# block 1

block_1/floorplan.png
Scale bar: 50 µm. Pins as bars on the die edge. Tap cells in gray.
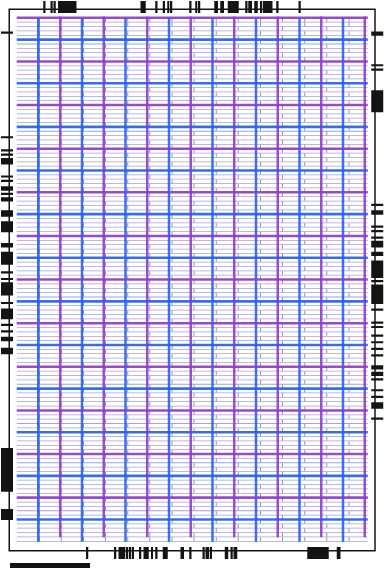

===== config.mk =====
export PLATFORM = sky130hd
export DESIGN_NAME = icache_assoc2_param
export DESIGN_NICKNAME = d
export VERILOG_FILES = /design/src/rtl/icache_pkg.sv /design/src/rtl/icache_byte_select.sv /design/src/rtl/icache_assoc2_param.sv
export SDC_FILE = /design/constraint.sdc
export NUM_CORES = 1
export LEC_CHECK = 0
export CELL_PAD_IN_SITES_DETAIL_PLACEMENT = 2
export CELL_PAD_IN_SITES_GLOBAL_PLACEMENT = 2
export CORE_ASPECT_RATIO = 1.5
export CORE_MARGIN = 4
export CORE_UTILIZATION = 40
export CTS_CLUSTER_DIAMETER = 80
export DETAILED_ROUTE_END_ITERATION = 8
export PLACE_DENSITY_LB_ADDON = 0.1
export SKIP_LAST_GASP = 1
export SLEW_MARGIN = 25
export SYNTH_ARGS = -nofsm -noshare
export SYNTH_HDL_FRONTEND = slang
export SYNTH_HIERARCHICAL = 1
export SYNTH_SLANG_ARGS = --single-unit

===== constraint.sdc =====
create_clock -name clk -period 15.07 [get_ports clk]
set_clock_uncertainty 0.1 [all_clocks]
set_input_delay 3.014 -clock clk [delete_from_list [all_inputs] [get_ports clk]]
set_output_delay 3.014 -clock clk [all_outputs]
set_load 0.02 [all_outputs]

===== src/rtl/icache_pkg.sv =====
// Types and defaults shared by the instruction and data caches.
package icache_pkg;

  typedef enum logic [1:0] {
    IDLE  = 2'd0,
    REQ   = 2'd1,
    FLUSH = 2'd2
  } state_t;

  localparam int DEF_LINE_BYTES = 16;
  localparam int DEF_N_SETS     = 2;

  // Ceiling log2 for elaboration-time width computation.
  function automatic int clog2(input int value);
    int result;
    result = 0;
    for (int i = 0; i < 31; i++) begin
      if ((32'sd1 <<< i) < value) begin
        result = i + 1;
      end
    end
    return result;
  endfunction

endpackage


===== src/rtl/icache_byte_select.sv =====
// Big-endian byte/word extraction from a cache line; bytes past the line end read as zero.
module icache_byte_select
  import icache_pkg::*;
#(
  parameter int LINE_BYTES = DEF_LINE_BYTES,
  parameter int OFF_W      = clog2(LINE_BYTES)
) (
  input  logic [8*LINE_BYTES-1:0] line,
  input  logic [OFF_W-1:0]        off,
  input  logic                    size,
  output logic [31:0]             data
);

  // Line byte 0 sits at the MSB; output byte 0 is data[31:24].
  always_comb begin
    data = 32'h0000_0000;
    for (int i = 0; i < 4; i++) begin
      if ((i == 0 || size) && (int'(off) + i < LINE_BYTES)) begin
        data[8*(3-i) +: 8] = line[8*(LINE_BYTES-1-(int'(off)+i)) +: 8];
      end else begin
        data[8*(3-i) +: 8] = 8'h00;
      end
    end
  end

endmodule


===== src/rtl/icache_assoc2_param.sv =====
// 2-way set-associative instruction cache with per-set LRU, line refill and
// multi-cycle flush.
module icache_assoc2_param
  import icache_pkg::*;
#(
  parameter int ADDR_W     = 32,
  parameter int LINE_BYTES = DEF_LINE_BYTES,
  parameter int N_SETS     = DEF_N_SETS
) (
  input  logic                    clk,
  input  logic                    reset,
  input  logic                    cs,
  input  logic                    size,
  input  logic [ADDR_W-1:0]       address,
  input  logic                    flush,
  output logic                    hit,
  output logic [31:0]             data,
  output logic                    busy,
  output logic [ADDR_W-1:0]       mem_bus_address,
  output logic                    mem_read_start,
  input  logic [8*LINE_BYTES-1:0] mem_bus_data,
  input  logic                    mem_read_rdy
);

  localparam int OFF_W  = clog2(LINE_BYTES);
  localparam int IDX_W  = clog2(N_SETS);
  localparam int TAG_W  = ADDR_W - IDX_W - OFF_W;
  localparam int LINE_W = 8 * LINE_BYTES;
  localparam logic [IDX_W-1:0] LAST_SET = IDX_W'(N_SETS - 1);

  state_t              state_q, state_d;
  logic [IDX_W-1:0]    fcnt_q, fcnt_d;
  logic                flush_pend_q, flush_pend_d;
  logic                mem_read_start_q, mem_read_start_d;
  logic [ADDR_W-1:0]   mem_bus_address_q, mem_bus_address_d;
  logic                valid_q [2][N_SETS];
  logic                valid_d [2][N_SETS];
  logic                lru_q [N_SETS];
  logic                lru_d [N_SETS];
  logic [TAG_W-1:0]    tag_q [2][N_SETS];
  logic [TAG_W-1:0]    tag_d [2][N_SETS];
  logic [LINE_W-1:0]   line_q [2][N_SETS];
  logic [LINE_W-1:0]   line_d [2][N_SETS];

  logic [TAG_W-1:0]    req_tag, fill_tag;
  logic [IDX_W-1:0]    req_idx, fill_idx;
  logic [OFF_W-1:0]    req_off;
  logic [1:0]          way_hit;
  logic                hit_way, fill_way;
  logic [LINE_W-1:0]   hit_line;

  assign req_tag  = address[ADDR_W-1 -: TAG_W];
  assign req_idx  = address[OFF_W +: IDX_W];
  assign req_off  = address[OFF_W-1:0];
  assign fill_tag = mem_bus_address_q[ADDR_W-1 -: TAG_W];
  assign fill_idx = mem_bus_address_q[OFF_W +: IDX_W];

  // Lookup and victim selection; lru holds the most recently used way.
  always_comb begin
    for (int w = 0; w < 2; w++) begin
      way_hit[w] = valid_q[w][req_idx] && (tag_q[w][req_idx] == req_tag);
    end
    hit      = (state_q != FLUSH) && (|way_hit);
    hit_way  = ~way_hit[0];
    hit_line = hit_way ? line_q[1][req_idx] : line_q[0][req_idx];
    if (!valid_q[0][fill_idx]) begin
      fill_way = 1'b0;
    end else if (!valid_q[1][fill_idx]) begin
      fill_way = 1'b1;
    end else begin
      fill_way = ~lru_q[fill_idx];
    end
  end

  icache_byte_select #(
    .LINE_BYTES (LINE_BYTES),
    .OFF_W      (OFF_W)
  ) u_byte_select (
    .line (hit_line),
    .off  (req_off),
    .size (size),
    .data (data)
  );

  // Next-state logic for the controller and the cache arrays.
  always_comb begin
    state_d           = state_q;
    fcnt_d            = fcnt_q;
    flush_pend_d      = flush_pend_q;
    mem_read_start_d  = mem_read_start_q;
    mem_bus_address_d = mem_bus_address_q;
    valid_d           = valid_q;
    lru_d             = lru_q;
    tag_d             = tag_q;
    line_d            = line_q;
    case (state_q)
      IDLE: begin
        if (flush) begin
          state_d = FLUSH;
          fcnt_d  = {IDX_W{1'b0}};
        end else if (cs && !hit) begin
          state_d           = REQ;
          mem_bus_address_d = {req_tag, req_idx, {OFF_W{1'b0}}};
          mem_read_start_d  = 1'b1;
        end else if (cs) begin
          lru_d[req_idx] = hit_way;
        end else begin
          state_d = IDLE;
        end
      end
      REQ: begin
        if (flush) begin
          flush_pend_d = 1'b1;
        end else begin
          flush_pend_d = flush_pend_q;
        end
        if (mem_read_rdy) begin
          tag_d[fill_way][fill_idx]   = fill_tag;
          line_d[fill_way][fill_idx]  = mem_bus_data;
          valid_d[fill_way][fill_idx] = 1'b1;
          lru_d[fill_idx]             = fill_way;
          mem_read_start_d            = 1'b0;
          // A flush that arrived during the refill runs right after the line lands.
          if (flush_pend_q || flush) begin
            state_d      = FLUSH;
            fcnt_d       = {IDX_W{1'b0}};
            flush_pend_d = 1'b0;
          end else begin
            state_d = IDLE;
          end
        end else begin
          state_d = REQ;
        end
      end
      FLUSH: begin
        valid_d[0][fcnt_q] = 1'b0;
        valid_d[1][fcnt_q] = 1'b0;
        if (fcnt_q == LAST_SET) begin
          state_d = IDLE;
        end else begin
          fcnt_d = fcnt_q + IDX_W'(1);
        end
      end
      default: begin
        state_d = IDLE;
      end
    endcase
  end

  // Control state and valid/LRU bits, cleared by reset.
  always_ff @(posedge clk or posedge reset) begin
    if (reset) begin
      state_q           <= IDLE;
      fcnt_q            <= {IDX_W{1'b0}};
      flush_pend_q      <= 1'b0;
      mem_read_start_q  <= 1'b0;
      mem_bus_address_q <= {ADDR_W{1'b0}};
      for (int s = 0; s < N_SETS; s++) begin
        valid_q[0][s] <= 1'b0;
        valid_q[1][s] <= 1'b0;
        lru_q[s]      <= 1'b0;
      end
    end else begin
      state_q           <= state_d;
      fcnt_q            <= fcnt_d;
      flush_pend_q      <= flush_pend_d;
      mem_read_start_q  <= mem_read_start_d;
      mem_bus_address_q <= mem_bus_address_d;
      valid_q           <= valid_d;
      lru_q             <= lru_d;
    end
  end

  // Tag and line storage are qualified by valid, so they need no reset.
  always_ff @(posedge clk) begin
    tag_q  <= tag_d;
    line_q <= line_d;
  end

  assign mem_bus_address = mem_bus_address_q;
  assign mem_read_start  = mem_read_start_q;
  assign busy            = (state_q != IDLE) | flush_pend_q;

endmodule


# block 2

$ cat config.mk
export PLATFORM = sky130hd
export DESIGN_NAME = cprv_mem_arbiter
export DESIGN_NICKNAME = d
export VERILOG_FILES = /design/src/rtl/cprv_pkg.sv /design/src/rtl/cprv_rr_arb2.sv /design/src/rtl/cprv_mem_arbiter.sv
export SDC_FILE = /design/constraint.sdc
export NUM_CORES = 1
export LEC_CHECK = 0
export CELL_PAD_IN_SITES_DETAIL_PLACEMENT = 0
export CELL_PAD_IN_SITES_GLOBAL_PLACEMENT = 2
export CORE_AREA = 5 5 201 203
export DETAILED_ROUTE_END_ITERATION = 12
export DIE_AREA = 0 0 206 208
export PLACE_DENSITY = 0.9
export SLEW_MARGIN = 10
export SYNTH_ARGS = -nofsm -noshare
export SYNTH_HDL_FRONTEND = slang
export SYNTH_SLANG_ARGS = --single-unit
$ cat constraint.sdc
create_clock -name clk -period 2.7 [get_ports clk]
set_clock_uncertainty 0.1 [all_clocks]
set_input_delay 0.54 -clock clk [delete_from_list [all_inputs] [get_ports clk]]
set_output_delay 0.54 -clock clk [all_outputs]
set_load 0.02 [all_outputs]
$ cat src/rtl/cprv_pkg.sv
// Shared types and default widths for the CPU memory arbiter.
package cprv_pkg;

    localparam int unsigned CPRV_DATA_WIDTH = 64;
    localparam int unsigned CPRV_ADDR_WIDTH = 64;

    typedef enum logic [1:0] {
        IDLE = 2'd0,
        REQ  = 2'd1,
        RSP  = 2'd2
    } arb_state_t;

    typedef enum logic {
        IMEM = 1'b0,
        DMEM = 1'b1
    } owner_t;

    // One-hot grant encoding: bit 0 instruction port, bit 1 data port.
    localparam logic [1:0] GNT_NONE = 2'b00;
    localparam logic [1:0] GNT_IMEM = 2'b01;
    localparam logic [1:0] GNT_DMEM = 2'b10;

endpackage

$ cat src/rtl/cprv_rr_arb2.sv
// Two-way round-robin grant; on a tie the port not granted last wins.
module cprv_rr_arb2
    import cprv_pkg::*;
(
    input  logic       i_valid_i,
    input  logic       d_valid_i,
    input  owner_t     last_owner_i,
    output logic [1:0] grant_c_o
);

    always_comb begin
        grant_c_o = GNT_NONE;
        if (i_valid_i && d_valid_i) begin
            grant_c_o = (last_owner_i == IMEM) ? GNT_DMEM : GNT_IMEM;
        end else if (i_valid_i) begin
            grant_c_o = GNT_IMEM;
        end else if (d_valid_i) begin
            grant_c_o = GNT_DMEM;
        end
    end

endmodule

$ cat src/rtl/cprv_mem_arbiter.sv
// Shares one memory port between instruction fetch and data access,
// one outstanding transaction at a time.
module cprv_mem_arbiter
    import cprv_pkg::*;
#(
    parameter int unsigned DATA_WIDTH = CPRV_DATA_WIDTH,
    parameter int unsigned ADDR_WIDTH = CPRV_ADDR_WIDTH
) (
    input  logic                  clk,
    input  logic                  rst_n,

    input  logic                  i_req_valid_i,
    output logic                  i_req_ready_o,
    input  logic [ADDR_WIDTH-1:0] i_req_addr_i,
    output logic                  i_rsp_valid_o,
    input  logic                  i_rsp_ready_i,
    output logic [DATA_WIDTH-1:0] i_rsp_data_o,

    input  logic                  d_req_valid_i,
    output logic                  d_req_ready_o,
    input  logic [ADDR_WIDTH-1:0] d_req_addr_i,
    input  logic [DATA_WIDTH-1:0] d_req_wdata_i,
    input  logic                  d_req_w_en_i,
    output logic                  d_rsp_valid_o,
    input  logic                  d_rsp_ready_i,
    output logic [DATA_WIDTH-1:0] d_rsp_data_o,

    output logic                  m_req_valid_o,
    input  logic                  m_req_ready_i,
    output logic [ADDR_WIDTH-1:0] m_addr_o,
    output logic [DATA_WIDTH-1:0] m_wdata_o,
    output logic                  m_w_en_o,
    input  logic                  m_rsp_valid_i,
    output logic                  m_rsp_ready_o,
    input  logic [DATA_WIDTH-1:0] m_rdata_i
);

    arb_state_t            state_q, state_d;
    owner_t                owner_q, owner_d;
    owner_t                last_owner_q, last_owner_d;
    logic [ADDR_WIDTH-1:0] addr_q, addr_d;
    logic [DATA_WIDTH-1:0] wdata_q, wdata_d;
    logic                  w_en_q, w_en_d;
    logic [1:0]            grant_c;
    logic                  i_hs_c, d_hs_c, own_rsp_ready_c;

    cprv_rr_arb2 u_rr_arb2 (
        .i_valid_i    (i_req_valid_i),
        .d_valid_i    (d_req_valid_i),
        .last_owner_i (last_owner_q),
        .grant_c_o    (grant_c)
    );

    // Ready is gated by reset so nothing is accepted while rst_n is low.
    assign i_hs_c          = (state_q == IDLE) && rst_n && i_req_valid_i && grant_c[0];
    assign d_hs_c          = (state_q == IDLE) && rst_n && d_req_valid_i && grant_c[1];
    assign own_rsp_ready_c = (owner_q == DMEM) ? d_rsp_ready_i : i_rsp_ready_i;

    always_ff @(posedge clk or negedge rst_n) begin
        if (!rst_n) begin
            state_q      <= IDLE;
            owner_q      <= IMEM;
            last_owner_q <= IMEM;
            addr_q       <= '0;
            wdata_q      <= '0;
            w_en_q       <= 1'b0;
        end else begin
            state_q      <= state_d;
            owner_q      <= owner_d;
            last_owner_q <= last_owner_d;
            addr_q       <= addr_d;
            wdata_q      <= wdata_d;
            w_en_q       <= w_en_d;
        end
    end

    // Next state and handshake outputs; latched fields only move in IDLE.
    always_comb begin
        state_d       = state_q;
        owner_d       = owner_q;
        last_owner_d  = last_owner_q;
        addr_d        = addr_q;
        wdata_d       = wdata_q;
        w_en_d        = w_en_q;
        i_req_ready_o = 1'b0;
        d_req_ready_o = 1'b0;
        m_req_valid_o = 1'b0;
        m_rsp_ready_o = 1'b0;
        i_rsp_valid_o = 1'b0;
        d_rsp_valid_o = 1'b0;
        i_rsp_data_o  = '0;
        d_rsp_data_o  = '0;

        unique case (state_q)
            IDLE: begin
                i_req_ready_o = rst_n && grant_c[0];
                d_req_ready_o = rst_n && grant_c[1];
                if (i_hs_c) begin
                    owner_d      = IMEM;
                    last_owner_d = IMEM;
                    addr_d       = i_req_addr_i;
                    wdata_d      = '0;
                    w_en_d       = 1'b0;
                    state_d      = REQ;
                end else if (d_hs_c) begin
                    owner_d      = DMEM;
                    last_owner_d = DMEM;
                    addr_d       = d_req_addr_i;
                    wdata_d      = d_req_wdata_i;
                    w_en_d       = d_req_w_en_i;
                    state_d      = REQ;
                end
            end
            REQ: begin
                m_req_valid_o = 1'b1;
                if (m_req_ready_i) begin
                    state_d = RSP;
                end
            end
            RSP: begin
                m_rsp_ready_o = own_rsp_ready_c;
                if (owner_q == DMEM) begin
                    d_rsp_valid_o = m_rsp_valid_i;
                    d_rsp_data_o  = m_rdata_i;
                end else begin
                    i_rsp_valid_o = m_rsp_valid_i;
                    i_rsp_data_o  = m_rdata_i;
                end
                if (m_rsp_valid_i && own_rsp_ready_c) begin
                    state_d = IDLE;
                end
            end
            default: state_d = IDLE;
        endcase
    end

    assign m_addr_o  = addr_q;
    assign m_wdata_o = wdata_q;
    assign m_w_en_o  = w_en_q;

endmodule

block_1/class_map.png
Scale bar: 50 µm.
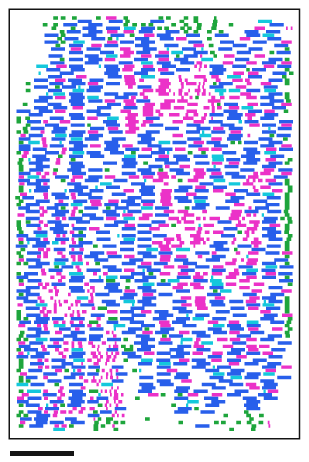
legend:
  remaining buffers and delay cells:
    color: green
    cells: 246
    share_of_their_area: 7.5%
  sequential cells:
    color: blue
    cells: 659
    share_of_their_area: 59%
  remaining logic cells:
    color: magenta
    cells: 609
    share_of_their_area: 27%
  clock drivers and dummy loads:
    color: cyan
    cells: 119
    share_of_their_area: 6.5%
final instance area: 34,200 µm²
utilization after layout: 47.8%
core area: 71,500 µm²

## Picture notes: block_1/floorplan.png
legend:
  VSS:
    color: blue
  VDD:
    color: purple
met5 straps: 24
met4 straps: 16
met1 rails: 121
signal pins: 233

==> results.py, block 1 <==
# Generated from Yosys and OpenROAD reports
metrics = {
    "status": {
        "status": "finished clean",
    },
    "setup_path": {
        "crit_end": "data[29]",
        "crit_buf_inv": 3,
        "critical_path_class": "in -> out",
    },
    "finish": {
        "num_antenna_cells": 4,
        "final-comb-area_um2": 8770,
    },
    "global_routing": {
        "top_usage_layer": "met2",
        "grt_use_met3_pct": 3.61,
        "grt_max_degree": 142,
    },
    "route": {
        "highest_layer": "met5",
        "first_iter_violations": 1195,
    },
    "yosys": {
        "edf_count": 620,
        "common_cells": "edfxtp_1, mux4_2, mux2i_1, xnor2_1, dfrtp_1",
    },
    "placement": {
        "numPortBuffers": 228,
    },
    "pwr": {
        "pwr-share-clk_pct": 36.3,
        "clk-power_mw": 1.67,
        "top_power_group": "sequential cells",
        "vdd_drop_max_v": 0.000110,
    },
    "die": {
        "die-area_um2": 76500,
        "die_w_um": 227,
    },
    "timing": {
        "fmax_mhz": 85.2,
        "slew_headroom_pct": 27.4,
        "rsz0062_at_grt": "no",
    },
}
==> block 1: logic make-up (layout without fill, tap and decap cells) <==
kind of cell             count (synthesis)  count (layout)  synth area share (%)
AND-OR/OR-AND                           57              57                  1.29
XOR/XNOR                                59              59                  1.85
adder cells (fa/ha/maj)                  4               4                 0.174
buffers and inverters                   92             374                  1.80
flip-flops                             659             659                  68.0
multiplexers                           394             394                  25.3
other                                    1               8                0.0130
AND/OR/NAND/NOR                         82              82                  1.57
==> block 1: registers in the layout, indices dropped and copies added (netlist names) <==
| signal | flops |
|---|---|
| fcnt_q | 1 |
| flush_pend_q | 1 |
| valid_q | 4 |
| tag_q | 108 |
| lru_q | 2 |
| line_q | 512 |
| mem_read_start | 1 |
| state_q | 2 |
| mem_bus_address | 28 |
==> block 1: worst register-to-register path, stage by stage (launching register included) <==
cell	delay, ns
dfrtp_1	0.54
inv_1	0.16
nor2_1	0.30
nand2_1	0.25
nor2_4	0.58
buf_12	0.70
==> block 1: metrics by stage <==
stage	cell area, µm²	total power [mW]	hold slack [ns]
after CTS	34200	4.66	0.392
after global routing	34200	4.77	0.422
after floorplan	28800	2.65	0.372
final	34200	4.59	0.389
after global placement	32000	2.94	0.385
after detailed placement	32000	2.97	0.378
block_2/floorplan.png
Scale bar: 50 µm. Pins as bars on the die edge. Tap cells in gray.
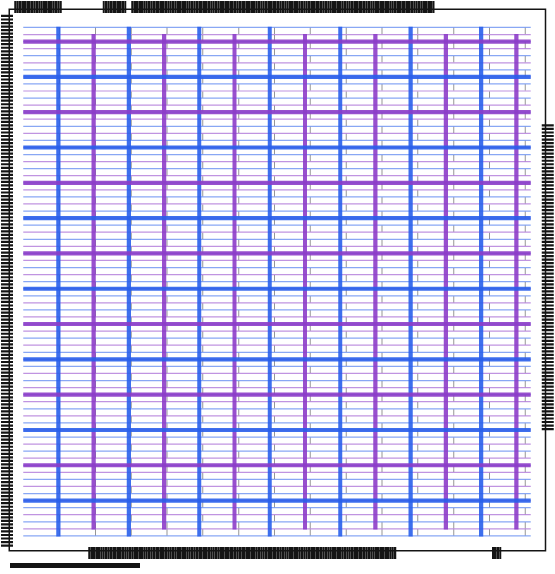
legend:
  VDD:
    color: purple
  VSS:
    color: blue
signal pins: 528
rows: 72
tap cells: 518
met5 straps: 14

block_2/clock_wires.png
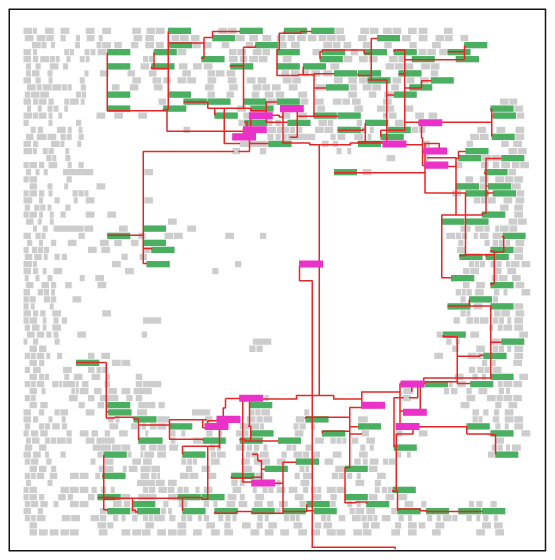
legend:
  flip-flops:
    color: green
    count: 132
  clock-net drivers:
    color: magenta
    count: 17
  clock wires:
    color: red
    length: 2,320 µm
routed clock nets: 18

==> results.py, block 2 <==
# Generated from Yosys and OpenROAD reports
metrics = {
    "status": {
        "status": "finished clean",
    },
    "yosys": {
        "aoi_share_pct": 26.3,
        "synth.area.top_cells": "dfrtp_1, and2_1, a22o_1, o31ai_1, a31oi_1",
        "synth_nets": 963,
        "largest_area_cell": "dfrtp_1",
        "mux_area_share_pct": 0.147,
    },
    "finish": {
        "finalNonFillerCells": 1720,
        "inv_count": 3,
        "nNetsFinal": 1448,
        "logic_gate_count": 472,
        "seq_cells": 132,
        "n_fill_cell": 4005,
    },
    "pwr": {
        "p_leak_nw": 5.54,
        "swShare_pct": 41.8,
    },
    "cts": {
        "post_cts_buffers": 2,
        "cts-root-buf": "clkbuf_16",
        "ctsHoldBuffers": 1,
    },
    "timing": {
        "final_max_slew_viol_count": 0,
    },
    "global_routing": {
        "antenna_found_initial": 8,
    },
    "placement": {
        "numPortBuffers": 527,
    },
    "route": {
        "highest_layer": "met4",
        "wl_mm": 39.2,
    },
    "setup_path": {
        "path_max_fanout": 32,
        "rr_startpoint": "state_q[0]",
    },
    "die": {
        "coreArea_um2": 38300,
    },
    "job": {
        "warnings": 30,
    },
}
-- block 2: layout by cell type (no fill, tap or decap), drive strengths merged --
cell	count
o2bb2ai	1
or3b	1
bufbuf	2
o31ai	64
or2	1
diode	7
nor3	1
nand2	2
dfrtp	132
nand4	64
nor2b	2
bufinv	2
clkinvlp	3
dlymetal6s2s	1
a21oi	65
nor3b	1
dlygate4sd3	1
nand2b	3
and2	131
and3	1
clkdlybuf4s50	393
mux2i	1
clkdlybuf4s15	5
a31oi	64
inv	7
buf	63
o21ai	1
clkinv	5
nor2	4
clkbuf	47
dlygate4sd2	62
a22o	65
-- block 2: worst max-delay path, stage by stage, from the launching register on --
cell and delay (ns):
dfrtp_1 0.37, nand2b_4 0.17, nor2_4 0.16, buf_12 0.12
bufbuf_16 0.30, and2_1 0.14, clkdlybuf4s15_2 0.26
-- block 2: sequential cells by signal, indices dropped and copies added (netlist names) --
signal and count:
state_q 2, m_wdata_o 64, m_w_en_o 1, m_addr_o 64
last_owner_q 1
-- block 2: cell families (layout without fill, tap and decap cells) --
kind of cell	after synthesis	count (layout)
AOI/OAI and AO/OA	260	260
and+or+nand+nor	211	211
DFF	132	132
buffers and inverters	94	591
muxes	1	1
other	0	7

==> layout pictures side by side <==
Signal wires by layer.
(a)
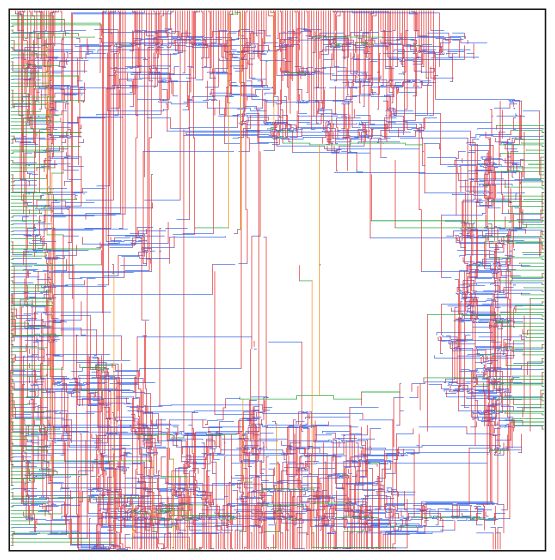
(b)
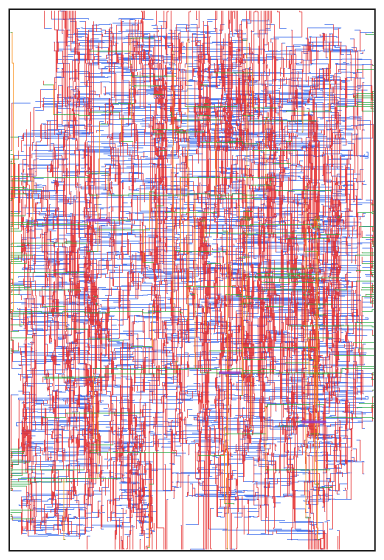
Of these, most wire: (b)
(a): block 2
(b): block 1

Key to (b):
legend:
  M2:
    color: red
    wire_length: 48.1 mm
  M5:
    color: purple
    wire_length: 39.6 µm
  M3:
    color: green
    wire_length: 3,630 µm
  M1:
    color: blue
    wire_length: 32.6 mm
  M4:
    color: orange
    wire_length: 2,530 µm


# block 3

block_3/clock_wires.png
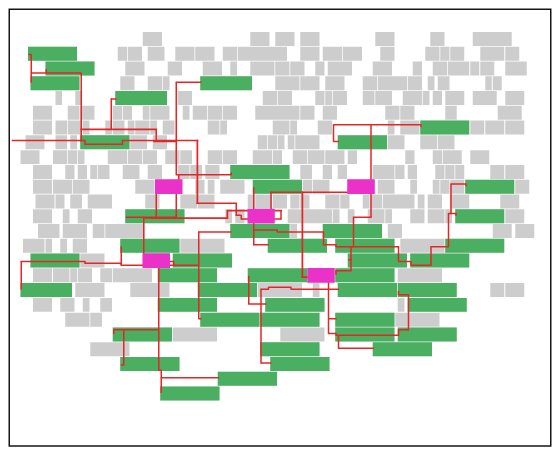

$ cat src/rtl/pc_seq_unit.sv
// Program-counter sequencer: increment, jump, relative branch, call/return via a LIFO stack.
// Optional macro PC_BOUND_EN adds a PC_LIMIT range check with a one-cycle o_bound_err pulse.
module pc_seq_unit #(
    parameter int unsigned          ADDR_W    = 8,
    parameter logic [ADDR_W-1:0]    RESET_VEC = '0,
    parameter int unsigned          STK_DEPTH = 4,
    parameter int unsigned          STK_PTR_W = 3
`ifdef PC_BOUND_EN
    ,
    parameter logic [ADDR_W-1:0]    PC_LIMIT  = '1
`endif
) (
    input  logic                 clk,
    input  logic                 rst,
    input  logic                 i_restart,
    input  logic                 i_hold,
    input  logic                 i_jump,
    input  logic                 i_branch,
    input  logic                 i_call,
    input  logic                 i_ret,
    input  logic [ADDR_W-1:0]    i_target,
    input  logic [ADDR_W-1:0]    i_offset,
    output logic [ADDR_W-1:0]    o_pc,
    output logic [STK_PTR_W-1:0] o_stk_depth,
    output logic                 o_stk_ovf,
    output logic                 o_stk_unf
`ifdef PC_BOUND_EN
    ,
    output logic                 o_bound_err
`endif
);

    localparam int unsigned          IDX_W    = (STK_DEPTH > 1) ? $clog2(STK_DEPTH) : 1;
    localparam logic [STK_PTR_W-1:0] STK_FULL = STK_PTR_W'(STK_DEPTH);

    logic [ADDR_W-1:0]    pc_q, pc_d, pc_inc, pc_calc;
    logic [STK_PTR_W-1:0] depth_q, depth_d, top_ptr;
    logic                 ovf_q, ovf_d, unf_q, unf_d;
    logic                 push;
    logic [ADDR_W-1:0]    stk_q [STK_DEPTH];
    logic [ADDR_W-1:0]    stk_top;

    assign pc_inc  = pc_q + ADDR_W'(1);
    assign top_ptr = depth_q - STK_PTR_W'(1);
    assign stk_top = stk_q[top_ptr[IDX_W-1:0]];

    always_comb begin
        pc_calc = pc_inc;
        depth_d = depth_q;
        ovf_d   = ovf_q;
        unf_d   = unf_q;
        push    = 1'b0;
        if (i_ret) begin
            if (depth_q != '0) begin
                pc_calc = stk_top;
                depth_d = top_ptr;
            end else begin
                unf_d = 1'b1;
            end
        end else if (i_call) begin
            pc_calc = i_target;
            if (depth_q < STK_FULL) begin
                push    = 1'b1;
                depth_d = depth_q + STK_PTR_W'(1);
            end else begin
                ovf_d = 1'b1;
            end
        end else if (i_jump) begin
            pc_calc = i_target;
        end else if (i_branch) begin
            pc_calc = pc_q + i_offset;
        end
    end

    // Restart and hold override the action decode above; the stack write is squashed with them.
    logic push_en;
    logic bound_d;

    always_comb begin
        pc_d    = pc_calc;
        push_en = push;
        bound_d = 1'b0;
`ifdef PC_BOUND_EN
        if (pc_calc > PC_LIMIT) begin
            pc_d    = RESET_VEC;
            bound_d = 1'b1;
        end
`endif
        if (i_restart || i_hold) begin
            push_en = 1'b0;
            bound_d = 1'b0;
        end
    end

    always_ff @(posedge clk or negedge rst) begin
        if (!rst) begin
            pc_q    <= RESET_VEC;
            depth_q <= '0;
            ovf_q   <= 1'b0;
            unf_q   <= 1'b0;
        end else if (i_restart) begin
            pc_q    <= RESET_VEC;
            depth_q <= '0;
            ovf_q   <= 1'b0;
            unf_q   <= 1'b0;
        end else if (!i_hold) begin
            pc_q    <= pc_d;
            depth_q <= depth_d;
            ovf_q   <= ovf_d;
            unf_q   <= unf_d;
        end
    end

    // Stack contents need no reset; only the depth counter defines validity.
    always_ff @(posedge clk) begin
        if (push_en) begin
            stk_q[depth_q[IDX_W-1:0]] <= pc_inc;
        end
    end

`ifdef PC_BOUND_EN
    logic bound_q;

    always_ff @(posedge clk or negedge rst) begin
        if (!rst) begin
            bound_q <= 1'b0;
        end else begin
            bound_q <= bound_d;
        end
    end

    assign o_bound_err = bound_q;
`else
    logic unused_bound;
    assign unused_bound = bound_d;
`endif

    assign o_pc        = pc_q;
    assign o_stk_depth = depth_q;
    assign o_stk_ovf   = ovf_q;
    assign o_stk_unf   = unf_q;

endmodule

$ cat config.mk
export PLATFORM = sky130hd
export DESIGN_NAME = pc_seq_unit
export DESIGN_NICKNAME = d
export VERILOG_FILES = /design/src/rtl/pc_seq_unit.sv
export SDC_FILE = /design/constraint.sdc
export NUM_CORES = 1
export LEC_CHECK = 0
export CAP_MARGIN = 20
export CORE_ASPECT_RATIO = 0.8
export CORE_MARGIN = 1.5
export CORE_UTILIZATION = 35
export DETAILED_ROUTE_END_ITERATION = 6
export SYNTH_ARGS = -nofsm -noshare
export SYNTH_HDL_FRONTEND = slang
export SYNTH_SLANG_ARGS = --single-unit
$ cat constraint.sdc
create_clock -name clk -period 2.1 [get_ports clk]
set_clock_uncertainty 0.05 [all_clocks]
set_input_delay 0.42 -clock clk [delete_from_list [all_inputs] [get_ports clk]]
set_output_delay 0.42 -clock clk [all_outputs]
set_load 0.01 [all_outputs]
# block 4

`config.mk`:
```
export PLATFORM = sky130hd
export DESIGN_NAME = controller_kes
export DESIGN_NICKNAME = d
export VERILOG_FILES = /design/src/rtl/controller_kes.sv
export SDC_FILE = /design/constraint.sdc
export NUM_CORES = 1
export LEC_CHECK = 0
export CAP_MARGIN = 5
export CORE_AREA = 3 3 43 45
export CTS_CLUSTER_SIZE = 40
export DETAILED_ROUTE_END_ITERATION = 12
export DIE_AREA = 0 0 46 48
export PLACE_DENSITY = 0.77
export SETUP_SLACK_MARGIN = 0.4
export SLEW_MARGIN = 20
export SYNTH_ARGS = -nofsm -noshare
export SYNTH_HDL_FRONTEND = slang
export SYNTH_SLANG_ARGS = --single-unit
```
`constraint.sdc`:
```
create_clock -name clk -period 2.2 [get_ports clk]
set_clock_uncertainty 0.05 [all_clocks]
set_input_delay 0.44 -clock clk [delete_from_list [all_inputs] [get_ports clk]]
set_output_delay 0.44 -clock clk [all_outputs]
set_load 0.01 [all_outputs]
```
`src/rtl/controller_kes.sv`:
```
// rtl/controller_kes.sv - Berlekamp-Massey KES stage sequencer with pending-start buffer and ready-gated done
module controller_kes #(
    parameter int ITER_NUM       = 8,
    parameter int ITER_CLK_CYCLE = 3,
    parameter int ITER_BIT_LEN   = 4,
    parameter int STEP_BIT_LEN   = 2
) (
    input  logic                    clk,
    input  logic                    in_ctr_Arst_n,
    input  logic                    in_ctr_en,
    input  logic                    in_ctr_start,
    input  logic                    in_ctr_back_rdy,
    output logic                    out_ctr_kes_init,
    output logic                    out_ctr_kes_proc_en,
    output logic                    out_ctr_kes_en,
    output logic [ITER_BIT_LEN-1:0] out_ctr_kes_iter_cnt,
    output logic [STEP_BIT_LEN-1:0] out_ctr_kes_step_cnt,
    output logic                    out_ctr_kes_iter_last,
    output logic                    out_ctr_done,
    output logic                    out_ctr_busy,
    output logic                    out_ctr_overrun
);

    typedef enum logic [1:0] {
        S_IDLE,
        S_INIT,
        S_RUN,
        S_HOLD
    } state_t;

    localparam logic [ITER_BIT_LEN-1:0] ITER_LAST = ITER_BIT_LEN'(ITER_NUM - 1);
    localparam logic [STEP_BIT_LEN-1:0] STEP_LAST = STEP_BIT_LEN'(ITER_CLK_CYCLE - 1);

    state_t                  state;
    logic [ITER_BIT_LEN-1:0] iter_cnt;
    logic [STEP_BIT_LEN-1:0] step_cnt;
    logic                    pending;
    logic                    overrun;
    logic                    final_step;
    logic                    complete;

    assign final_step = (state == S_RUN) && (iter_cnt == ITER_LAST) && (step_cnt == STEP_LAST);
    // A result is handed off only when the back end is ready, either straight from RUN or out of HOLD.
    assign complete   = in_ctr_en && in_ctr_back_rdy && (final_step || (state == S_HOLD));

    always_ff @(posedge clk or negedge in_ctr_Arst_n) begin
        if (!in_ctr_Arst_n) begin
            state    <= S_IDLE;
            iter_cnt <= '0;
            step_cnt <= '0;
            pending  <= 1'b0;
            overrun  <= 1'b0;
        end else if (in_ctr_en) begin
            case (state)
                S_IDLE: begin
                    if (in_ctr_start) begin
                        state <= S_INIT;
                    end else if (pending) begin
                        state   <= S_INIT;
                        pending <= 1'b0;
                    end
                end
                S_INIT: begin
                    iter_cnt <= '0;
                    step_cnt <= '0;
                    state    <= S_RUN;
                end
                S_RUN: begin
                    if (final_step) begin
                        if (!in_ctr_back_rdy) begin
                            state <= S_HOLD;
                        end
                    end else if (step_cnt == STEP_LAST) begin
                        step_cnt <= '0;
                        iter_cnt <= iter_cnt + 1'b1;
                    end else begin
                        step_cnt <= step_cnt + 1'b1;
                    end
                end
                default: ;
            endcase

            // Completion overrides the case above; a start arriving on that same cycle chains the next codeword.
            if (complete) begin
                state   <= (pending || in_ctr_start) ? S_INIT : S_IDLE;
                pending <= pending && in_ctr_start;
            end else if (in_ctr_start && (state != S_IDLE)) begin
                if (pending) begin
                    overrun <= 1'b1;
                end else begin
                    pending <= 1'b1;
                end
            end
        end
    end

    assign out_ctr_kes_init      = in_ctr_en && (state == S_INIT);
    assign out_ctr_kes_proc_en   = (state == S_RUN) || (state == S_HOLD);
    assign out_ctr_kes_en        = in_ctr_en && (state == S_RUN);
    assign out_ctr_kes_iter_cnt  = iter_cnt;
    assign out_ctr_kes_step_cnt  = step_cnt;
    assign out_ctr_kes_iter_last = (state == S_RUN) && (iter_cnt == ITER_LAST);
    assign out_ctr_done          = complete;
    assign out_ctr_busy          = (state != S_IDLE);
    assign out_ctr_overrun       = overrun;

endmodule

```
# block 5

### config.mk
export PLATFORM = sky130hd
export DESIGN_NAME = ps_setpoint_mux
export DESIGN_NICKNAME = d
export VERILOG_FILES = /design/src/rtl/ps_setpoint_mux.sv
export SDC_FILE = /design/constraint.sdc
export NUM_CORES = 1
export LEC_CHECK = 0
export CAP_MARGIN = 20
export CORE_ASPECT_RATIO = 1.25
export CORE_MARGIN = 2
export CORE_UTILIZATION = 37
export CTS_CLUSTER_SIZE = 25
export DETAILED_ROUTE_END_ITERATION = 10
export PLACE_DENSITY_LB_ADDON = 0.15
export SETUP_SLACK_MARGIN = 0.4
export SLEW_MARGIN = 20
export SYNTH_ARGS = -nofsm -noshare
export SYNTH_HDL_FRONTEND = slang
export SYNTH_SLANG_ARGS = --single-unit
### constraint.sdc
create_clock -name sysClk -period 1.35 [get_ports sysClk]
set_input_delay 0.2025 -clock sysClk [delete_from_list [all_inputs] [get_ports sysClk]]
set_output_delay 0.2025 -clock sysClk [all_outputs]
set_load 0.02 [all_outputs]
### src/rtl/ps_setpoint_mux.sv
`default_nettype none
// ============================================================================
// Module   : ps_setpoint_mux
// Brief    : Merges AWG and FOFB setpoint streams onto the PS link, switching
//            ownership only at packet boundaries. Optional FOFB drop counter
//            is built when PS_SETPOINT_MUX_DROP_COUNT_EN is defined.
// Revision : 1.0 - initial release
// ============================================================================
module ps_setpoint_mux #(
  parameter int    DATA_WIDTH    = 32,
  parameter int    COUNTER_WIDTH = 16,
  parameter string DEBUG         = "false"
) (
  input  logic                     sysClk,
  input  logic                     sysReset_n,
  input  logic                     AWGrequest,
  output logic                     AWGenabled,
  input  logic [DATA_WIDTH-1:0]    awgTDATA,
  input  logic                     awgTVALID,
  input  logic                     awgTLAST,
  input  logic [DATA_WIDTH-1:0]    fofbTDATA,
  input  logic                     fofbTVALID,
  input  logic                     fofbTLAST,
  output logic [DATA_WIDTH-1:0]    psTDATA,
  output logic                     psTVALID,
  output logic                     psTLAST,
  output logic                     psTUSER,
  input  logic                     countersClear,
  output logic [31:0]              status,
  output logic [COUNTER_WIDTH-1:0] awgPacketCount
);

  typedef enum logic [1:0] {
    ST_FOFB    = 2'd0,
    ST_TO_AWG  = 2'd1,
    ST_AWG     = 2'd2,
    ST_TO_FOFB = 2'd3
  } state_t;

  state_t                  r_state, w_nextState;
  logic                    r_awgEnabled, w_awgEnabledNext;
  logic                    r_awgAligned, r_fofbAligned;
  logic                    r_awgInPkt, r_fofbInPkt, r_fofbDrop;
  logic                    r_psTVALID, r_psTLAST, r_psTUSER;
  logic [DATA_WIDTH-1:0]   r_psTDATA;
  logic [COUNTER_WIDTH-1:0] r_awgPacketCount;
  logic                    w_awgBeat, w_fofbBeat, w_awgSide;
  logic                    w_fofbDropBeat, w_fwdAwg, w_fwdFofb;
  logic [15:0]             w_drop16;
  logic [1:0]              w_stateTap;
  logic [DATA_WIDTH+2:0]   w_stream, w_streamTap;

  // Unaligned sources are invisible to everything except their alignment flag.
  assign w_awgBeat      = awgTVALID & r_awgAligned;
  assign w_fofbBeat     = fofbTVALID & r_fofbAligned;
  assign w_awgSide      = (r_state == ST_AWG) || (r_state == ST_TO_FOFB);
  assign w_fofbDropBeat = w_fofbBeat & (r_fofbInPkt ? r_fofbDrop : w_awgSide);
  assign w_fwdFofb      = w_fofbBeat & ~w_fofbDropBeat & ~w_awgSide;
  assign w_fwdAwg       = w_awgBeat & w_awgSide;

  always_comb begin
    w_nextState      = r_state;
    w_awgEnabledNext = r_awgEnabled;
    case (r_state)
      ST_FOFB: begin
        if (AWGrequest) w_nextState = ST_TO_AWG;
      end
      ST_TO_AWG: begin
        if (!AWGrequest) begin
          w_nextState = ST_FOFB;
        end else if ((!r_fofbInPkt && !w_fofbBeat) || (w_fofbBeat && fofbTLAST)) begin
          w_nextState      = ST_AWG;
          w_awgEnabledNext = 1'b1;
        end
      end
      ST_AWG: begin
        if (!AWGrequest) w_nextState = ST_TO_FOFB;
      end
      ST_TO_FOFB: begin
        if (AWGrequest) begin
          w_nextState = ST_AWG;
        end else if ((!r_awgInPkt && !w_awgBeat) || (w_awgBeat && awgTLAST)) begin
          w_nextState      = ST_FOFB;
          w_awgEnabledNext = 1'b0;
        end
      end
      default: w_nextState = ST_FOFB;
    endcase
  end

  always_ff @(posedge sysClk or negedge sysReset_n) begin
    if (!sysReset_n) begin
      r_state       <= ST_FOFB;
      r_awgEnabled  <= 1'b0;
      r_awgAligned  <= 1'b0;
      r_fofbAligned <= 1'b0;
      r_awgInPkt    <= 1'b0;
      r_fofbInPkt   <= 1'b0;
      r_fofbDrop    <= 1'b0;
      r_psTVALID    <= 1'b0;
      r_psTLAST     <= 1'b0;
      r_psTUSER     <= 1'b0;
      r_psTDATA     <= '0;
    end else begin
      r_state      <= w_nextState;
      r_awgEnabled <= w_awgEnabledNext;
      if (awgTVALID && awgTLAST)   r_awgAligned  <= 1'b1;
      if (fofbTVALID && fofbTLAST) r_fofbAligned <= 1'b1;
      if (w_awgBeat) r_awgInPkt <= ~awgTLAST;
      if (w_fofbBeat) begin
        r_fofbInPkt <= ~fofbTLAST;
        r_fofbDrop  <= ~fofbTLAST & w_fofbDropBeat;
      end
      r_psTVALID <= w_fwdAwg | w_fwdFofb;
      r_psTLAST  <= (w_fwdAwg & awgTLAST) | (w_fwdFofb & fofbTLAST);
      r_psTUSER  <= w_fwdAwg;
      if (w_fwdAwg)       r_psTDATA <= awgTDATA;
      else if (w_fwdFofb) r_psTDATA <= fofbTDATA;
    end
  end

  always_ff @(posedge sysClk or negedge sysReset_n) begin
    if (!sysReset_n)                                       r_awgPacketCount <= '0;
    else if (countersClear)                                r_awgPacketCount <= '0;
    else if (w_fwdAwg && awgTLAST && !(&r_awgPacketCount)) r_awgPacketCount <= r_awgPacketCount + 1'b1;
  end

`ifdef PS_SETPOINT_MUX_DROP_COUNT_EN
  logic [COUNTER_WIDTH-1:0] r_dropCount;

  always_ff @(posedge sysClk or negedge sysReset_n) begin
    if (!sysReset_n)                                         r_dropCount <= '0;
    else if (countersClear)                                  r_dropCount <= '0;
    else if (w_fofbDropBeat && fofbTLAST && !(&r_dropCount)) r_dropCount <= r_dropCount + 1'b1;
  end

  if (COUNTER_WIDTH >= 16) begin : g_dropTrunc
    assign w_drop16 = r_dropCount[15:0];
  end else begin : g_dropExt
    assign w_drop16 = {{(16-COUNTER_WIDTH){1'b0}}, r_dropCount};
  end
`else
  assign w_drop16 = 16'h0000;
`endif

  assign w_stream = {r_psTUSER, r_psTLAST, r_psTVALID, r_psTDATA};

  if (DEBUG == "true") begin : g_debugMark
    (* mark_debug = "true" *) logic [1:0]            w_dbgState;
    (* mark_debug = "true" *) logic [DATA_WIDTH+2:0] w_dbgStream;
    assign w_dbgState  = r_state;
    assign w_dbgStream = w_stream;
    assign w_stateTap  = w_dbgState;
    assign w_streamTap = w_dbgStream;
  end else begin : g_debugPlain
    assign w_stateTap  = r_state;
    assign w_streamTap = w_stream;
  end

  assign {psTUSER, psTLAST, psTVALID, psTDATA} = w_streamTap;
  assign AWGenabled     = r_awgEnabled;
  assign awgPacketCount = r_awgPacketCount;
  assign status         = {AWGrequest, r_awgEnabled, w_stateTap, 12'h000, w_drop16};

endmodule
`default_nettype wire

# block 6

[src/rtl/fifo_buf_arbiter_pkg.sv]
// Shared widths, requester codes and CPU command FSM states
// for the packet buffer arbiter.
package fifo_buf_arbiter_pkg;

  localparam int MEM_WIDTH    = 72;
  localparam int ADDR_WIDTH   = 10;
  localparam int CPU_MAX_WAIT = 8;
  localparam int WAIT_W       = $clog2(CPU_MAX_WAIT + 1);
  localparam int CNT_W        = 16;

  typedef enum logic [1:0] {
    REQ_NONE = 2'd0,
    REQ_ING  = 2'd1,
    REQ_EGR  = 2'd2,
    REQ_CPU  = 2'd3
  } req_e;

  localparam logic [1:0] C_IDLE = 2'd0;
  localparam logic [1:0] C_PEND = 2'd1;
  localparam logic [1:0] C_RDAT = 2'd2;
  localparam logic [1:0] C_DONE = 2'd3;

endpackage

[src/rtl/fifo_buf_arbiter_if.sv]
// Requester, CPU and RAM signals of the buffer arbiter.
// slave = arbiter side, master = environment side.
interface fifo_buf_arbiter_if;
  import fifo_buf_arbiter_pkg::*;

  logic                  ing_req;
  logic [ADDR_WIDTH-1:0] ing_addr;
  logic [MEM_WIDTH-1:0]  ing_wdata;
  logic                  ing_gnt;

  logic                  egr_req;
  logic [ADDR_WIDTH-1:0] egr_addr;
  logic                  egr_gnt;
  logic                  egr_rvalid;
  logic [MEM_WIDTH-1:0]  egr_rdata;

  logic                  cpu_cmd_stb;
  logic                  cpu_wen;
  logic [ADDR_WIDTH-1:0] cpu_addr;
  logic [MEM_WIDTH-1:0]  cpu_wdata;
  logic                  cpu_lock;
  logic                  cpu_busy;
  logic                  cpu_done;
  logic [MEM_WIDTH-1:0]  cpu_rdata;

  logic                  mem_en;
  logic                  mem_we;
  logic [ADDR_WIDTH-1:0] mem_addr;
  logic [MEM_WIDTH-1:0]  mem_wdata;
  logic [MEM_WIDTH-1:0]  mem_rdata;

  logic [CNT_W-1:0]      conflict_cnt;

  modport slave (
    input  ing_req, ing_addr, ing_wdata,
    output ing_gnt,
    input  egr_req, egr_addr,
    output egr_gnt, egr_rvalid, egr_rdata,
    input  cpu_cmd_stb, cpu_wen, cpu_addr,
    input  cpu_wdata, cpu_lock,
    output cpu_busy, cpu_done, cpu_rdata,
    output mem_en, mem_we, mem_addr, mem_wdata,
    input  mem_rdata,
    output conflict_cnt
  );

  modport master (
    output ing_req, ing_addr, ing_wdata,
    input  ing_gnt,
    output egr_req, egr_addr,
    input  egr_gnt, egr_rvalid, egr_rdata,
    output cpu_cmd_stb, cpu_wen, cpu_addr,
    output cpu_wdata, cpu_lock,
    input  cpu_busy, cpu_done, cpu_rdata,
    input  mem_en, mem_we, mem_addr, mem_wdata,
    output mem_rdata,
    input  conflict_cnt
  );

endinterface

[src/rtl/fifo_buf_arbiter_cpu_cmd_fsm.sv]
// CPU command latch, busy/done handshake, starvation wait
// counter and read-data capture.
module fifo_cpu_cmd_fsm
  import fifo_buf_arbiter_pkg::*;
(
  input  logic                  clk,
  input  logic                  reset_n,
  input  logic                  stb_i,
  input  logic                  wen_i,
  input  logic [ADDR_WIDTH-1:0] addr_i,
  input  logic [MEM_WIDTH-1:0]  wdata_i,
  input  logic                  gnt_i,
  input  logic [MEM_WIDTH-1:0]  mem_rdata_i,
  output logic                  pend_o,
  output logic                  force_o,
  output logic                  wen_o,
  output logic [ADDR_WIDTH-1:0] addr_o,
  output logic [MEM_WIDTH-1:0]  wdata_o,
  output logic                  busy_o,
  output logic                  done_o,
  output logic [MEM_WIDTH-1:0]  rdata_o
);

  localparam logic [WAIT_W-1:0] WAIT_MAX =
    WAIT_W'(CPU_MAX_WAIT);

  logic [1:0]            state_q, state_d;
  logic                  wen_q, wen_d;
  logic [ADDR_WIDTH-1:0] addr_q, addr_d;
  logic [MEM_WIDTH-1:0]  wdata_q, wdata_d;
  logic [MEM_WIDTH-1:0]  rdata_q, rdata_d;
  logic [WAIT_W-1:0]     wait_q, wait_d;

  always_comb begin
    state_d = state_q;
    wen_d   = wen_q;
    addr_d  = addr_q;
    wdata_d = wdata_q;
    rdata_d = rdata_q;
    wait_d  = wait_q;
    unique case (state_q)
      C_IDLE: begin
        if (stb_i) begin
          state_d = C_PEND;
          wen_d   = wen_i;
          addr_d  = addr_i;
          wdata_d = wdata_i;
          wait_d  = '0;
        end
      end
      C_PEND: begin
        if (gnt_i) begin
          state_d = wen_q ? C_DONE : C_RDAT;
        end else if (wait_q != WAIT_MAX) begin
          wait_d = wait_q + 1'b1;
        end
      end
      C_RDAT: begin
        rdata_d = mem_rdata_i;
        state_d = C_DONE;
      end
      default: begin
        state_d = C_IDLE;
        wait_d  = '0;
      end
    endcase
  end

  always_ff @(posedge clk or negedge reset_n) begin
    if (!reset_n) begin
      state_q <= C_IDLE;
      wen_q   <= 1'b0;
      addr_q  <= '0;
      wdata_q <= '0;
      rdata_q <= '0;
      wait_q  <= '0;
    end else begin
      state_q <= state_d;
      wen_q   <= wen_d;
      addr_q  <= addr_d;
      wdata_q <= wdata_d;
      rdata_q <= rdata_d;
      wait_q  <= wait_d;
    end
  end

  assign pend_o  = (state_q == C_PEND);
  assign force_o = pend_o && (wait_q == WAIT_MAX);
  assign wen_o   = wen_q;
  assign addr_o  = addr_q;
  assign wdata_o = wdata_q;
  assign busy_o  = (state_q == C_PEND) ||
                   (state_q == C_RDAT);
  assign done_o  = (state_q == C_DONE);
  assign rdata_o = rdata_q;

endmodule

[src/rtl/fifo_buf_arbiter.sv]
// Single-port packet buffer arbiter: ingress writes,
// egress reads and CPU commands, one access per cycle.
module fifo_buf_arbiter
  import fifo_buf_arbiter_pkg::*;
(
  input  logic              clk,
  input  logic              reset_n,
  fifo_buf_arbiter_if.slave bus
);

  req_e             win;
  req_e             rsel_q, rsel_d;
  logic [CNT_W-1:0] cnt_q, cnt_d;
  logic             cpu_pend, cpu_force, cpu_wen;
  logic [ADDR_WIDTH-1:0] cpu_addr;
  logic [MEM_WIDTH-1:0]  cpu_wdata;
  logic [1:0]       nreq;

  fifo_cpu_cmd_fsm u_cpu (
    .clk         (clk),
    .reset_n     (reset_n),
    .stb_i       (bus.cpu_cmd_stb),
    .wen_i       (bus.cpu_wen),
    .addr_i      (bus.cpu_addr),
    .wdata_i     (bus.cpu_wdata),
    .gnt_i       (win == REQ_CPU),
    .mem_rdata_i (bus.mem_rdata),
    .pend_o      (cpu_pend),
    .force_o     (cpu_force),
    .wen_o       (cpu_wen),
    .addr_o      (cpu_addr),
    .wdata_o     (cpu_wdata),
    .busy_o      (bus.cpu_busy),
    .done_o      (bus.cpu_done),
    .rdata_o     (bus.cpu_rdata)
  );

  // Lock or exhausted wait budget lets the CPU jump the queue.
  always_comb begin
    if (cpu_force && bus.cpu_lock) win = REQ_CPU;
    else if (cpu_force) win = REQ_CPU;
    else if (!bus.cpu_lock && bus.egr_req) win = REQ_EGR;
    else if (!bus.cpu_lock && bus.ing_req) win = REQ_ING;
    else if (cpu_pend) win = REQ_CPU;
    else win = REQ_NONE;
  end

  always_comb begin
    bus.mem_en    = 1'b0;
    bus.mem_we    = 1'b0;
    bus.mem_addr  = '0;
    bus.mem_wdata = '0;
    unique case (win)
      REQ_ING: begin
        bus.mem_en    = 1'b1;
        bus.mem_we    = 1'b1;
        bus.mem_addr  = bus.ing_addr;
        bus.mem_wdata = bus.ing_wdata;
      end
      REQ_EGR: begin
        bus.mem_en   = 1'b1;
        bus.mem_addr = bus.egr_addr;
      end
      REQ_CPU: begin
        bus.mem_en    = 1'b1;
        bus.mem_we    = cpu_wen;
        bus.mem_addr  = cpu_addr;
        bus.mem_wdata = cpu_wen ? cpu_wdata : '0;
      end
      default: ;
    endcase
  end

  assign bus.ing_gnt = (win == REQ_ING);
  assign bus.egr_gnt = (win == REQ_EGR);

  always_comb begin
    rsel_d = REQ_NONE;
    if (win == REQ_EGR) rsel_d = REQ_EGR;
    else if (win == REQ_CPU && !cpu_wen) rsel_d = REQ_CPU;
  end

  assign bus.egr_rvalid = (rsel_q == REQ_EGR);
  assign bus.egr_rdata  = bus.egr_rvalid ?
                          bus.mem_rdata : '0;

  assign nreq = 2'(bus.ing_req) + 2'(bus.egr_req) +
                2'(cpu_pend);

  always_comb begin
    cnt_d = cnt_q;
    if (nreq >= 2'd2 && cnt_q != '1) cnt_d = cnt_q + 1'b1;
  end

  assign bus.conflict_cnt = cnt_q;

  always_ff @(posedge clk or negedge reset_n) begin
    if (!reset_n) begin
      rsel_q <= REQ_NONE;
      cnt_q  <= '0;
    end else begin
      rsel_q <= rsel_d;
      cnt_q  <= cnt_d;
    end
  end

endmodule

[src/flat_wrapper.sv]
// flat-port wrapper written by rule: the top's interface ports become plain ports
module fifo_buf_arbiter_flat import fifo_buf_arbiter_pkg::*;
  (clk, reset_n, bus_ing_req, bus_ing_addr, bus_ing_wdata, bus_ing_gnt, bus_egr_req, bus_egr_addr, bus_egr_gnt, bus_egr_rvalid, bus_egr_rdata, bus_cpu_cmd_stb, bus_cpu_wen, bus_cpu_addr, bus_cpu_wdata, bus_cpu_lock, bus_cpu_busy, bus_cpu_done, bus_cpu_rdata, bus_mem_en, bus_mem_we, bus_mem_addr, bus_mem_wdata, bus_mem_rdata, bus_conflict_cnt);
  fifo_buf_arbiter_if bus_i ();
  input  logic clk;
  input  logic reset_n;
  input wire logic [$bits(bus_i.ing_req)-1:0] bus_ing_req;
  input wire logic [$bits(bus_i.ing_addr)-1:0] bus_ing_addr;
  input wire logic [$bits(bus_i.ing_wdata)-1:0] bus_ing_wdata;
  output wire logic [$bits(bus_i.ing_gnt)-1:0] bus_ing_gnt;
  input wire logic [$bits(bus_i.egr_req)-1:0] bus_egr_req;
  input wire logic [$bits(bus_i.egr_addr)-1:0] bus_egr_addr;
  output wire logic [$bits(bus_i.egr_gnt)-1:0] bus_egr_gnt;
  output wire logic [$bits(bus_i.egr_rvalid)-1:0] bus_egr_rvalid;
  output wire logic [$bits(bus_i.egr_rdata)-1:0] bus_egr_rdata;
  input wire logic [$bits(bus_i.cpu_cmd_stb)-1:0] bus_cpu_cmd_stb;
  input wire logic [$bits(bus_i.cpu_wen)-1:0] bus_cpu_wen;
  input wire logic [$bits(bus_i.cpu_addr)-1:0] bus_cpu_addr;
  input wire logic [$bits(bus_i.cpu_wdata)-1:0] bus_cpu_wdata;
  input wire logic [$bits(bus_i.cpu_lock)-1:0] bus_cpu_lock;
  output wire logic [$bits(bus_i.cpu_busy)-1:0] bus_cpu_busy;
  output wire logic [$bits(bus_i.cpu_done)-1:0] bus_cpu_done;
  output wire logic [$bits(bus_i.cpu_rdata)-1:0] bus_cpu_rdata;
  output wire logic [$bits(bus_i.mem_en)-1:0] bus_mem_en;
  output wire logic [$bits(bus_i.mem_we)-1:0] bus_mem_we;
  output wire logic [$bits(bus_i.mem_addr)-1:0] bus_mem_addr;
  output wire logic [$bits(bus_i.mem_wdata)-1:0] bus_mem_wdata;
  input wire logic [$bits(bus_i.mem_rdata)-1:0] bus_mem_rdata;
  output wire logic [$bits(bus_i.conflict_cnt)-1:0] bus_conflict_cnt;
  assign bus_i.ing_req = bus_ing_req;
  assign bus_i.ing_addr = bus_ing_addr;
  assign bus_i.ing_wdata = bus_ing_wdata;
  assign bus_ing_gnt = bus_i.ing_gnt;
  assign bus_i.egr_req = bus_egr_req;
  assign bus_i.egr_addr = bus_egr_addr;
  assign bus_egr_gnt = bus_i.egr_gnt;
  assign bus_egr_rvalid = bus_i.egr_rvalid;
  assign bus_egr_rdata = bus_i.egr_rdata;
  assign bus_i.cpu_cmd_stb = bus_cpu_cmd_stb;
  assign bus_i.cpu_wen = bus_cpu_wen;
  assign bus_i.cpu_addr = bus_cpu_addr;
  assign bus_i.cpu_wdata = bus_cpu_wdata;
  assign bus_i.cpu_lock = bus_cpu_lock;
  assign bus_cpu_busy = bus_i.cpu_busy;
  assign bus_cpu_done = bus_i.cpu_done;
  assign bus_cpu_rdata = bus_i.cpu_rdata;
  assign bus_mem_en = bus_i.mem_en;
  assign bus_mem_we = bus_i.mem_we;
  assign bus_mem_addr = bus_i.mem_addr;
  assign bus_mem_wdata = bus_i.mem_wdata;
  assign bus_i.mem_rdata = bus_mem_rdata;
  assign bus_conflict_cnt = bus_i.conflict_cnt;
  fifo_buf_arbiter u_core (.clk(clk), .reset_n(reset_n), .bus(bus_i));
endmodule
[config.mk]
export PLATFORM = sky130hd
export DESIGN_NAME = fifo_buf_arbiter_flat
export DESIGN_NICKNAME = d
export VERILOG_FILES = /design/src/rtl/fifo_buf_arbiter_pkg.sv /design/src/rtl/fifo_buf_arbiter_if.sv /design/src/rtl/fifo_buf_arbiter_cpu_cmd_fsm.sv /design/src/rtl/fifo_buf_arbiter.sv /design/src/flat_wrapper.sv
export SDC_FILE = /design/constraint.sdc
export NUM_CORES = 1
export LEC_CHECK = 0
export CAP_MARGIN = 40
export CORE_AREA = 5 5 189 191
export DETAILED_ROUTE_END_ITERATION = 10
export DIE_AREA = 0 0 194 196
export PLACE_DENSITY = 0.57
export SLEW_MARGIN = 25
export SYNTH_ARGS = -nofsm -noshare
export SYNTH_HDL_FRONTEND = slang
export SYNTH_HIERARCHICAL = 1
export SYNTH_SLANG_ARGS = --single-unit
[constraint.sdc]
create_clock -name clk -period 5.5 [get_ports clk]
set_input_delay 0.825 -clock clk [delete_from_list [all_inputs] [get_ports clk]]
set_output_delay 0.825 -clock clk [all_outputs]
set_load 0.01 [all_outputs]
block_5/congestion_map.png
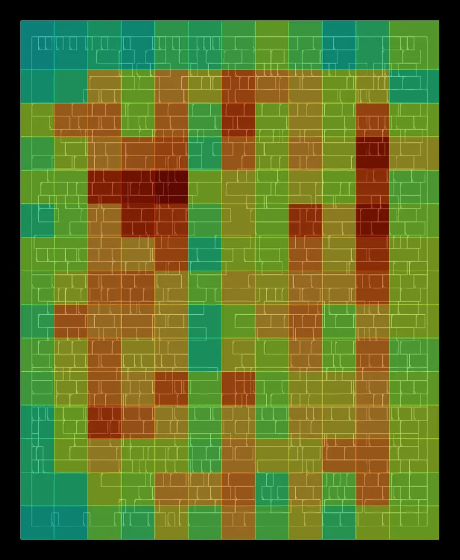
gr usage total: 23.0%
Wirelength per Cell: 16.9 µm

block_5/class_map.png
Scale bar: 20 µm.
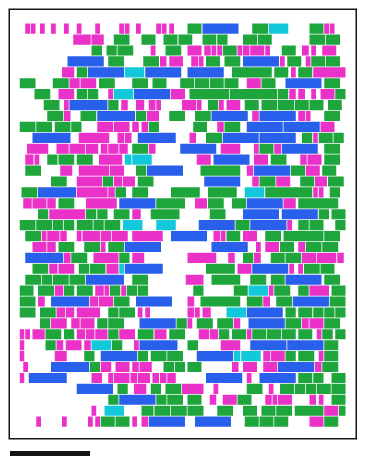
legend:
  clock drivers and dummy loads:
    color: cyan
    cells: 15
    share_of_their_area: 2.9%
  remaining logic cells:
    color: magenta
    cells: 236
    share_of_their_area: 28%
  remaining buffers and delay cells:
    color: green
    cells: 253
    share_of_their_area: 44%
  sequential cells:
    color: blue
    cells: 59
    share_of_their_area: 25%

==> results.py, block 5 <==
# Generated from Yosys and OpenROAD reports
metrics = {
    "setup_path": {
        "reg2reg_slack_ns": -0.22,
        "path_max_fanout": 6,
        "critPathCaptureType": "register",
        "r2r-end": "awgPacketCount[7]",
        "r2r_cells": 7,
    },
    "die": {
        "pin_count": 156,
    },
    "yosys": {
        "ys_sh_adder_pct": 0.401,
        "mux_area_share_pct": 11.3,
        "synth_cells": 315,
        "syn_area_um2": 3120,
    },
    "timing": {
        "rsz0062_at_grt": "yes",
        "finalSetupViolCount": 57,
        "fin_ws_ns": -0.220,
    },
    "pwr": {
        "finalPower_mw": 9.54,
        "top_power_group": "combinational logic",
        "swShare_pct": 35.7,
    },
    "finish": {
        "finish.utilization_pct": 75.5,
        "final-clk-cell-share_pct": 2.89,
        "post_route_cells_drive_above_1_share_pct": 47.1,
        "buf_share_pct": 43.6,
    },
    "status": {
        "status": "finished, violations left",
        "violations": "negative setup slack",
    },
    "placement": {
        "numPortBuffers": 127,
    },
    "min_path": {
        "hold_end": "psTDATA[10]",
    },
    "global_routing": {
        "antenna_found_initial": 0,
    },
}
[block 5: worst max-delay path: cells and delay by family (launching register included)]
| family | cells | cell delay [ns] |
|---|---|---|
| flops | 1 | 0.43 |
| simple gates | 3 | 0.52 |
| buf+inv | 2 | 0.27 |
| fa+ha+maj | 1 | 0.16 |
| compound gates | 1 | 0.11 |
[block 5: layer usage]
metal	GRT usage (%)	wire, µm	vias to the layer above	share of wire (%)
met4	7.94	206	0	1.8
met2	41.0	5960	127	53
met1	25.7	4200	1609	38
li1	-	-	1560	-
met3	6.70	799	20	7.2
met5	0	0	-	0
[block 5: synth_stat cells, drive strengths merged (2+ instances only)]
cell	count	area share, %
a21o	2	0.48
a21oi	18	2.9
a31oi	2	0.40
and3	3	0.76
and4	3	0.84
buf	38	9.2
clkbuf	9	1.1
dfrtp	59	47
inv	4	0.48
mux2	2	0.72
mux2i	33	11
nand2	40	4.8
nand2b	2	0.40
nand3	9	1.6
nand4	8	2.3
nor2	5	0.60
nor3	2	0.32
nor4	3	1.0
o21ai	43	6.9
o31ai	5	1.2
or3	7	1.4
or4	4	0.96
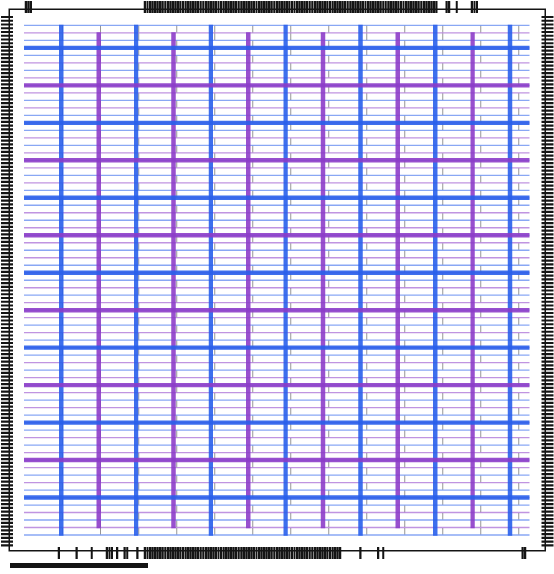
block_6/floorplan.png
Scale bar: 50 µm. Pins as bars on the die edge. Tap cells in gray.
legend:
  VDD:
    color: purple
  VSS:
    color: blue
signal pins: 502
rows: 68
met5 straps: 13
met1 rails: 69
Die Wd: 194 µm
VDD IR max: 0.000217 V
die height: 196 µm
core area: 33,900 µm²

==> results.py, block 6 <==
# Generated from Yosys and OpenROAD reports
metrics = {
    "status": {
        "status": "finished clean",
    },
    "route": {
        "drc_errors": 0,
        "dr_wl_met2_mm": 15.2,
        "drt-pass1-iter-count": 4,
    },
    "placement": {
        "place_area_um2": 14000,
        "gp_congestion": 0.810,
        "dp.cells": 1577,
    },
    "finish": {
        "num_antenna_cells": 1,
        "n_fill_cell": 3203,
        "signal_buffers": 511,
        "comb_area_share_pct": 26.2,
        "final_area_um2": 14600,
    },
    "yosys": {
        "avgSynthCellArea_um2": 13.0,
        "ys_sh_simple_pct": 9.87,
        "syn_area_um2": 8550,
        "aoi_share_pct": 10.2,
        "yosys_cells": 657,
    },
    "timing": {
        "finalSetupViolCount": 0,
        "hold_viol": 0,
    },
    "global_routing": {
        "grt.met1_usage_pct": 18.0,
        "grtUsageTotal_pct": 15.9,
    },
    "setup_path": {
        "crit_arrival_ns": 3.82,
        "startpoint_type": "register",
    },
    "cts": {
        "cts_resized": 0,
    },
}
[block 6: path summary, 6_finish.rpt]
| check | start | to | cells past startpoint |
|---|---|---|---|
| setup / recovery | u_core/u_cpu/state_q[1] | bus_mem_wdata[51] | 9 |
| hold / removal | reset_n | u_core/u_cpu/wdata_o[70] | 1 |
| setup reg to reg | u_core/u_cpu/state_q[1] | u_core/u_cpu/wait_q[3] | 8 |
| hold reg to reg | u_core/u_cpu/rdata_o[54] | u_core/u_cpu/rdata_o[54] | 1 |
| max in group asynchronous | reset_n | u_core/u_cpu/wdata_o[15] | 2 |
| min in group clk | u_core/u_cpu/rdata_o[54] | u_core/u_cpu/rdata_o[54] | 1 |
[block 6: critical path, stage by stage (launching register included)]
cell             delay, ns
dfrtp_1               0.45
inv_1                 0.12
ha_1                  0.44
and4b_4               0.47
a21o_1                0.12
buf_4                 0.19
and2_2                0.54
buf_12                0.28
a22o_1                0.18
clkdlybuf4s50_1       0.54
[block 6: placed cells by master, fill, tap and decap left out, types with 10 or more instances in the layout]
master           instances
nand3b_1                10
a22o_1                  72
dfrtp_1                179
mux2_2                 158
xnor2_1                 14
clkdlybuf4s50_1        500
a22oi_1                 10
a21oi_1                 12
and2_1                  73
clkbuf_16               17
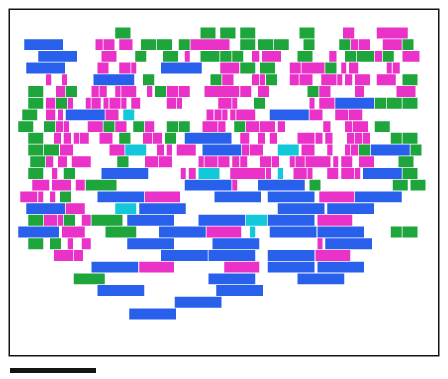
block_3/class_map.png
Scale bar: 20 µm.
legend:
  remaining buffers and delay cells:
    color: green
    cells: 78
    share_of_their_area: 21%
  sequential cells:
    color: blue
    cells: 45
    share_of_their_area: 38%
  remaining logic cells:
    color: magenta
    cells: 169
    share_of_their_area: 39%
  clock drivers and dummy loads:
    color: cyan
    cells: 8
    share_of_their_area: 2.4%
Core Rows: 27
utilization after layout: 50.3%
final instance area: 3540 µm²
flop share of the area: 36.5%
core area: 7030 µm²

Notes on block_3/clock_wires.png above:
legend:
  flip-flops:
    color: green
    count: 45
  clock wires:
    color: red
    length: 578 µm
  clock-net drivers:
    color: magenta
    count: 5
routed clock nets: 6

==> results.py, block 3 <==
# Generated from Yosys and OpenROAD reports
metrics = {
    "status": {
        "status": "finished clean",
    },
    "global_routing": {
        "grt.met1_usage_pct": 24.4,
        "antenna_found_initial": 0,
    },
    "timing": {
        "post-route-min-period_ns": 2.06,
        "period_used_pct": 98.1,
        "finalSetupTns_ns": 0,
        "slew_headroom_pct": 68.7,
        "fin_ws_ns": 0.0392,
    },
    "yosys": {
        "ys_warn_count": 0,
    },
    "setup_path": {
        "cpMaxStageDelayCell": "clkdlybuf4s50_1",
        "rr_startpoint": "o_pc[0]",
        "critical_path_class": "in -> reg",
        "crit_path_cell_trace": "clkdlybuf4s50_1 -> ha_1 -> a21o_1 -> a211oi_1 -> a2bb2oi_1 -> a21oi_1 -> a221o_1",
    },
    "route": {
        "wl_mm": 6.46,
        "drt-pass1-iter-count": 5,
    },
    "cts": {
        "numCtsBuffers": 5,
        "clock_sinks": 45,
    },
    "placement": {
        "hpwl_mm": 4.85,
    },
}
block 3: routing by layer:
layer / up-vias / part of all wire [%]
li1: 999 / -
met1: 1008 / 47
met2: 68 / 46
met3: 6 / 6.5
met4: 0 / 0.68
met5: - / 0
block 3: layout make-up:
cell class	count	share of cell area, %
Clock inverter	1	0.212
Timing Repair Buffer	78	20.7
Sequential cell	45	36.5
Clock buffer	7	2.16
Tap cell	87	3.08
Multi-Input combinational cell	162	36.6
Inverter	7	0.743
block 3: state kept, by name, summed over array words and instances, names as in the netlist:
signal	count
o_pc	8
o_stk_depth	3
o_stk_ovf	1
o_stk_unf	1
stk_q	32
block 3: cells in the final DEF (no fill, tap or decap), drive strengths merged, types with 2 or more instances in the layout:
cell,instances
dfrtp,13
inv,7
and3,4
o31ai,2
ha,13
nand3,3
clkbuf,7
nor3,6
nor2b,2
edfxtp,32
mux2,2
mux4,8
a31oi,3
o21ai,17
a221o,4
and2,6
nand2b,3
a21o,3
nand2,9
a21oi,10
xor2,5
o211ai,3
xnor2,4
mux2i,5
a22oi,3
a211oi,5
buf,42
clkdlybuf4s50,35
nor2,25
nor3b,2
a211o,2
block_4/clock_wires.png
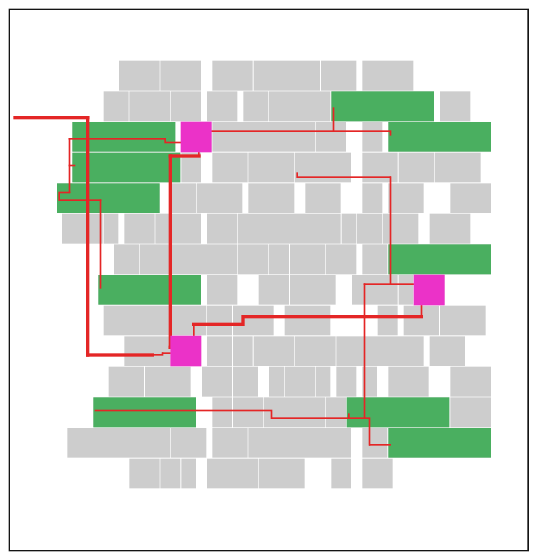
legend:
  clock wires:
    color: red
    length: 199 µm
  clock-net drivers:
    color: magenta
    count: 3
  flip-flops:
    color: green
    count: 10
routed clock nets: 4
Clock power frac: 12.9%
Clk. pwr: 0.180 mW
clk ins delay skew pair: 0.29 ns

==> results.py, block 4 <==
# Generated from Yosys and OpenROAD reports
metrics = {
    "cts": {
        "cts_buffer_depth": 2,
        "numCtsBuffers": 3,
        "cts-root-buf": "clkbuf_4",
    },
    "finish": {
        "sh_seq_area_pct": 21.2,
        "logic_gate_count": 52,
        "seq_cells": 10,
        "areaGrowthSynthToFinish_pct": 70.0,
    },
    "status": {
        "status": "finished clean",
    },
    "timing": {
        "hold_viol": 0,
        "finalSetupViolCount": 0,
    },
    "yosys": {
        "avgSynthCellArea_um2": 10.1,
        "mux_area_share_pct": 3.59,
        "flop_cell": "dfrtp_1",
    },
    "die": {
        "fp_util_pct": 46.3,
        "coreArea_um2": 1510,
    },
    "placement": {
        "place_ws_ns": -0.184,
    },
    "route": {
        "wl_per_cell_um": 17.8,
    },
    "global_routing": {
        "grtUsageTotal_pct": 18.7,
        "grt_pass1_wl_mm": 2.84,
        "met2_usage_pct": 30.5,
    },
    "job": {
        "drv_cap": 0,
    },
}
-- block 4: state kept, by name (all words and copies together) (netlist names) --
name                  cells
out_ctr_kes_iter_cnt      4
out_ctr_kes_step_cnt      2
out_ctr_overrun           1
pending                   1
state                     2
-- block 4: metal layers --
metal,wire length [µm],part of all wire [%]
met1,983,45
met3,77,3.5
met4,38,1.7
met2,1090,50
met5,0,0
-- block 4: placed cells by master (no fill, tap or decap), drive strengths merged --
cell type      instances
and3                   1
dlygate4sd2            2
nand3b                 1
a2bb2oi                1
ha                     6
o311a                  1
a41o                   1
o31ai                  2
clkbuf                 4
nor2b                  1
nand2b                 4
nand4b                 1
a21bo                  1
and2                   2
inv                    5
nand4                  1
a21o                   1
o21ai                  6
clkdlybuf4s50          8
dfrtp                 10
buf                   25
mux2i                  1
a21oi                  4
mux2                   1
nand2                  4
o2bb2ai                1
or2                    2
dlymetal6s2s           1
nor2                   2
a22o                   2
a31o                   1
nand3                  4
-- block 4: power by group --
group          switching, mW  leakage [nW]  internal, mW
Sequential            0.0572         0.122         0.233
Combinational          0.417         0.436         0.514
Clock                 0.0795        0.0210         0.101

# block 7

block_7/class_map.png
Scale bar: 50 µm.
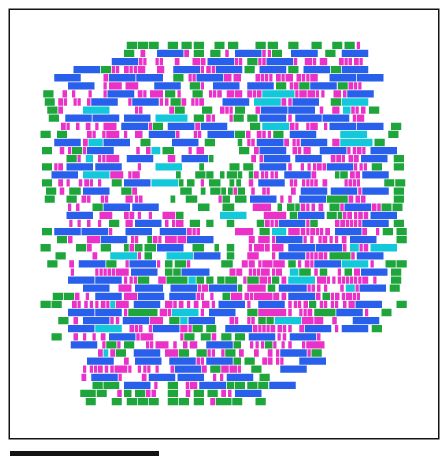

$ cat src/rtl/wb_port_arbiter_pkg.sv
// Shared constants and types for the register-file write-port arbiter.
package wb_port_arbiter_pkg;

  localparam int DW_DEF = 32;
  localparam int AW_DEF = 5;
  localparam int LINK_REG_DEF = 31;

  localparam logic [1:0] SRC_ALU = 2'b00;
  localparam logic [1:0] SRC_LD  = 2'b01;
  localparam logic [1:0] SRC_LNK = 2'b10;

  typedef struct packed {
    logic              valid;
    logic [AW_DEF-1:0] dst;
    logic [DW_DEF-1:0] data;
  } wb_req_t;

  // Round-robin successor: ALU -> LD -> LNK -> ALU.
  function automatic logic [1:0] next_src(input logic [1:0] src);
    case (src)
      SRC_ALU: next_src = SRC_LD;
      SRC_LD:  next_src = SRC_LNK;
      SRC_LNK: next_src = SRC_ALU;
      default: next_src = SRC_ALU;
    endcase
  endfunction

endpackage

$ cat src/rtl/wb_port_arbiter_req_buf.sv
// One-entry holding buffer with valid/ready; a grant frees the slot in the
// same edge that a new request may refill it.
module wb_req_buf
  import wb_port_arbiter_pkg::*;
#(
  parameter int DW = DW_DEF,
  parameter int AW = AW_DEF
) (
  input  logic          clk,
  input  logic          rst,
  input  logic          in_valid,
  output logic          in_ready,
  input  logic [AW-1:0] in_dst,
  input  logic [DW-1:0] in_data,
  input  logic          grant,
  output logic          occ,
  output logic [AW-1:0] out_dst,
  output logic [DW-1:0] out_data
);

  logic          occ_q, occ_d;
  logic [AW-1:0] dst_q, dst_d;
  logic [DW-1:0] data_q, data_d;

  assign in_ready = ~occ_q | grant;
  assign occ      = occ_q;
  assign out_dst  = dst_q;
  assign out_data = data_q;

  // Capture on handshake, otherwise drain on grant.
  always_comb begin
    occ_d  = occ_q;
    dst_d  = dst_q;
    data_d = data_q;
    if (in_valid && in_ready) begin
      occ_d  = 1'b1;
      dst_d  = in_dst;
      data_d = in_data;
    end else if (grant) begin
      occ_d = 1'b0;
    end else begin
      occ_d = occ_q;
    end
  end

  // Buffer state register.
  always_ff @(posedge clk or negedge rst) begin
    if (!rst) begin
      occ_q  <= 1'b0;
      dst_q  <= '0;
      data_q <= '0;
    end else begin
      occ_q  <= occ_d;
      dst_q  <= dst_d;
      data_q <= data_d;
    end
  end

endmodule

$ cat src/rtl/wb_port_arbiter.sv
// Round-robin arbiter sharing the register-file write port between ALU,
// load-return and call-link writers. Optional macro: WB_CONFLICT_CNT_EN.
module wb_port_arbiter
  import wb_port_arbiter_pkg::*;
#(
  parameter int DW       = DW_DEF,
  parameter int AW       = AW_DEF,
  parameter int LINK_REG = LINK_REG_DEF
) (
  input  logic          clk,
  input  logic          rst,
  input  logic          alu_valid,
  output logic          alu_ready,
  input  logic [AW-1:0] alu_dst,
  input  logic [DW-1:0] alu_data,
  input  logic          ld_valid,
  output logic          ld_ready,
  input  logic [AW-1:0] ld_dst,
  input  logic [DW-1:0] ld_data,
  input  logic          lnk_valid,
  output logic          lnk_ready,
  input  logic [DW-1:0] lnk_data,
  output logic          rf_we,
  output logic [AW-1:0] rf_waddr,
  output logic [DW-1:0] rf_wdata,
  output logic [1:0]    rf_sel,
  output logic          busy
`ifdef WB_CONFLICT_CNT_EN
  ,
  output logic [15:0]   conflict_cnt
`endif
);

  localparam logic [AW-1:0] LINK_DST = AW'(LINK_REG);

  logic [2:0]    occ_s;
  logic [2:0]    grant_s;
  logic [AW-1:0] buf_dst_s [3];
  logic [DW-1:0] buf_data_s [3];

  logic          win_valid_s;
  logic [1:0]    win_src_s;
  logic [1:0]    srch_s;
  logic [AW-1:0] win_dst_s;
  logic [DW-1:0] win_data_s;

  logic [1:0]    rr_ptr_q, rr_ptr_d;
  logic          rf_we_q, rf_we_d;
  logic [AW-1:0] rf_waddr_q, rf_waddr_d;
  logic [DW-1:0] rf_wdata_q, rf_wdata_d;
  logic [1:0]    rf_sel_q, rf_sel_d;

  wb_req_buf #(.DW(DW), .AW(AW)) u_buf_alu (
    .clk(clk), .rst(rst), .in_valid(alu_valid), .in_ready(alu_ready),
    .in_dst(alu_dst), .in_data(alu_data), .grant(grant_s[0]),
    .occ(occ_s[0]), .out_dst(buf_dst_s[0]), .out_data(buf_data_s[0])
  );

  wb_req_buf #(.DW(DW), .AW(AW)) u_buf_ld (
    .clk(clk), .rst(rst), .in_valid(ld_valid), .in_ready(ld_ready),
    .in_dst(ld_dst), .in_data(ld_data), .grant(grant_s[1]),
    .occ(occ_s[1]), .out_dst(buf_dst_s[1]), .out_data(buf_data_s[1])
  );

  wb_req_buf #(.DW(DW), .AW(AW)) u_buf_lnk (
    .clk(clk), .rst(rst), .in_valid(lnk_valid), .in_ready(lnk_ready),
    .in_dst(LINK_DST), .in_data(lnk_data), .grant(grant_s[2]),
    .occ(occ_s[2]), .out_dst(buf_dst_s[2]), .out_data(buf_data_s[2])
  );

  // First occupied buffer in round-robin order starting at rr_ptr wins.
  always_comb begin
    win_valid_s = 1'b0;
    win_src_s   = SRC_ALU;
    srch_s      = rr_ptr_q;
    for (int i = 0; i < 3; i++) begin
      if (!win_valid_s && occ_s[srch_s]) begin
        win_valid_s = 1'b1;
        win_src_s   = srch_s;
      end else begin
        win_valid_s = win_valid_s;
      end
      srch_s = next_src(srch_s);
    end
    win_dst_s  = buf_dst_s[win_src_s];
    win_data_s = buf_data_s[win_src_s];
    grant_s    = win_valid_s ? (3'b001 << win_src_s) : 3'b000;
    rr_ptr_d   = win_valid_s ? next_src(win_src_s) : rr_ptr_q;
  end

  // Output stage; writes to register 0 still update addr/sel but never strobe.
  always_comb begin
    rf_we_d    = 1'b0;
    rf_waddr_d = rf_waddr_q;
    rf_wdata_d = rf_wdata_q;
    rf_sel_d   = rf_sel_q;
    if (win_valid_s) begin
      rf_we_d    = (win_dst_s != '0);
      rf_waddr_d = win_dst_s;
      rf_wdata_d = win_data_s;
      rf_sel_d   = win_src_s;
    end else begin
      rf_we_d = 1'b0;
    end
  end

  // Arbiter pointer and registered write-port outputs.
  always_ff @(posedge clk or negedge rst) begin
    if (!rst) begin
      rr_ptr_q   <= SRC_ALU;
      rf_we_q    <= 1'b0;
      rf_waddr_q <= '0;
      rf_wdata_q <= '0;
      rf_sel_q   <= SRC_ALU;
    end else begin
      rr_ptr_q   <= rr_ptr_d;
      rf_we_q    <= rf_we_d;
      rf_waddr_q <= rf_waddr_d;
      rf_wdata_q <= rf_wdata_d;
      rf_sel_q   <= rf_sel_d;
    end
  end

  assign rf_we    = rf_we_q;
  assign rf_waddr = rf_waddr_q;
  assign rf_wdata = rf_wdata_q;
  assign rf_sel   = rf_sel_q;
  assign busy     = (|occ_s) | rf_we_q;

`ifdef WB_CONFLICT_CNT_EN
  logic [15:0] conflict_cnt_q, conflict_cnt_d;
  logic        multi_occ_s;

  // Saturating count of cycles with two or more buffers waiting.
  always_comb begin
    multi_occ_s    = (occ_s[0] & occ_s[1]) | (occ_s[0] & occ_s[2]) | (occ_s[1] & occ_s[2]);
    conflict_cnt_d = conflict_cnt_q;
    if (multi_occ_s && (conflict_cnt_q != 16'hFFFF)) begin
      conflict_cnt_d = conflict_cnt_q + 16'd1;
    end else begin
      conflict_cnt_d = conflict_cnt_q;
    end
  end

  // Conflict counter register.
  always_ff @(posedge clk or negedge rst) begin
    if (!rst) begin
      conflict_cnt_q <= 16'd0;
    end else begin
      conflict_cnt_q <= conflict_cnt_d;
    end
  end

  assign conflict_cnt = conflict_cnt_q;
`endif

endmodule

$ cat config.mk
export PLATFORM = sky130hd
export DESIGN_NAME = wb_port_arbiter
export DESIGN_NICKNAME = d
export VERILOG_FILES = /design/src/rtl/wb_port_arbiter_pkg.sv /design/src/rtl/wb_port_arbiter_req_buf.sv /design/src/rtl/wb_port_arbiter.sv
export SDC_FILE = /design/constraint.sdc
export NUM_CORES = 1
export LEC_CHECK = 0
export ABC_AREA = 1
export CORE_MARGIN = 10
export CORE_UTILIZATION = 45
export CTS_BUF_LIST = sky130_fd_sc_hd__clkbuf_4 sky130_fd_sc_hd__clkbuf_8 sky130_fd_sc_hd__clkbuf_16
export CTS_CLUSTER_SIZE = 24
export DETAILED_ROUTE_END_ITERATION = 7
export GPL_TIMING_DRIVEN = 0
export PLACE_DENSITY = 0.82
export SETUP_SLACK_MARGIN = 0.05
export SLEW_MARGIN = 20
export SYNTH_ARGS = -nofsm -noshare
export SYNTH_HDL_FRONTEND = slang
export SYNTH_HIERARCHICAL = 1
export SYNTH_SLANG_ARGS = --single-unit
$ cat constraint.sdc
create_clock -name clk -period 2.6 [get_ports clk]
set_input_delay 0.39 -clock clk [delete_from_list [all_inputs] [get_ports clk]]
set_output_delay 0.39 -clock clk [all_outputs]
set_load 0.05 [all_outputs]
# block 8

File: config.mk
export PLATFORM = sky130hd
export DESIGN_NAME = set_cmd_dispatcher
export DESIGN_NICKNAME = d
export VERILOG_FILES = /design/src/rtl/set_pkg.sv /design/src/rtl/set_cmd_fifo.sv /design/src/rtl/set_cmd_dispatcher.sv
export SDC_FILE = /design/constraint.sdc
export NUM_CORES = 1
export LEC_CHECK = 0
export CORE_ASPECT_RATIO = 0.8
export CORE_UTILIZATION = 45
export CTS_BUF_LIST = sky130_fd_sc_hd__clkbuf_16
export CTS_CLUSTER_SIZE = 14
export DETAILED_ROUTE_END_ITERATION = 10
export GPL_ROUTABILITY_DRIVEN = 0
export PLACE_DENSITY = 0.67
export RECOVER_POWER = 25
export SLEW_MARGIN = 15
export SYNTH_ARGS = -nofsm -noshare
export SYNTH_HDL_FRONTEND = slang
export SYNTH_SLANG_ARGS = --single-unit
File: constraint.sdc
create_clock -name clk -period 3.8 [get_ports clk]
set_clock_uncertainty 0.2 [all_clocks]
set_input_delay 1.14 -clock clk [delete_from_list [all_inputs] [get_ports clk]]
set_output_delay 1.14 -clock clk [all_outputs]
set_load 0.01 [all_outputs]
File: src/rtl/set_pkg.sv
// Shared types and constants for the SET command dispatcher.
package set_pkg;

    localparam logic [1:0] MODE_A            = 2'b00;
    localparam logic [1:0] MODE_AND          = 2'b01;
    localparam logic [1:0] MODE_XOR          = 2'b10;
    localparam logic [1:0] MODE_TWO_OF_THREE = 2'b11;

    typedef struct packed {
        logic [23:0] central;
        logic [11:0] radius;
        logic [1:0]  mode;
    } set_cmd_t;

    localparam int CMD_W = $bits(set_cmd_t);

    // Dispatcher FSM state encoding.
    typedef logic [1:0] state_t;
    localparam state_t ST_IDLE  = 2'd0;
    localparam state_t ST_ISSUE = 2'd1;
    localparam state_t ST_WAIT  = 2'd2;
    localparam state_t ST_OUT   = 2'd3;

endpackage

File: src/rtl/set_cmd_fifo.sv
// Synchronous FIFO with occupancy count; caller guarantees no push when full
// and no pop when empty. rdata shows the head entry combinationally.
module set_cmd_fifo #(
    parameter  int DEPTH = 4,
    parameter  int W     = 8,
    localparam int AW    = $clog2(DEPTH),
    localparam int CW    = AW + 1
) (
    input  logic          clk,
    input  logic          rst,
    input  logic          push,
    input  logic [W-1:0]  wdata,
    input  logic          pop,
    output logic [W-1:0]  rdata,
    output logic [CW-1:0] count
);

    logic [W-1:0]  mem_q [DEPTH];
    logic [AW-1:0] wr_ptr_q, wr_ptr_d;
    logic [AW-1:0] rd_ptr_q, rd_ptr_d;
    logic [CW-1:0] count_q, count_d;

    // NOTE: every always_comb output gets a default first so no path leaves it unassigned (no latch).
    always_comb begin
        wr_ptr_d = wr_ptr_q;
        rd_ptr_d = rd_ptr_q;
        count_d  = count_q;
        if (push) wr_ptr_d = wr_ptr_q + 1'b1;
        if (pop)  rd_ptr_d = rd_ptr_q + 1'b1;
        if (push && !pop)      count_d = count_q + 1'b1;
        else if (pop && !push) count_d = count_q - 1'b1;
    end

    // NOTE: sequential state uses non-blocking assignments so all flops update together at the edge.
    always_ff @(posedge clk or posedge rst) begin
        if (rst) begin
            wr_ptr_q <= '0;
            rd_ptr_q <= '0;
            count_q  <= '0;
        end else begin
            wr_ptr_q <= wr_ptr_d;
            rd_ptr_q <= rd_ptr_d;
            count_q  <= count_d;
        end
    end

    // NOTE: storage is not reset; the count and pointers alone decide which entries are valid.
    always_ff @(posedge clk) begin
        if (push) mem_q[wr_ptr_q] <= wdata;
    end

    assign rdata = mem_q[rd_ptr_q];
    assign count = count_q;

endmodule

File: src/rtl/set_cmd_dispatcher.sv
// Command front-end for the SET candidate engine: queues commands, issues one job
// at a time, returns tagged results. Optional watchdog: SET_DISPATCH_TIMEOUT_EN.
module set_cmd_dispatcher
    import set_pkg::*;
#(
    parameter int DEPTH       = 4,
    parameter int TAG_W       = 4,
    parameter int TIMEOUT_CYC = 512
) (
    input  logic                   clk,
    input  logic                   rst,
    input  logic                   cmd_valid,
    output logic                   cmd_ready,
    input  logic [23:0]            cmd_central,
    input  logic [11:0]            cmd_radius,
    input  logic [1:0]             cmd_mode,
    input  logic [TAG_W-1:0]       cmd_tag,
    output logic                   set_en,
    output logic [23:0]            set_central,
    output logic [11:0]            set_radius,
    output logic [1:0]             set_mode,
    input  logic                   set_valid,
    input  logic [7:0]             set_candidate,
    output logic                   res_valid,
    input  logic                   res_ready,
    output logic [7:0]             res_candidate,
    output logic [TAG_W-1:0]       res_tag,
    output logic [1:0]             res_mode,
    output logic                   res_timeout,
    output logic [$clog2(DEPTH):0] fifo_count
);

    localparam int CW    = $clog2(DEPTH) + 1;
    localparam int ENT_W = CMD_W + TAG_W;

    if (DEPTH < 2 || (DEPTH & (DEPTH - 1)) != 0 || TIMEOUT_CYC < 1) begin : g_bad_cfg
        $error("set_cmd_dispatcher: DEPTH must be a power of 2 >= 2 and TIMEOUT_CYC >= 1");
    end

    logic             push, pop;
    logic [ENT_W-1:0] fifo_wdata, fifo_rdata;
    set_cmd_t         head_cmd;
    logic [TAG_W-1:0] head_tag;

    state_t           state_q, state_d;
    set_cmd_t         op_q, op_d;
    logic [TAG_W-1:0] tag_q, tag_d;
    logic [7:0]       cand_q, cand_d;

    assign cmd_ready  = (fifo_count != CW'(DEPTH));
    assign push       = cmd_valid && cmd_ready;
    assign pop        = (state_q == ST_IDLE) && (fifo_count != '0);
    assign fifo_wdata = {cmd_central, cmd_radius, cmd_mode, cmd_tag};
    assign head_cmd   = fifo_rdata[ENT_W-1:TAG_W];
    assign head_tag   = fifo_rdata[TAG_W-1:0];

    set_cmd_fifo #(.DEPTH(DEPTH), .W(ENT_W)) u_fifo (
        .clk   (clk),
        .rst   (rst),
        .push  (push),
        .wdata (fifo_wdata),
        .pop   (pop),
        .rdata (fifo_rdata),
        .count (fifo_count)
    );

`ifdef SET_DISPATCH_TIMEOUT_EN
    localparam int TW = $clog2(TIMEOUT_CYC + 1);
    logic [TW-1:0] wcnt_q, wcnt_d;
    logic          tmo_q, tmo_d;
`endif

    always_comb begin
        state_d = state_q;
        op_d    = op_q;
        tag_d   = tag_q;
        cand_d  = cand_q;
`ifdef SET_DISPATCH_TIMEOUT_EN
        wcnt_d  = wcnt_q;
        tmo_d   = tmo_q;
`endif
        case (state_q)
            ST_IDLE: begin
                if (pop) begin
                    op_d    = head_cmd;
                    tag_d   = head_tag;
                    state_d = ST_ISSUE;
                end
            end
            ST_ISSUE: begin
                state_d = ST_WAIT;
`ifdef SET_DISPATCH_TIMEOUT_EN
                wcnt_d  = '0;
`endif
            end
            ST_WAIT: begin
                // A real result wins over a watchdog expiry in the same cycle.
                if (set_valid) begin
                    cand_d  = set_candidate;
                    state_d = ST_OUT;
`ifdef SET_DISPATCH_TIMEOUT_EN
                    tmo_d   = 1'b0;
                end else if (wcnt_q == TW'(TIMEOUT_CYC - 1)) begin
                    cand_d  = '0;
                    tmo_d   = 1'b1;
                    state_d = ST_OUT;
                end else begin
                    wcnt_d  = wcnt_q + 1'b1;
`endif
                end
            end
            ST_OUT: begin
                if (res_ready) state_d = ST_IDLE;
            end
            default: state_d = ST_IDLE;
        endcase
    end

    always_ff @(posedge clk or posedge rst) begin
        if (rst) begin
            state_q <= ST_IDLE;
            op_q    <= '0;
            tag_q   <= '0;
            cand_q  <= '0;
`ifdef SET_DISPATCH_TIMEOUT_EN
            wcnt_q  <= '0;
            tmo_q   <= 1'b0;
`endif
        end else begin
            state_q <= state_d;
            op_q    <= op_d;
            tag_q   <= tag_d;
            cand_q  <= cand_d;
`ifdef SET_DISPATCH_TIMEOUT_EN
            wcnt_q  <= wcnt_d;
            tmo_q   <= tmo_d;
`endif
        end
    end

    assign set_en        = (state_q == ST_ISSUE);
    assign res_valid     = (state_q == ST_OUT);
    assign set_central   = op_q.central;
    assign set_radius    = op_q.radius;
    assign set_mode      = op_q.mode;
    assign res_candidate = cand_q;
    assign res_tag       = tag_q;
    assign res_mode      = op_q.mode;
`ifdef SET_DISPATCH_TIMEOUT_EN
    assign res_timeout   = tmo_q;
`else
    assign res_timeout   = 1'b0;
`endif

endmodule

# block 9

$ cat src/rtl/pb_loader_pkg.sv
// Shared constants and helpers for the KCPSM3 program loader.
// Frame: START, CNT_HI, CNT_LO, N x (B0,B1,B2), CHK.
package pb_loader_pkg;

   localparam int RAM_AW    = 10;
   localparam int RAM_DW    = 18;
   localparam int MAX_WORDS = 1 << RAM_AW;

   localparam logic [7:0] START_BYTE_DEF     = 8'hA5;
   localparam logic [7:0] ACK_BYTE_DEF       = 8'h06;
   localparam logic [7:0] NAK_BYTE_DEF       = 8'h15;
   localparam int         TIMEOUT_CYCLES_DEF = 1000000;

   typedef logic [3:0] state_t;

   localparam state_t ST_IDLE   = 4'd0;
   localparam state_t ST_CNT_HI = 4'd1;
   localparam state_t ST_CNT_LO = 4'd2;
   localparam state_t ST_B0     = 4'd3;
   localparam state_t ST_B1     = 4'd4;
   localparam state_t ST_B2     = 4'd5;
   localparam state_t ST_WR     = 4'd6;
   localparam state_t ST_CHK    = 4'd7;
   localparam state_t ST_RESP   = 4'd8;

   // Only B0[1:0] carries data; it lands in the parity bits of the word.
   function automatic logic [RAM_DW-1:0] pack_word(input logic [7:0] b0,
                                                   input logic [7:0] b1,
                                                   input logic [7:0] b2);
      return {b0[1:0], b1, b2};
   endfunction

endpackage

$ cat src/rtl/pb_loader_timeout.sv
// Inter-byte silence detector: a down-counter that restarts on clear and
// flags expiry on the cycle that completes TIMEOUT_CYCLES-1 silent cycles.
module pb_loader_timeout
   import pb_loader_pkg::*;
#(
   parameter int TIMEOUT_CYCLES = TIMEOUT_CYCLES_DEF
) (
   input  logic clk,
   input  logic reset,
   input  logic clear,
   input  logic en,
   output logic expired
);

   localparam int W = (TIMEOUT_CYCLES > 2) ? $clog2(TIMEOUT_CYCLES) : 1;
   // Reload to T-2 so that expiry coincides with the (T-1)th silent cycle.
   localparam logic [W-1:0] RELOAD = W'(TIMEOUT_CYCLES - 2);

   logic [W-1:0] cnt;

   always_ff @(posedge clk) begin
      if (reset) begin
         cnt <= '0;
      end else if (clear) begin
         cnt <= RELOAD;
      end else if (en && (cnt != '0)) begin
         cnt <= cnt - W'(1);
      end
   end

   assign expired = en && (cnt == '0);

endmodule

$ cat src/rtl/pb_prog_loader.sv
// Byte-stream program loader: writes framed 18-bit words into the program
// RAM write port, holds the processor in reset, and answers ACK or NAK.
module pb_prog_loader
   import pb_loader_pkg::*;
#(
   parameter logic [7:0] START_BYTE     = START_BYTE_DEF,
   parameter int         TIMEOUT_CYCLES = TIMEOUT_CYCLES_DEF,
   parameter logic [7:0] ACK_BYTE       = ACK_BYTE_DEF,
   parameter logic [7:0] NAK_BYTE       = NAK_BYTE_DEF
) (
   input  logic              clk,
   input  logic              reset,
   input  logic [7:0]        rx_data,
   input  logic              rx_valid,
   output logic [7:0]        tx_data,
   output logic              tx_valid,
   input  logic              tx_ready,
   output logic [RAM_AW-1:0] ram_addr,
   output logic [15:0]       ram_di,
   output logic [1:0]        ram_dip,
   output logic              ram_en,
   output logic              ram_we,
   output logic              proc_reset,
   output logic              busy
);

   state_t      state;
   logic [7:0]  cnt_hi;
   logic [7:0]  chk;
   logic [10:0] n_words;
   logic [10:0] word_cnt;
   logic [1:0]  w_hi;
   logic [7:0]  w_mid;
   logic        resp_ack;

   logic        in_frame;
   logic        to_expired;
   logic [7:0]  chk_next;
   logic [15:0] n_full;
   logic [10:0] word_cnt_inc;

   assign in_frame     = (state != ST_IDLE) && (state != ST_RESP);
   assign chk_next     = chk ^ rx_data;
   assign n_full       = {cnt_hi, rx_data};
   assign word_cnt_inc = word_cnt + 11'd1;
   assign busy         = (state != ST_IDLE);
   assign ram_en       = ram_we;

   pb_loader_timeout #(
      .TIMEOUT_CYCLES(TIMEOUT_CYCLES)
   ) u_timeout (
      .clk    (clk),
      .reset  (reset),
      .clear  (rx_valid || !in_frame),
      .en     (in_frame && !rx_valid),
      .expired(to_expired)
   );

   always_ff @(posedge clk) begin
      if (reset) begin
         state      <= ST_IDLE;
         tx_data    <= '0;
         tx_valid   <= 1'b0;
         ram_we     <= 1'b0;
         ram_addr   <= '0;
         ram_di     <= '0;
         ram_dip    <= '0;
         proc_reset <= 1'b0;
         chk        <= '0;
         cnt_hi     <= '0;
         n_words    <= '0;
         word_cnt   <= '0;
         w_hi       <= '0;
         w_mid      <= '0;
         resp_ack   <= 1'b0;
      end else begin
         ram_we <= 1'b0;
         // Expiry only asserts in-frame without rx_valid, so it preempts all.
         if (to_expired) begin
            tx_data  <= NAK_BYTE;
            resp_ack <= 1'b0;
            tx_valid <= 1'b1;
            state    <= ST_RESP;
         end else begin
            case (state)
               ST_IDLE: begin
                  if (rx_valid && (rx_data == START_BYTE)) begin
                     proc_reset <= 1'b1;
                     chk        <= '0;
                     word_cnt   <= '0;
                     ram_addr   <= '0;
                     state      <= ST_CNT_HI;
                  end
               end
               ST_CNT_HI: begin
                  if (rx_valid) begin
                     cnt_hi <= rx_data;
                     chk    <= chk_next;
                     state  <= ST_CNT_LO;
                  end
               end
               ST_CNT_LO: begin
                  if (rx_valid) begin
                     chk     <= chk_next;
                     n_words <= n_full[10:0];
                     if (n_full > 16'(MAX_WORDS)) begin
                        tx_data  <= NAK_BYTE;
                        resp_ack <= 1'b0;
                        tx_valid <= 1'b1;
                        state    <= ST_RESP;
                     end else if (n_full == 16'd0) begin
                        state <= ST_CHK;
                     end else begin
                        state <= ST_B0;
                     end
                  end
               end
               ST_B0: begin
                  if (rx_valid) begin
                     w_hi  <= rx_data[1:0];
                     chk   <= chk_next;
                     state <= ST_B1;
                  end
               end
               ST_B1: begin
                  if (rx_valid) begin
                     w_mid <= rx_data;
                     chk   <= chk_next;
                     state <= ST_B2;
                  end
               end
               ST_B2: begin
                  if (rx_valid) begin
                     chk               <= chk_next;
                     {ram_dip, ram_di} <= pack_word({6'd0, w_hi}, w_mid, rx_data);
                     ram_we            <= 1'b1;
                     state             <= ST_WR;
                  end
               end
               ST_WR: begin
                  word_cnt <= word_cnt_inc;
                  if (word_cnt_inc == n_words) begin
                     // Last word: address stays put, so 1023 never wraps to 0.
                     if (rx_valid) begin
                        tx_data  <= (rx_data == chk) ? ACK_BYTE : NAK_BYTE;
                        resp_ack <= (rx_data == chk);
                        tx_valid <= 1'b1;
                        state    <= ST_RESP;
                     end else begin
                        state <= ST_CHK;
                     end
                  end else begin
                     ram_addr <= ram_addr + 10'd1;
                     if (rx_valid) begin
                        w_hi  <= rx_data[1:0];
                        chk   <= chk_next;
                        state <= ST_B1;
                     end else begin
                        state <= ST_B0;
                     end
                  end
               end
               ST_CHK: begin
                  if (rx_valid) begin
                     tx_data  <= (rx_data == chk) ? ACK_BYTE : NAK_BYTE;
                     resp_ack <= (rx_data == chk);
                     tx_valid <= 1'b1;
                     state    <= ST_RESP;
                  end
               end
               ST_RESP: begin
                  if (tx_ready) begin
                     tx_valid <= 1'b0;
                     state    <= ST_IDLE;
                     if (resp_ack) begin
                        proc_reset <= 1'b0;
                     end
                  end
               end
               default: state <= ST_IDLE;
            endcase
         end
      end
   end

endmodule

$ cat config.mk
export PLATFORM = sky130hd
export DESIGN_NAME = pb_prog_loader
export DESIGN_NICKNAME = d
export VERILOG_FILES = /design/src/rtl/pb_loader_pkg.sv /design/src/rtl/pb_loader_timeout.sv /design/src/rtl/pb_prog_loader.sv
export SDC_FILE = /design/constraint.sdc
export NUM_CORES = 1
export LEC_CHECK = 0
export CAP_MARGIN = 10
export CORE_ASPECT_RATIO = 0.9
export CORE_MARGIN = 8
export CORE_UTILIZATION = 50
export DETAILED_ROUTE_END_ITERATION = 10
export PLACE_DENSITY = 0.71
export SLEW_MARGIN = 20
export SYNTH_ARGS = -nofsm -noshare
export SYNTH_HDL_FRONTEND = slang
export SYNTH_SLANG_ARGS = --single-unit
export TNS_END_PERCENT = 10
$ cat constraint.sdc
create_clock -name clk -period 4.7 [get_ports clk]
set_input_delay 0.47 -clock clk [delete_from_list [all_inputs] [get_ports clk]]
set_output_delay 0.47 -clock clk [all_outputs]
set_load 0.01 [all_outputs]
block_8/floorplan.png
Scale bar: 50 µm. Pins as bars on the die edge. Tap cells in gray.
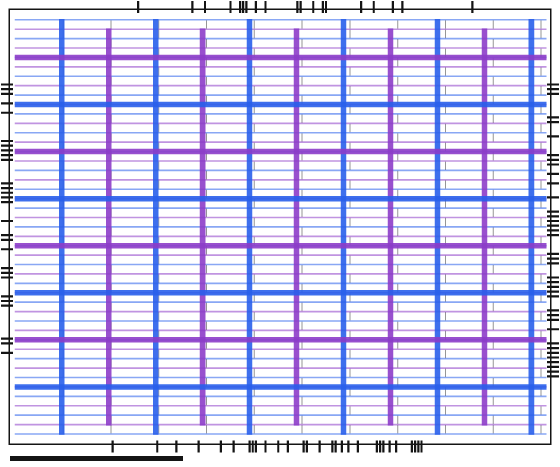
legend:
  VSS:
    color: blue
  VDD:
    color: purple
met1 rails: 45
tap cells: 253
met5 straps: 8
rows: 44
met4 straps: 11
VDD IR max: 0.000438 V
die height: 125 µm
Die Wd: 156 µm
core area: 18,400 µm²

block_8/congestion_map.png
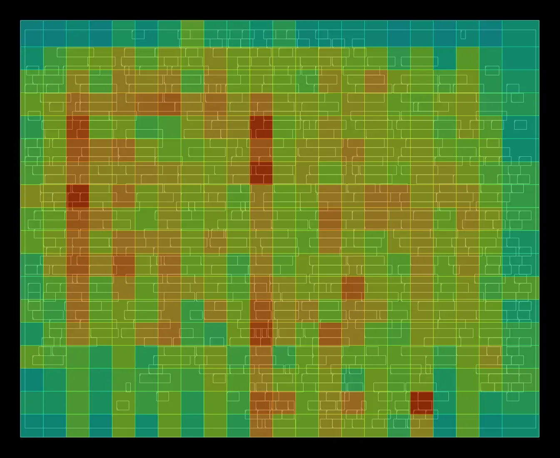
layer carrying the most global-route usage: met2
grt met2 use: 24.7%
GR Layer Usage met1: 22.3%
Wirelength per Cell: 18.8 µm

==> results.py, block 8 <==
# Generated from Yosys and OpenROAD reports
metrics = {
    "yosys": {
        "synth.area.top_cells": "edfxtp_1, dfrtp_1, mux4_2, mux2_2, ha_1",
        "common_cells": "edfxtp_1, dfrtp_1, mux2_2, mux4_2",
        "top_cell_area_share_pct": 59.1,
        "avgSynthCellArea_um2": 22.5,
        "synth_nets": 445,
        "edf_count": 168,
        "synthArstFlopShare_pct": 26.0,
    },
    "cts": {
        "clkTransAtPathRegs_ns": 0.06,
        "clock_sinks": 227,
        "numCtsBuffers": 22,
    },
    "route": {
        "highest_layer": "met4",
    },
    "setup_path": {
        "critical_path_class": "reg -> out",
        "cpMaxStageDelayCell": "clkdlybuf4s50_1",
    },
    "pwr": {
        "swShare_pct": 27.7,
        "cellPowerDensity_nw_per_um2": 804,
        "p_int_mw": 6.18,
    },
    "die": {
        "pin_count": 114,
        "die-area_um2": 19500,
    },
    "timing": {
        "fmax_mhz": 322,
    },
    "min_path": {
        "whs_path_depth": 1,
    },
    "finish": {
        "finish.utilization_pct": 57.8,
        "final_area_um2": 10600,
    },
    "placement": {
        "dp.cells": 733,
        "place_ws_ns": 0.477,
    },
    "global_routing": {
        "grt_max_degree": 45,
        "antenna_found_initial": 2,
        "grt-ovfl-total": 0,
    },
    "status": {
        "status": "finished clean",
    },
}
## block 8: cells by family after synthesis
logic type	synth area share (%)
and+or+nand+nor	0.644
adders and majority gates	1.55
DFF	76.3
buffers and inverters	2.09
AOI/OAI and AO/OA	0.601
muxes	18.1
xor gates and xnor gates	0.615
other	0.0439
## block 8: critical path: cells and delay by family (launching register included)
kind          cells  cell delay, ns
simple gates      2            0.30
buf+inv           1            0.49
flops             1            0.48
## block 8: state kept, by name, indices dropped and copies added, names as in the netlist, 3 cells and up
name and flops:
res_tag 4, set_central 24, res_candidate 8, set_radius 12
u_fifo.count 3, u_fifo.mem_q 168
## block 8: area by class of cell
cell class,instances,area [µm²]
fillers,1410,7760
inverters,8,30.0
well taps,253,317
multi-input cells,127,1850
repair buffers,118,1230
diodes,2,5.00
clock inverters,17,103
clock buffers,23,576
flip-flops and latches,227,6530
## block 8: placed cells by master, fill, tap and decap left out, drive strengths merged, types with 9 or more instances in the layout
master           n
clkdlybuf4s50   80
mux2            53
inv             13
ha               9
dfrtp           59
clkinv          10
mux4            42
dlygate4sd3     32
clkbuf          23
edfxtp         168
block_7/congestion_map.png
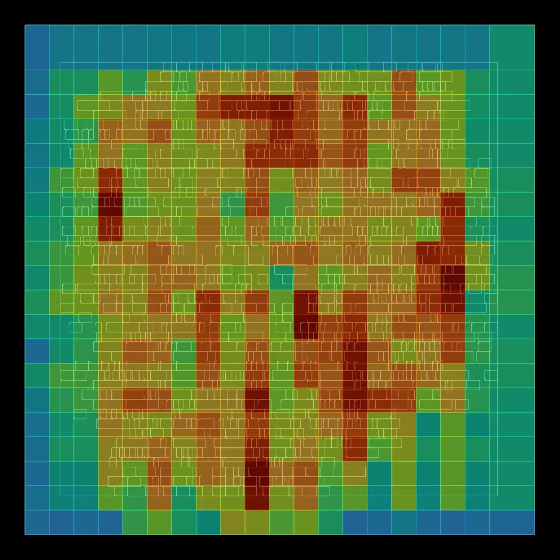
met3 usage: 6.01%
GR Layer Usage met1: 25.5%
grt met2 use: 32.9%
Wirelength per Cell: 18.6 µm
utilization after layout: 64.7%

About block_7/class_map.png:
legend:
  remaining logic cells:
    color: magenta
    cells: 550
    share_of_their_area: 29%
  sequential cells:
    color: blue
    cells: 156
    share_of_their_area: 41%
  clock drivers and dummy loads:
    color: cyan
    cells: 32
    share_of_their_area: 6.5%
  remaining buffers and delay cells:
    color: green
    cells: 234
    share_of_their_area: 23%
flop share of the area: 40.0%
core area: 15,100 µm²
final instance area: 9770 µm²
Core Rows: 45

==> results.py, block 7 <==
# Generated from Yosys and OpenROAD reports
metrics = {
    "pwr": {
        "p_leak_nw": 4.79,
        "pwr-share-clk_pct": 16.0,
    },
    "yosys": {
        "ys_warn_count": 6,
        "synth_cells": 753,
        "yosys_cells": 753,
        "mux_area_share_pct": 0,
    },
    "cts": {
        "cts_resized": 53,
        "cts_buffer_depth": 2,
        "clock_sinks": 156,
        "cts-root-buf": "clkbuf_16",
    },
    "finish": {
        "finalNonFillerCells": 1163,
    },
    "timing": {
        "slew_headroom_pct": 58.7,
        "finClkSkew_ns": 0.0162,
        "period_used_pct": 99.0,
    },
    "setup_path": {
        "crit_path_cell_trace": "buf_6 -> o211ai_1 -> nand2_4 -> inv_6 -> nand3_4 -> inv_8 -> buf_12 -> clkinv_4 -> nand2_4 -> buf_8",
        "cpPeakStageDelay_ns": 0.39,
        "startpoint_type": "register",
        "critPathCaptureType": "primary output",
    },
    "route": {
        "wl_mm": 21.6,
        "viasPerCell": 5.37,
        "drc_errors": 0,
        "first_iter_violations": 487,
        "drtAntennaViolNets": 0,
    },
    "global_routing": {
        "top_usage_layer": "met2",
        "grt_max_degree": 82,
        "grtUsageTotal_pct": 20.7,
    },
    "placement": {
        "hpwl_mm": 14.7,
    },
    "min_path": {
        "worstHoldPathType": "reg -> reg",
    },
    "status": {
        "status": "finished clean",
    },
}
[block 7: synth_stat cells (all sizes together)]
cell type,count,area (µm²)
o2111ai,1,15.0
conb,1,3.75
a21oi,10,50.1
nand4,1,6.26
a31oi,5,31.3
buf,51,370
o211ai,1,7.51
inv,16,65.1
o21ai,8,40.0
nand2,300,1150
nand3,124,653
nor2,25,104
dfrtp,156,3900
a22oi,54,500
[block 7: kinds of logic (layout without fill, tap and decap cells)]
group	count (synthesis)	in the layout
simple gates	450	450
flops	156	156
compound gates	79	79
buf+inv	67	282
other cells	1	8
[block 7: power by group through the flow]
stage	registers, mW	logic [mW]	clock network [mW]
after floorplan	5.32	4.50	0
after global placement	4.41	7.65	0
after detailed placement	4.45	7.83	0
after CTS	4.46	8.52	2.60
after global routing	4.60	9.74	2.73
final	4.47	9.03	2.58
[block 7: final cells by class]
class	count	share of cell area, %
antenna	3	0.0769
multi-input combinational	534	27.4
clock inverter	13	1.69
inverter	16	0.948
tap	188	2.41
buffer	48	4.09
timing repair buffer	186	18.8
clock buffer	19	4.64
sequential	156	40.0
[block 7: worst min-delay path: stages, from the launching register on]
cell     delay [ns]
dfrtp_1        0.33
nand2_1        0.05
nand2_1        0.05
block_9/floorplan.png
Scale bar: 50 µm. Pins as bars on the die edge. Tap cells in gray.
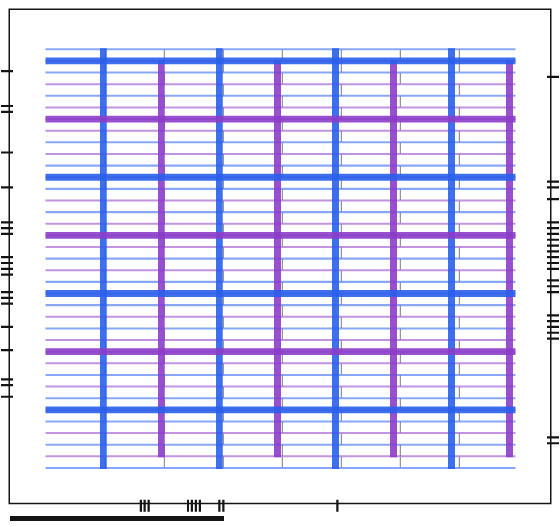
legend:
  VSS:
    color: blue
  VDD:
    color: purple
tap cells: 133
rows: 36

block_9/class_map.png
Scale bar: 50 µm.
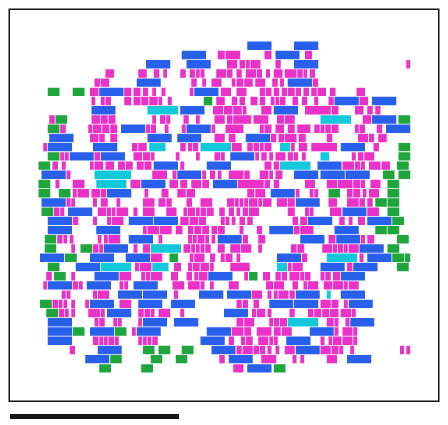
legend:
  remaining buffers and delay cells:
    color: green
    cells: 52
    share_of_their_area: 8.4%
  sequential cells:
    color: blue
    cells: 108
    share_of_their_area: 36%
  clock drivers and dummy loads:
    color: cyan
    cells: 16
    share_of_their_area: 5.2%
  remaining logic cells:
    color: magenta
    cells: 519
    share_of_their_area: 51%

==> results.py, block 9 <==
# Generated from Yosys and OpenROAD reports
metrics = {
    "status": {
        "status": "finished clean",
    },
    "finish": {
        "flop_area_um2": 2160,
        "sh_seq_area_pct": 34.8,
        "regMostFlops": "u_timeout.cnt",
        "logic_gate_count": 508,
        "seq_cells": 108,
        "n_fill_cell": 959,
        "layout_top_cell": "dfxtp_1",
    },
    "yosys": {
        "yosys_area_um2": 5480,
        "netlist-cell-type-count": 63,
        "avgSynthCellArea_um2": 8.09,
        "common_cells": "dfxtp_1, nand2_1, a21oi_1, nor2_1, clkbuf_1",
        "flop_cell": "dfxtp_1",
    },
    "timing": {
        "finalSetupViolCount": 0,
    },
    "global_routing": {
        "met2_usage_pct": 30.7,
        "grtUsageTotal_pct": 18.4,
    },
    "route": {
        "first_iter_violations": 382,
    },
    "setup_path": {
        "critical_path_class": "reg -> reg",
    },
    "min_path": {
        "whs_path_depth": 2,
        "worstHoldPathType": "reg -> reg",
        "min_from": "ram_di[10]",
    },
    "pwr": {
        "cellPowerDensity_nw_per_um2": 317,
    },
    "job": {
        "drv_cap": 0,
    },
}
block 9: power by group through the flow:
stage	Combinational (mW)	Sequential [mW]	Clock, mW
3_5_place_dp	0.218	0.978	0
2_1_floorplan	0.171	0.963	0
5_1_grt	0.246	0.960	0.846
6_report	0.222	0.957	0.786
4_1_cts	0.219	0.956	0.806
3_3_place_gp	0.211	0.977	0
block 9: through the flow:
| stage | cell area (µm²) | total power [mW] | cells |
|---|---|---|---|
| finish | 6210 | 1.96 | 828 |
| global route | 6210 | 2.05 | 828 |
| CTS | 6200 | 1.98 | 828 |
| detailed placement | 5890 | 1.20 | 812 |
| global placement | 5890 | 1.19 | 812 |
| floorplan | 5480 | 1.13 | 679 |
block 9: per-layer routing:
metal,share of wire (%),wire [µm],up-vias
met5,0,0,-
met3,6.9,920,18
met1,46,6080,2303
met2,46,6170,158
li1,-,-,2408
met4,1.3,172,0
block 9: logic make-up after synthesis:
| group | Yosys count |
|---|---|
| compound gates | 150 |
| xor+xnor | 32 |
| fa+ha+maj | 5 |
| buf+inv | 63 |
| flops | 108 |
| mux | 19 |
| other cells | 1 |
| simple gates | 299 |

# block 10

block_10/floorplan.png
Scale bar: 50 µm. Pins as bars on the die edge. Tap cells in gray.
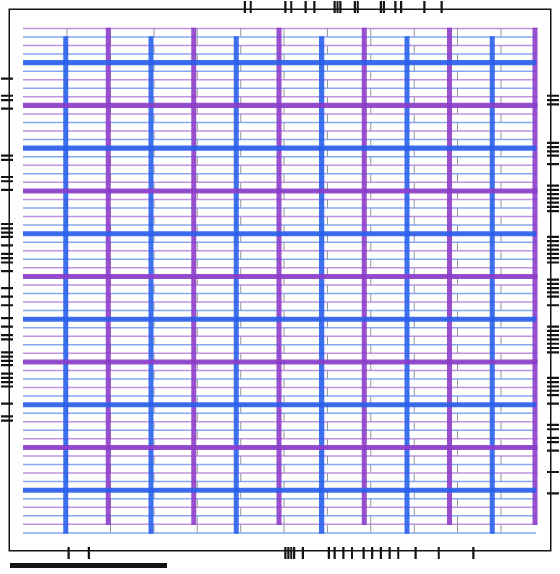
==> src/rtl/fetch_pkg.sv <==
// Shared fetch-stage definitions: default widths, reset PC and the {pc, instr}
// entry handed from fetch to decode.
package fetch_pkg;

    localparam int FETCH_ADDR_W = 16;
    localparam int FETCH_DATA_W = 32;
    localparam int FETCH_DEPTH  = 4;
    localparam logic [FETCH_ADDR_W-1:0] FETCH_RESET_PC = '0;

    typedef struct packed {
        logic [FETCH_ADDR_W-1:0] pc;
        logic [FETCH_DATA_W-1:0] instr;
    } fetch_entry_t;

endpackage

==> src/rtl/fetch_fifo.sv <==
// Synchronous FIFO with synchronous flush; flush wins over push and pop.
// Used both as the in-flight PC queue and as the instruction buffer.
module fetch_fifo #(
    parameter int WIDTH = 8,
    parameter int DEPTH = 4,
    localparam int PTR_W = $clog2(DEPTH),
    localparam int CNT_W = $clog2(DEPTH + 1)
) (
    input  logic             clk,
    input  logic             rst_n,
    input  logic             flush,
    input  logic             push,
    input  logic [WIDTH-1:0] push_data,
    input  logic             pop,
    output logic [WIDTH-1:0] pop_data,
    output logic             full,
    output logic             empty,
    output logic [CNT_W-1:0] count
);

    logic [WIDTH-1:0] mem [DEPTH];
    logic [PTR_W-1:0] rd_ptr;
    logic [PTR_W-1:0] wr_ptr;
    logic [CNT_W-1:0] count_q;
    logic             do_push;
    logic             do_pop;

    assign full     = (count_q == CNT_W'(DEPTH));
    assign empty    = (count_q == '0);
    assign count    = count_q;
    assign pop_data = mem[rd_ptr];
    assign do_pop   = pop && !empty;
    assign do_push  = push && (!full || pop);

    // NOTE: state registers use non-blocking assignments so every flop samples pre-edge values.
    always_ff @(posedge clk or negedge rst_n) begin
        if (!rst_n) begin
            rd_ptr  <= '0;
            wr_ptr  <= '0;
            count_q <= '0;
        end else if (flush) begin
            rd_ptr  <= '0;
            wr_ptr  <= '0;
            count_q <= '0;
        end else begin
            if (do_push) wr_ptr <= wr_ptr + PTR_W'(1);
            if (do_pop)  rd_ptr <= rd_ptr + PTR_W'(1);
            count_q <= count_q + CNT_W'(do_push) - CNT_W'(do_pop);
        end
    end

    // NOTE: storage is not reset; the pointers and count alone define which words are valid.
    always_ff @(posedge clk) begin
        if (do_push && !flush) mem[wr_ptr] <= push_data;
    end

endmodule

==> src/rtl/fetch_unit.sv <==
// Instruction fetch: walks the PC, keeps at most DEPTH fetches buffered or in
// flight, and drops stale responses after a redirect from the core.
module fetch_unit
    import fetch_pkg::*;
#(
    parameter int ADDR_W = FETCH_ADDR_W,
    parameter int DATA_W = FETCH_DATA_W,
    parameter int DEPTH  = FETCH_DEPTH,
    parameter logic [ADDR_W-1:0] RESET_PC = ADDR_W'(FETCH_RESET_PC)
) (
    input  logic              clk,
    input  logic              rst_n,
    input  logic              redirect_valid,
    input  logic [ADDR_W-1:0] redirect_pc,
    output logic              imem_req_valid,
    input  logic              imem_req_ready,
    output logic [ADDR_W-1:0] imem_req_addr,
    input  logic              imem_rsp_valid,
    input  logic [DATA_W-1:0] imem_rsp_data,
    output logic              out_valid,
    input  logic              out_ready,
    output logic [DATA_W-1:0] out_instr,
    output logic [ADDR_W-1:0] out_pc
);

    localparam int CNT_W   = $clog2(DEPTH + 1);
    localparam int ENTRY_W = ADDR_W + DATA_W;

    logic [ADDR_W-1:0]  fetch_pc;
    logic [CNT_W-1:0]   outstanding;
    logic [CNT_W-1:0]   drop;

    logic [CNT_W:0]     inflight;
    logic               req_valid;
    logic               req_fire;
    logic               rsp_live;
    logic               rsp_drop;
    logic               out_fire;

    logic [ADDR_W-1:0]  pcq_head;
    logic               pcq_full;
    logic               pcq_empty;
    logic [CNT_W-1:0]   pcq_count;

    logic [ENTRY_W-1:0] buf_head;
    logic               buf_full;
    logic               buf_empty;
    logic [CNT_W-1:0]   buf_count;

    // NOTE: every always_comb output gets a default first so no path can infer a latch.
    always_comb begin
        inflight  = '0;
        req_valid = 1'b0;
        req_fire  = 1'b0;
        rsp_live  = 1'b0;
        rsp_drop  = 1'b0;
        out_fire  = 1'b0;

        inflight  = {1'b0, buf_count} + {1'b0, outstanding};
        // Gated by rst_n so no request is visible while the memory side is held in reset.
        req_valid = rst_n && !redirect_valid && (inflight < (CNT_W+1)'(DEPTH));
        req_fire  = req_valid && imem_req_ready;
        rsp_drop  = imem_rsp_valid && (redirect_valid || (drop != '0));
        rsp_live  = imem_rsp_valid && !redirect_valid && (drop == '0);
        out_fire  = !buf_empty && out_ready;
    end

    always_ff @(posedge clk or negedge rst_n) begin
        if (!rst_n) begin
            fetch_pc    <= RESET_PC;
            outstanding <= '0;
            drop        <= '0;
        end else begin
            outstanding <= outstanding + CNT_W'(req_fire) - CNT_W'(imem_rsp_valid);
            if (redirect_valid) begin
                // Everything still in flight becomes stale, including earlier drops.
                fetch_pc <= redirect_pc;
                drop     <= outstanding - CNT_W'(imem_rsp_valid);
            end else begin
                if (req_fire) fetch_pc <= fetch_pc + ADDR_W'(1);
                if (rsp_drop) drop     <= drop - CNT_W'(1);
            end
        end
    end

    fetch_fifo #(.WIDTH(ADDR_W), .DEPTH(DEPTH)) u_pc_queue (
        .clk       (clk),
        .rst_n     (rst_n),
        .flush     (redirect_valid),
        .push      (req_fire),
        .push_data (fetch_pc),
        .pop       (rsp_live),
        .pop_data  (pcq_head),
        .full      (pcq_full),
        .empty     (pcq_empty),
        .count     (pcq_count)
    );

    fetch_fifo #(.WIDTH(ENTRY_W), .DEPTH(DEPTH)) u_instr_buf (
        .clk       (clk),
        .rst_n     (rst_n),
        .flush     (redirect_valid),
        .push      (rsp_live),
        .push_data ({pcq_head, imem_rsp_data}),
        .pop       (out_fire),
        .pop_data  (buf_head),
        .full      (buf_full),
        .empty     (buf_empty),
        .count     (buf_count)
    );

    assign imem_req_valid = req_valid;
    assign imem_req_addr  = fetch_pc;
    assign out_valid      = !buf_empty;
    assign out_pc         = buf_head[ENTRY_W-1 -: ADDR_W];
    assign out_instr      = buf_head[DATA_W-1:0];

    // The issue rule reserves buffer space for every live fetch.
    a_buf_no_overflow: assert property (@(posedge clk) disable iff (!rst_n)
        !(rsp_live && buf_full && !out_fire));
    a_pcq_no_overflow: assert property (@(posedge clk) disable iff (!rst_n)
        !(req_fire && pcq_full));
    a_pcq_has_pc: assert property (@(posedge clk) disable iff (!rst_n)
        !(rsp_live && pcq_empty));
    a_rsp_expected: assert property (@(posedge clk) disable iff (!rst_n)
        !(imem_rsp_valid && (outstanding == '0)));
    a_pcq_tracks_live: assert property (@(posedge clk) disable iff (!rst_n)
        (pcq_count == outstanding - drop) || (drop > outstanding));

endmodule

==> config.mk <==
export PLATFORM = sky130hd
export DESIGN_NAME = fetch_unit
export DESIGN_NICKNAME = d
export VERILOG_FILES = /design/src/rtl/fetch_pkg.sv /design/src/rtl/fetch_fifo.sv /design/src/rtl/fetch_unit.sv
export SDC_FILE = /design/constraint.sdc
export NUM_CORES = 1
export LEC_CHECK = 0
export ABC_AREA = 1
export ABC_CLOCK_PERIOD_IN_PS = 8800
export CAP_MARGIN = 0
export CORE_MARGIN = 4
export CORE_UTILIZATION = 45
export CTS_CLUSTER_DIAMETER = 100
export CTS_CLUSTER_SIZE = 25
export DETAILED_ROUTE_END_ITERATION = 10
export DONT_BUFFER_PORTS = 1
export GPL_TIMING_DRIVEN = 0
export SYNTH_ARGS = -nofsm -noshare
export SYNTH_HDL_FRONTEND = slang
export SYNTH_HIERARCHICAL = 1
export SYNTH_SLANG_ARGS = --single-unit
==> constraint.sdc <==
create_clock -name clk -period 8.8 [get_ports clk]
set_input_delay 1.76 -clock clk [delete_from_list [all_inputs] [get_ports clk]]
set_output_delay 1.76 -clock clk [all_outputs]
set_load 0.01 [all_outputs]
==> results.py <==
# Generated from Yosys and OpenROAD reports
metrics = {
    "status": {
        "status": "finished clean",
    },
    "setup_path": {
        "path_max_fanout": 25,
        "r2r_cells": 7,
        "critical_path.startpoint": "redirect_valid",
    },
    "global_routing": {
        "grt_pass1_vias": 6975,
        "grt-ovfl-total": 0,
        "antenna_found_initial": 0,
    },
    "timing": {
        "finalSetupTns_ns": 0,
        "finalSetupViolCount": 0,
        "rsz0062_at_grt": "no",
    },
    "pwr": {
        "swShare_pct": 22.9,
        "p_leak_nw": 4.63,
    },
    "job": {
        "drv_cap": 0,
    },
    "finish": {
        "layout_top_cell": "edfxtp_1",
        "regMostFlops": "u_instr_buf/mem",
        "largest_register_ffs": 192,
        "areaGrowthSynthToFinish_pct": 8.22,
    },
    "route": {
        "drtAntennaViolNets": 0,
        "wl_per_cell_um": 19.7,
    },
    "placement": {
        "gp_congestion": 0.748,
    },
    "yosys": {
        "synth_cells": 947,
        "syn_area_um2": 12100,
    },
    "min_path": {
        "worstHoldPathType": "reg -> reg",
    },
    "cts": {
        "numCtsBuffers": 15,
        "clock_sinks": 292,
        "cts_buffer_depth": 3,
    },
    "die": {
        "die_h_um": 172,
    },
}
## Picture notes: block_10/floorplan.png
legend:
  VDD:
    color: purple
  VSS:
    color: blue
signal pins: 120
met1 rails: 60
tap cells: 335
met5 straps: 11
met4 straps: 12

## routing by layer
| layer | GRT usage, % | vias to the layer above | wire, µm |
|---|---|---|---|
| met2 | 29.9 | 169 | 12600 |
| met4 | 3.01 | 0 | 346 |
| met5 | 0 | - | 0 |
| met3 | 3.19 | 27 | 1510 |
| met1 | 22.8 | 3493 | 11300 |
| li1 | - | 3439 | - |
## final cells by class
cell class | instances | area (µm²)
Clock inverter | 2 | 12.5
Clock buffer | 23 | 405
Inverter | 58 | 233
Timing Repair Buffer | 5 | 115
Fill cell | 2283 | 13100
Sequential cell | 292 | 8590
Multi-Input combinational cell | 552 | 2970
Tap cell | 335 | 419
Buffer | 45 | 322
## through the flow
| step | utilization [%] | power [mW] |
|---|---|---|
| finish | 49.8 | 2.53 |
| global route | 49.8 | 2.64 |
| CTS | 49.8 | 2.56 |
| detailed placement | 48.2 | 1.84 |
| global placement | 47.7 | 1.83 |
| floorplan | - | 1.77 |
## critical path, cell delays in order
cell	delay (ns)
inv_2	0.07
clkbuf_1	0.39
nand2_1	0.10
nor2_1	0.47
nand3_1	0.44
nor2_4	0.80
buf_12	0.28


==> screenshots <==
Signal wires by layer.
image #1
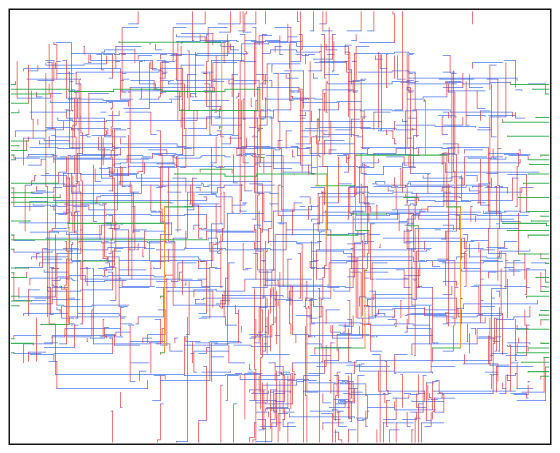
image #2
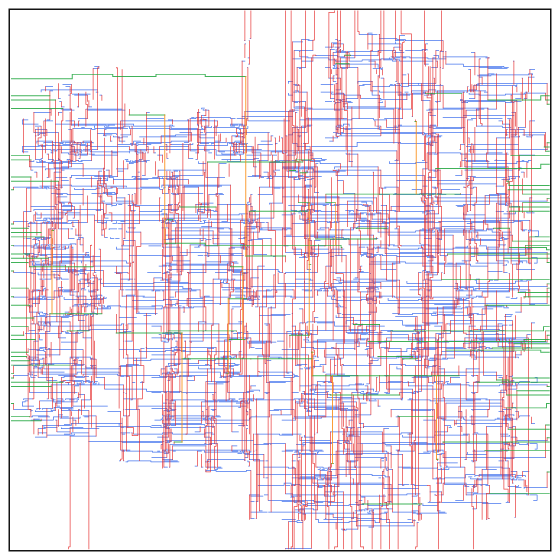
image #3
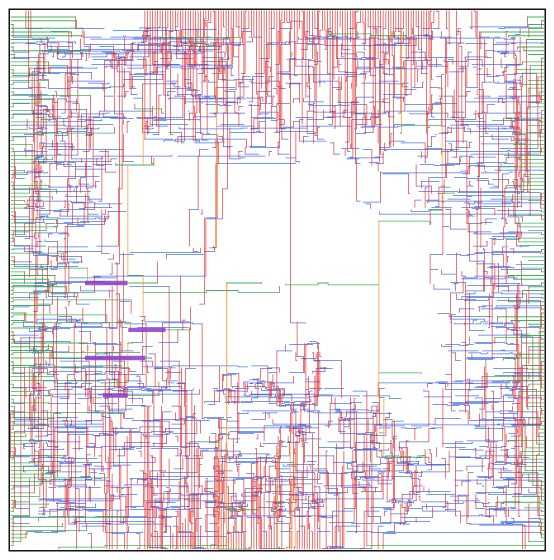
image #4
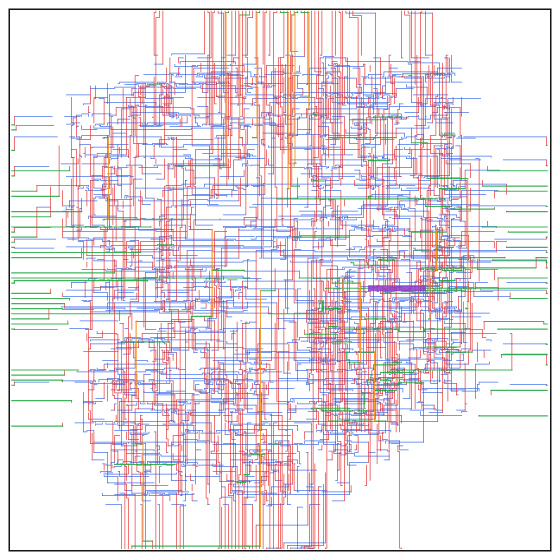
image #5
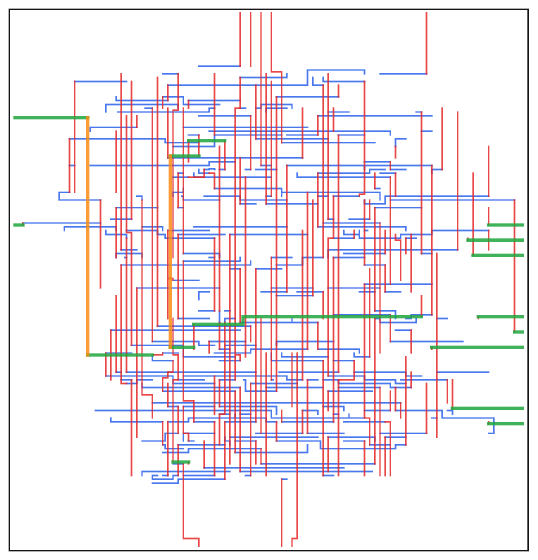
image #6
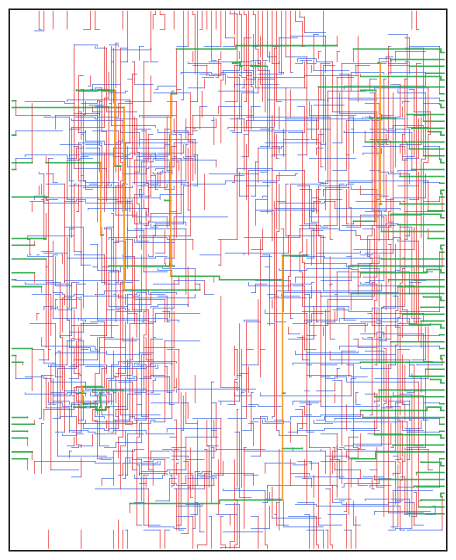
| from | picture |
|---|---|
| block 5 | image #6 |
| block 4 | image #5 |
| block 8 | image #1 |
| block 6 | image #3 |
| block 7 | image #4 |
| block 10 | image #2 |
Of these, least wire: image #5
Of these, most wire: image #3


==> gallery <==
Cells colored by class.
picture 1
Scale bar: 50 µm.
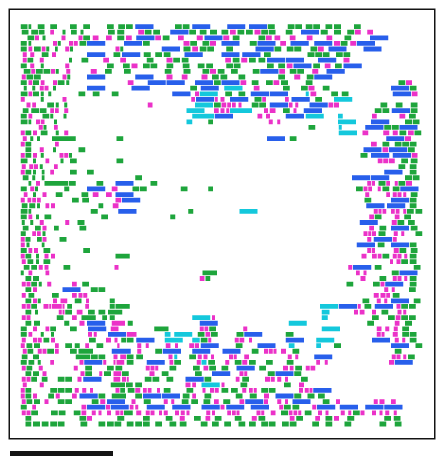
picture 2
Scale bar: 50 µm.
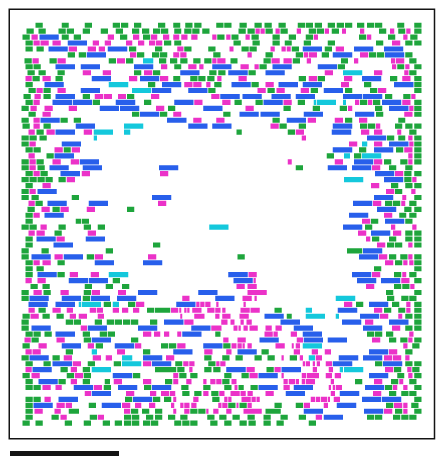
picture 3
Scale bar: 10 µm.
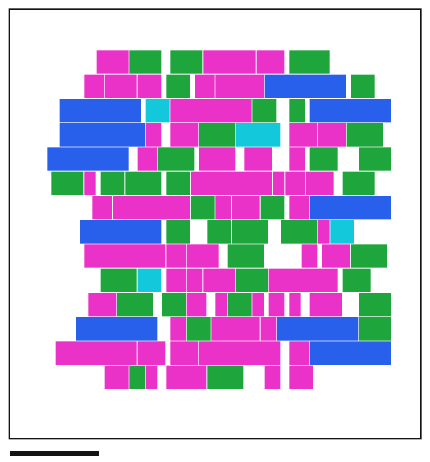
picture 4
Scale bar: 50 µm.
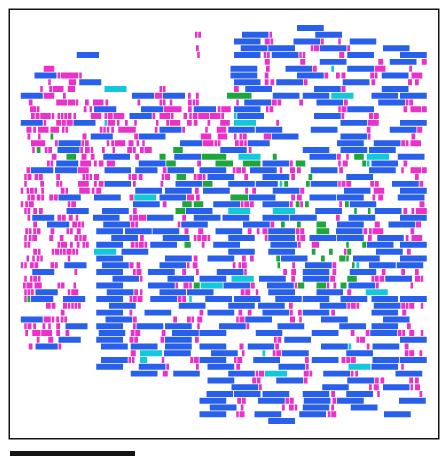
picture 5
Scale bar: 50 µm.
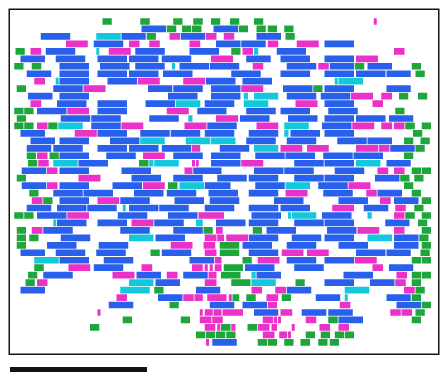
For block 4, see picture 3.
For block 10, see picture 4.
For block 6, see picture 2.
For block 8, see picture 5.
For block 2, see picture 1.
- most sequential cells: picture 4

No activity file was given, so power comes from the tool's default toggle rates.
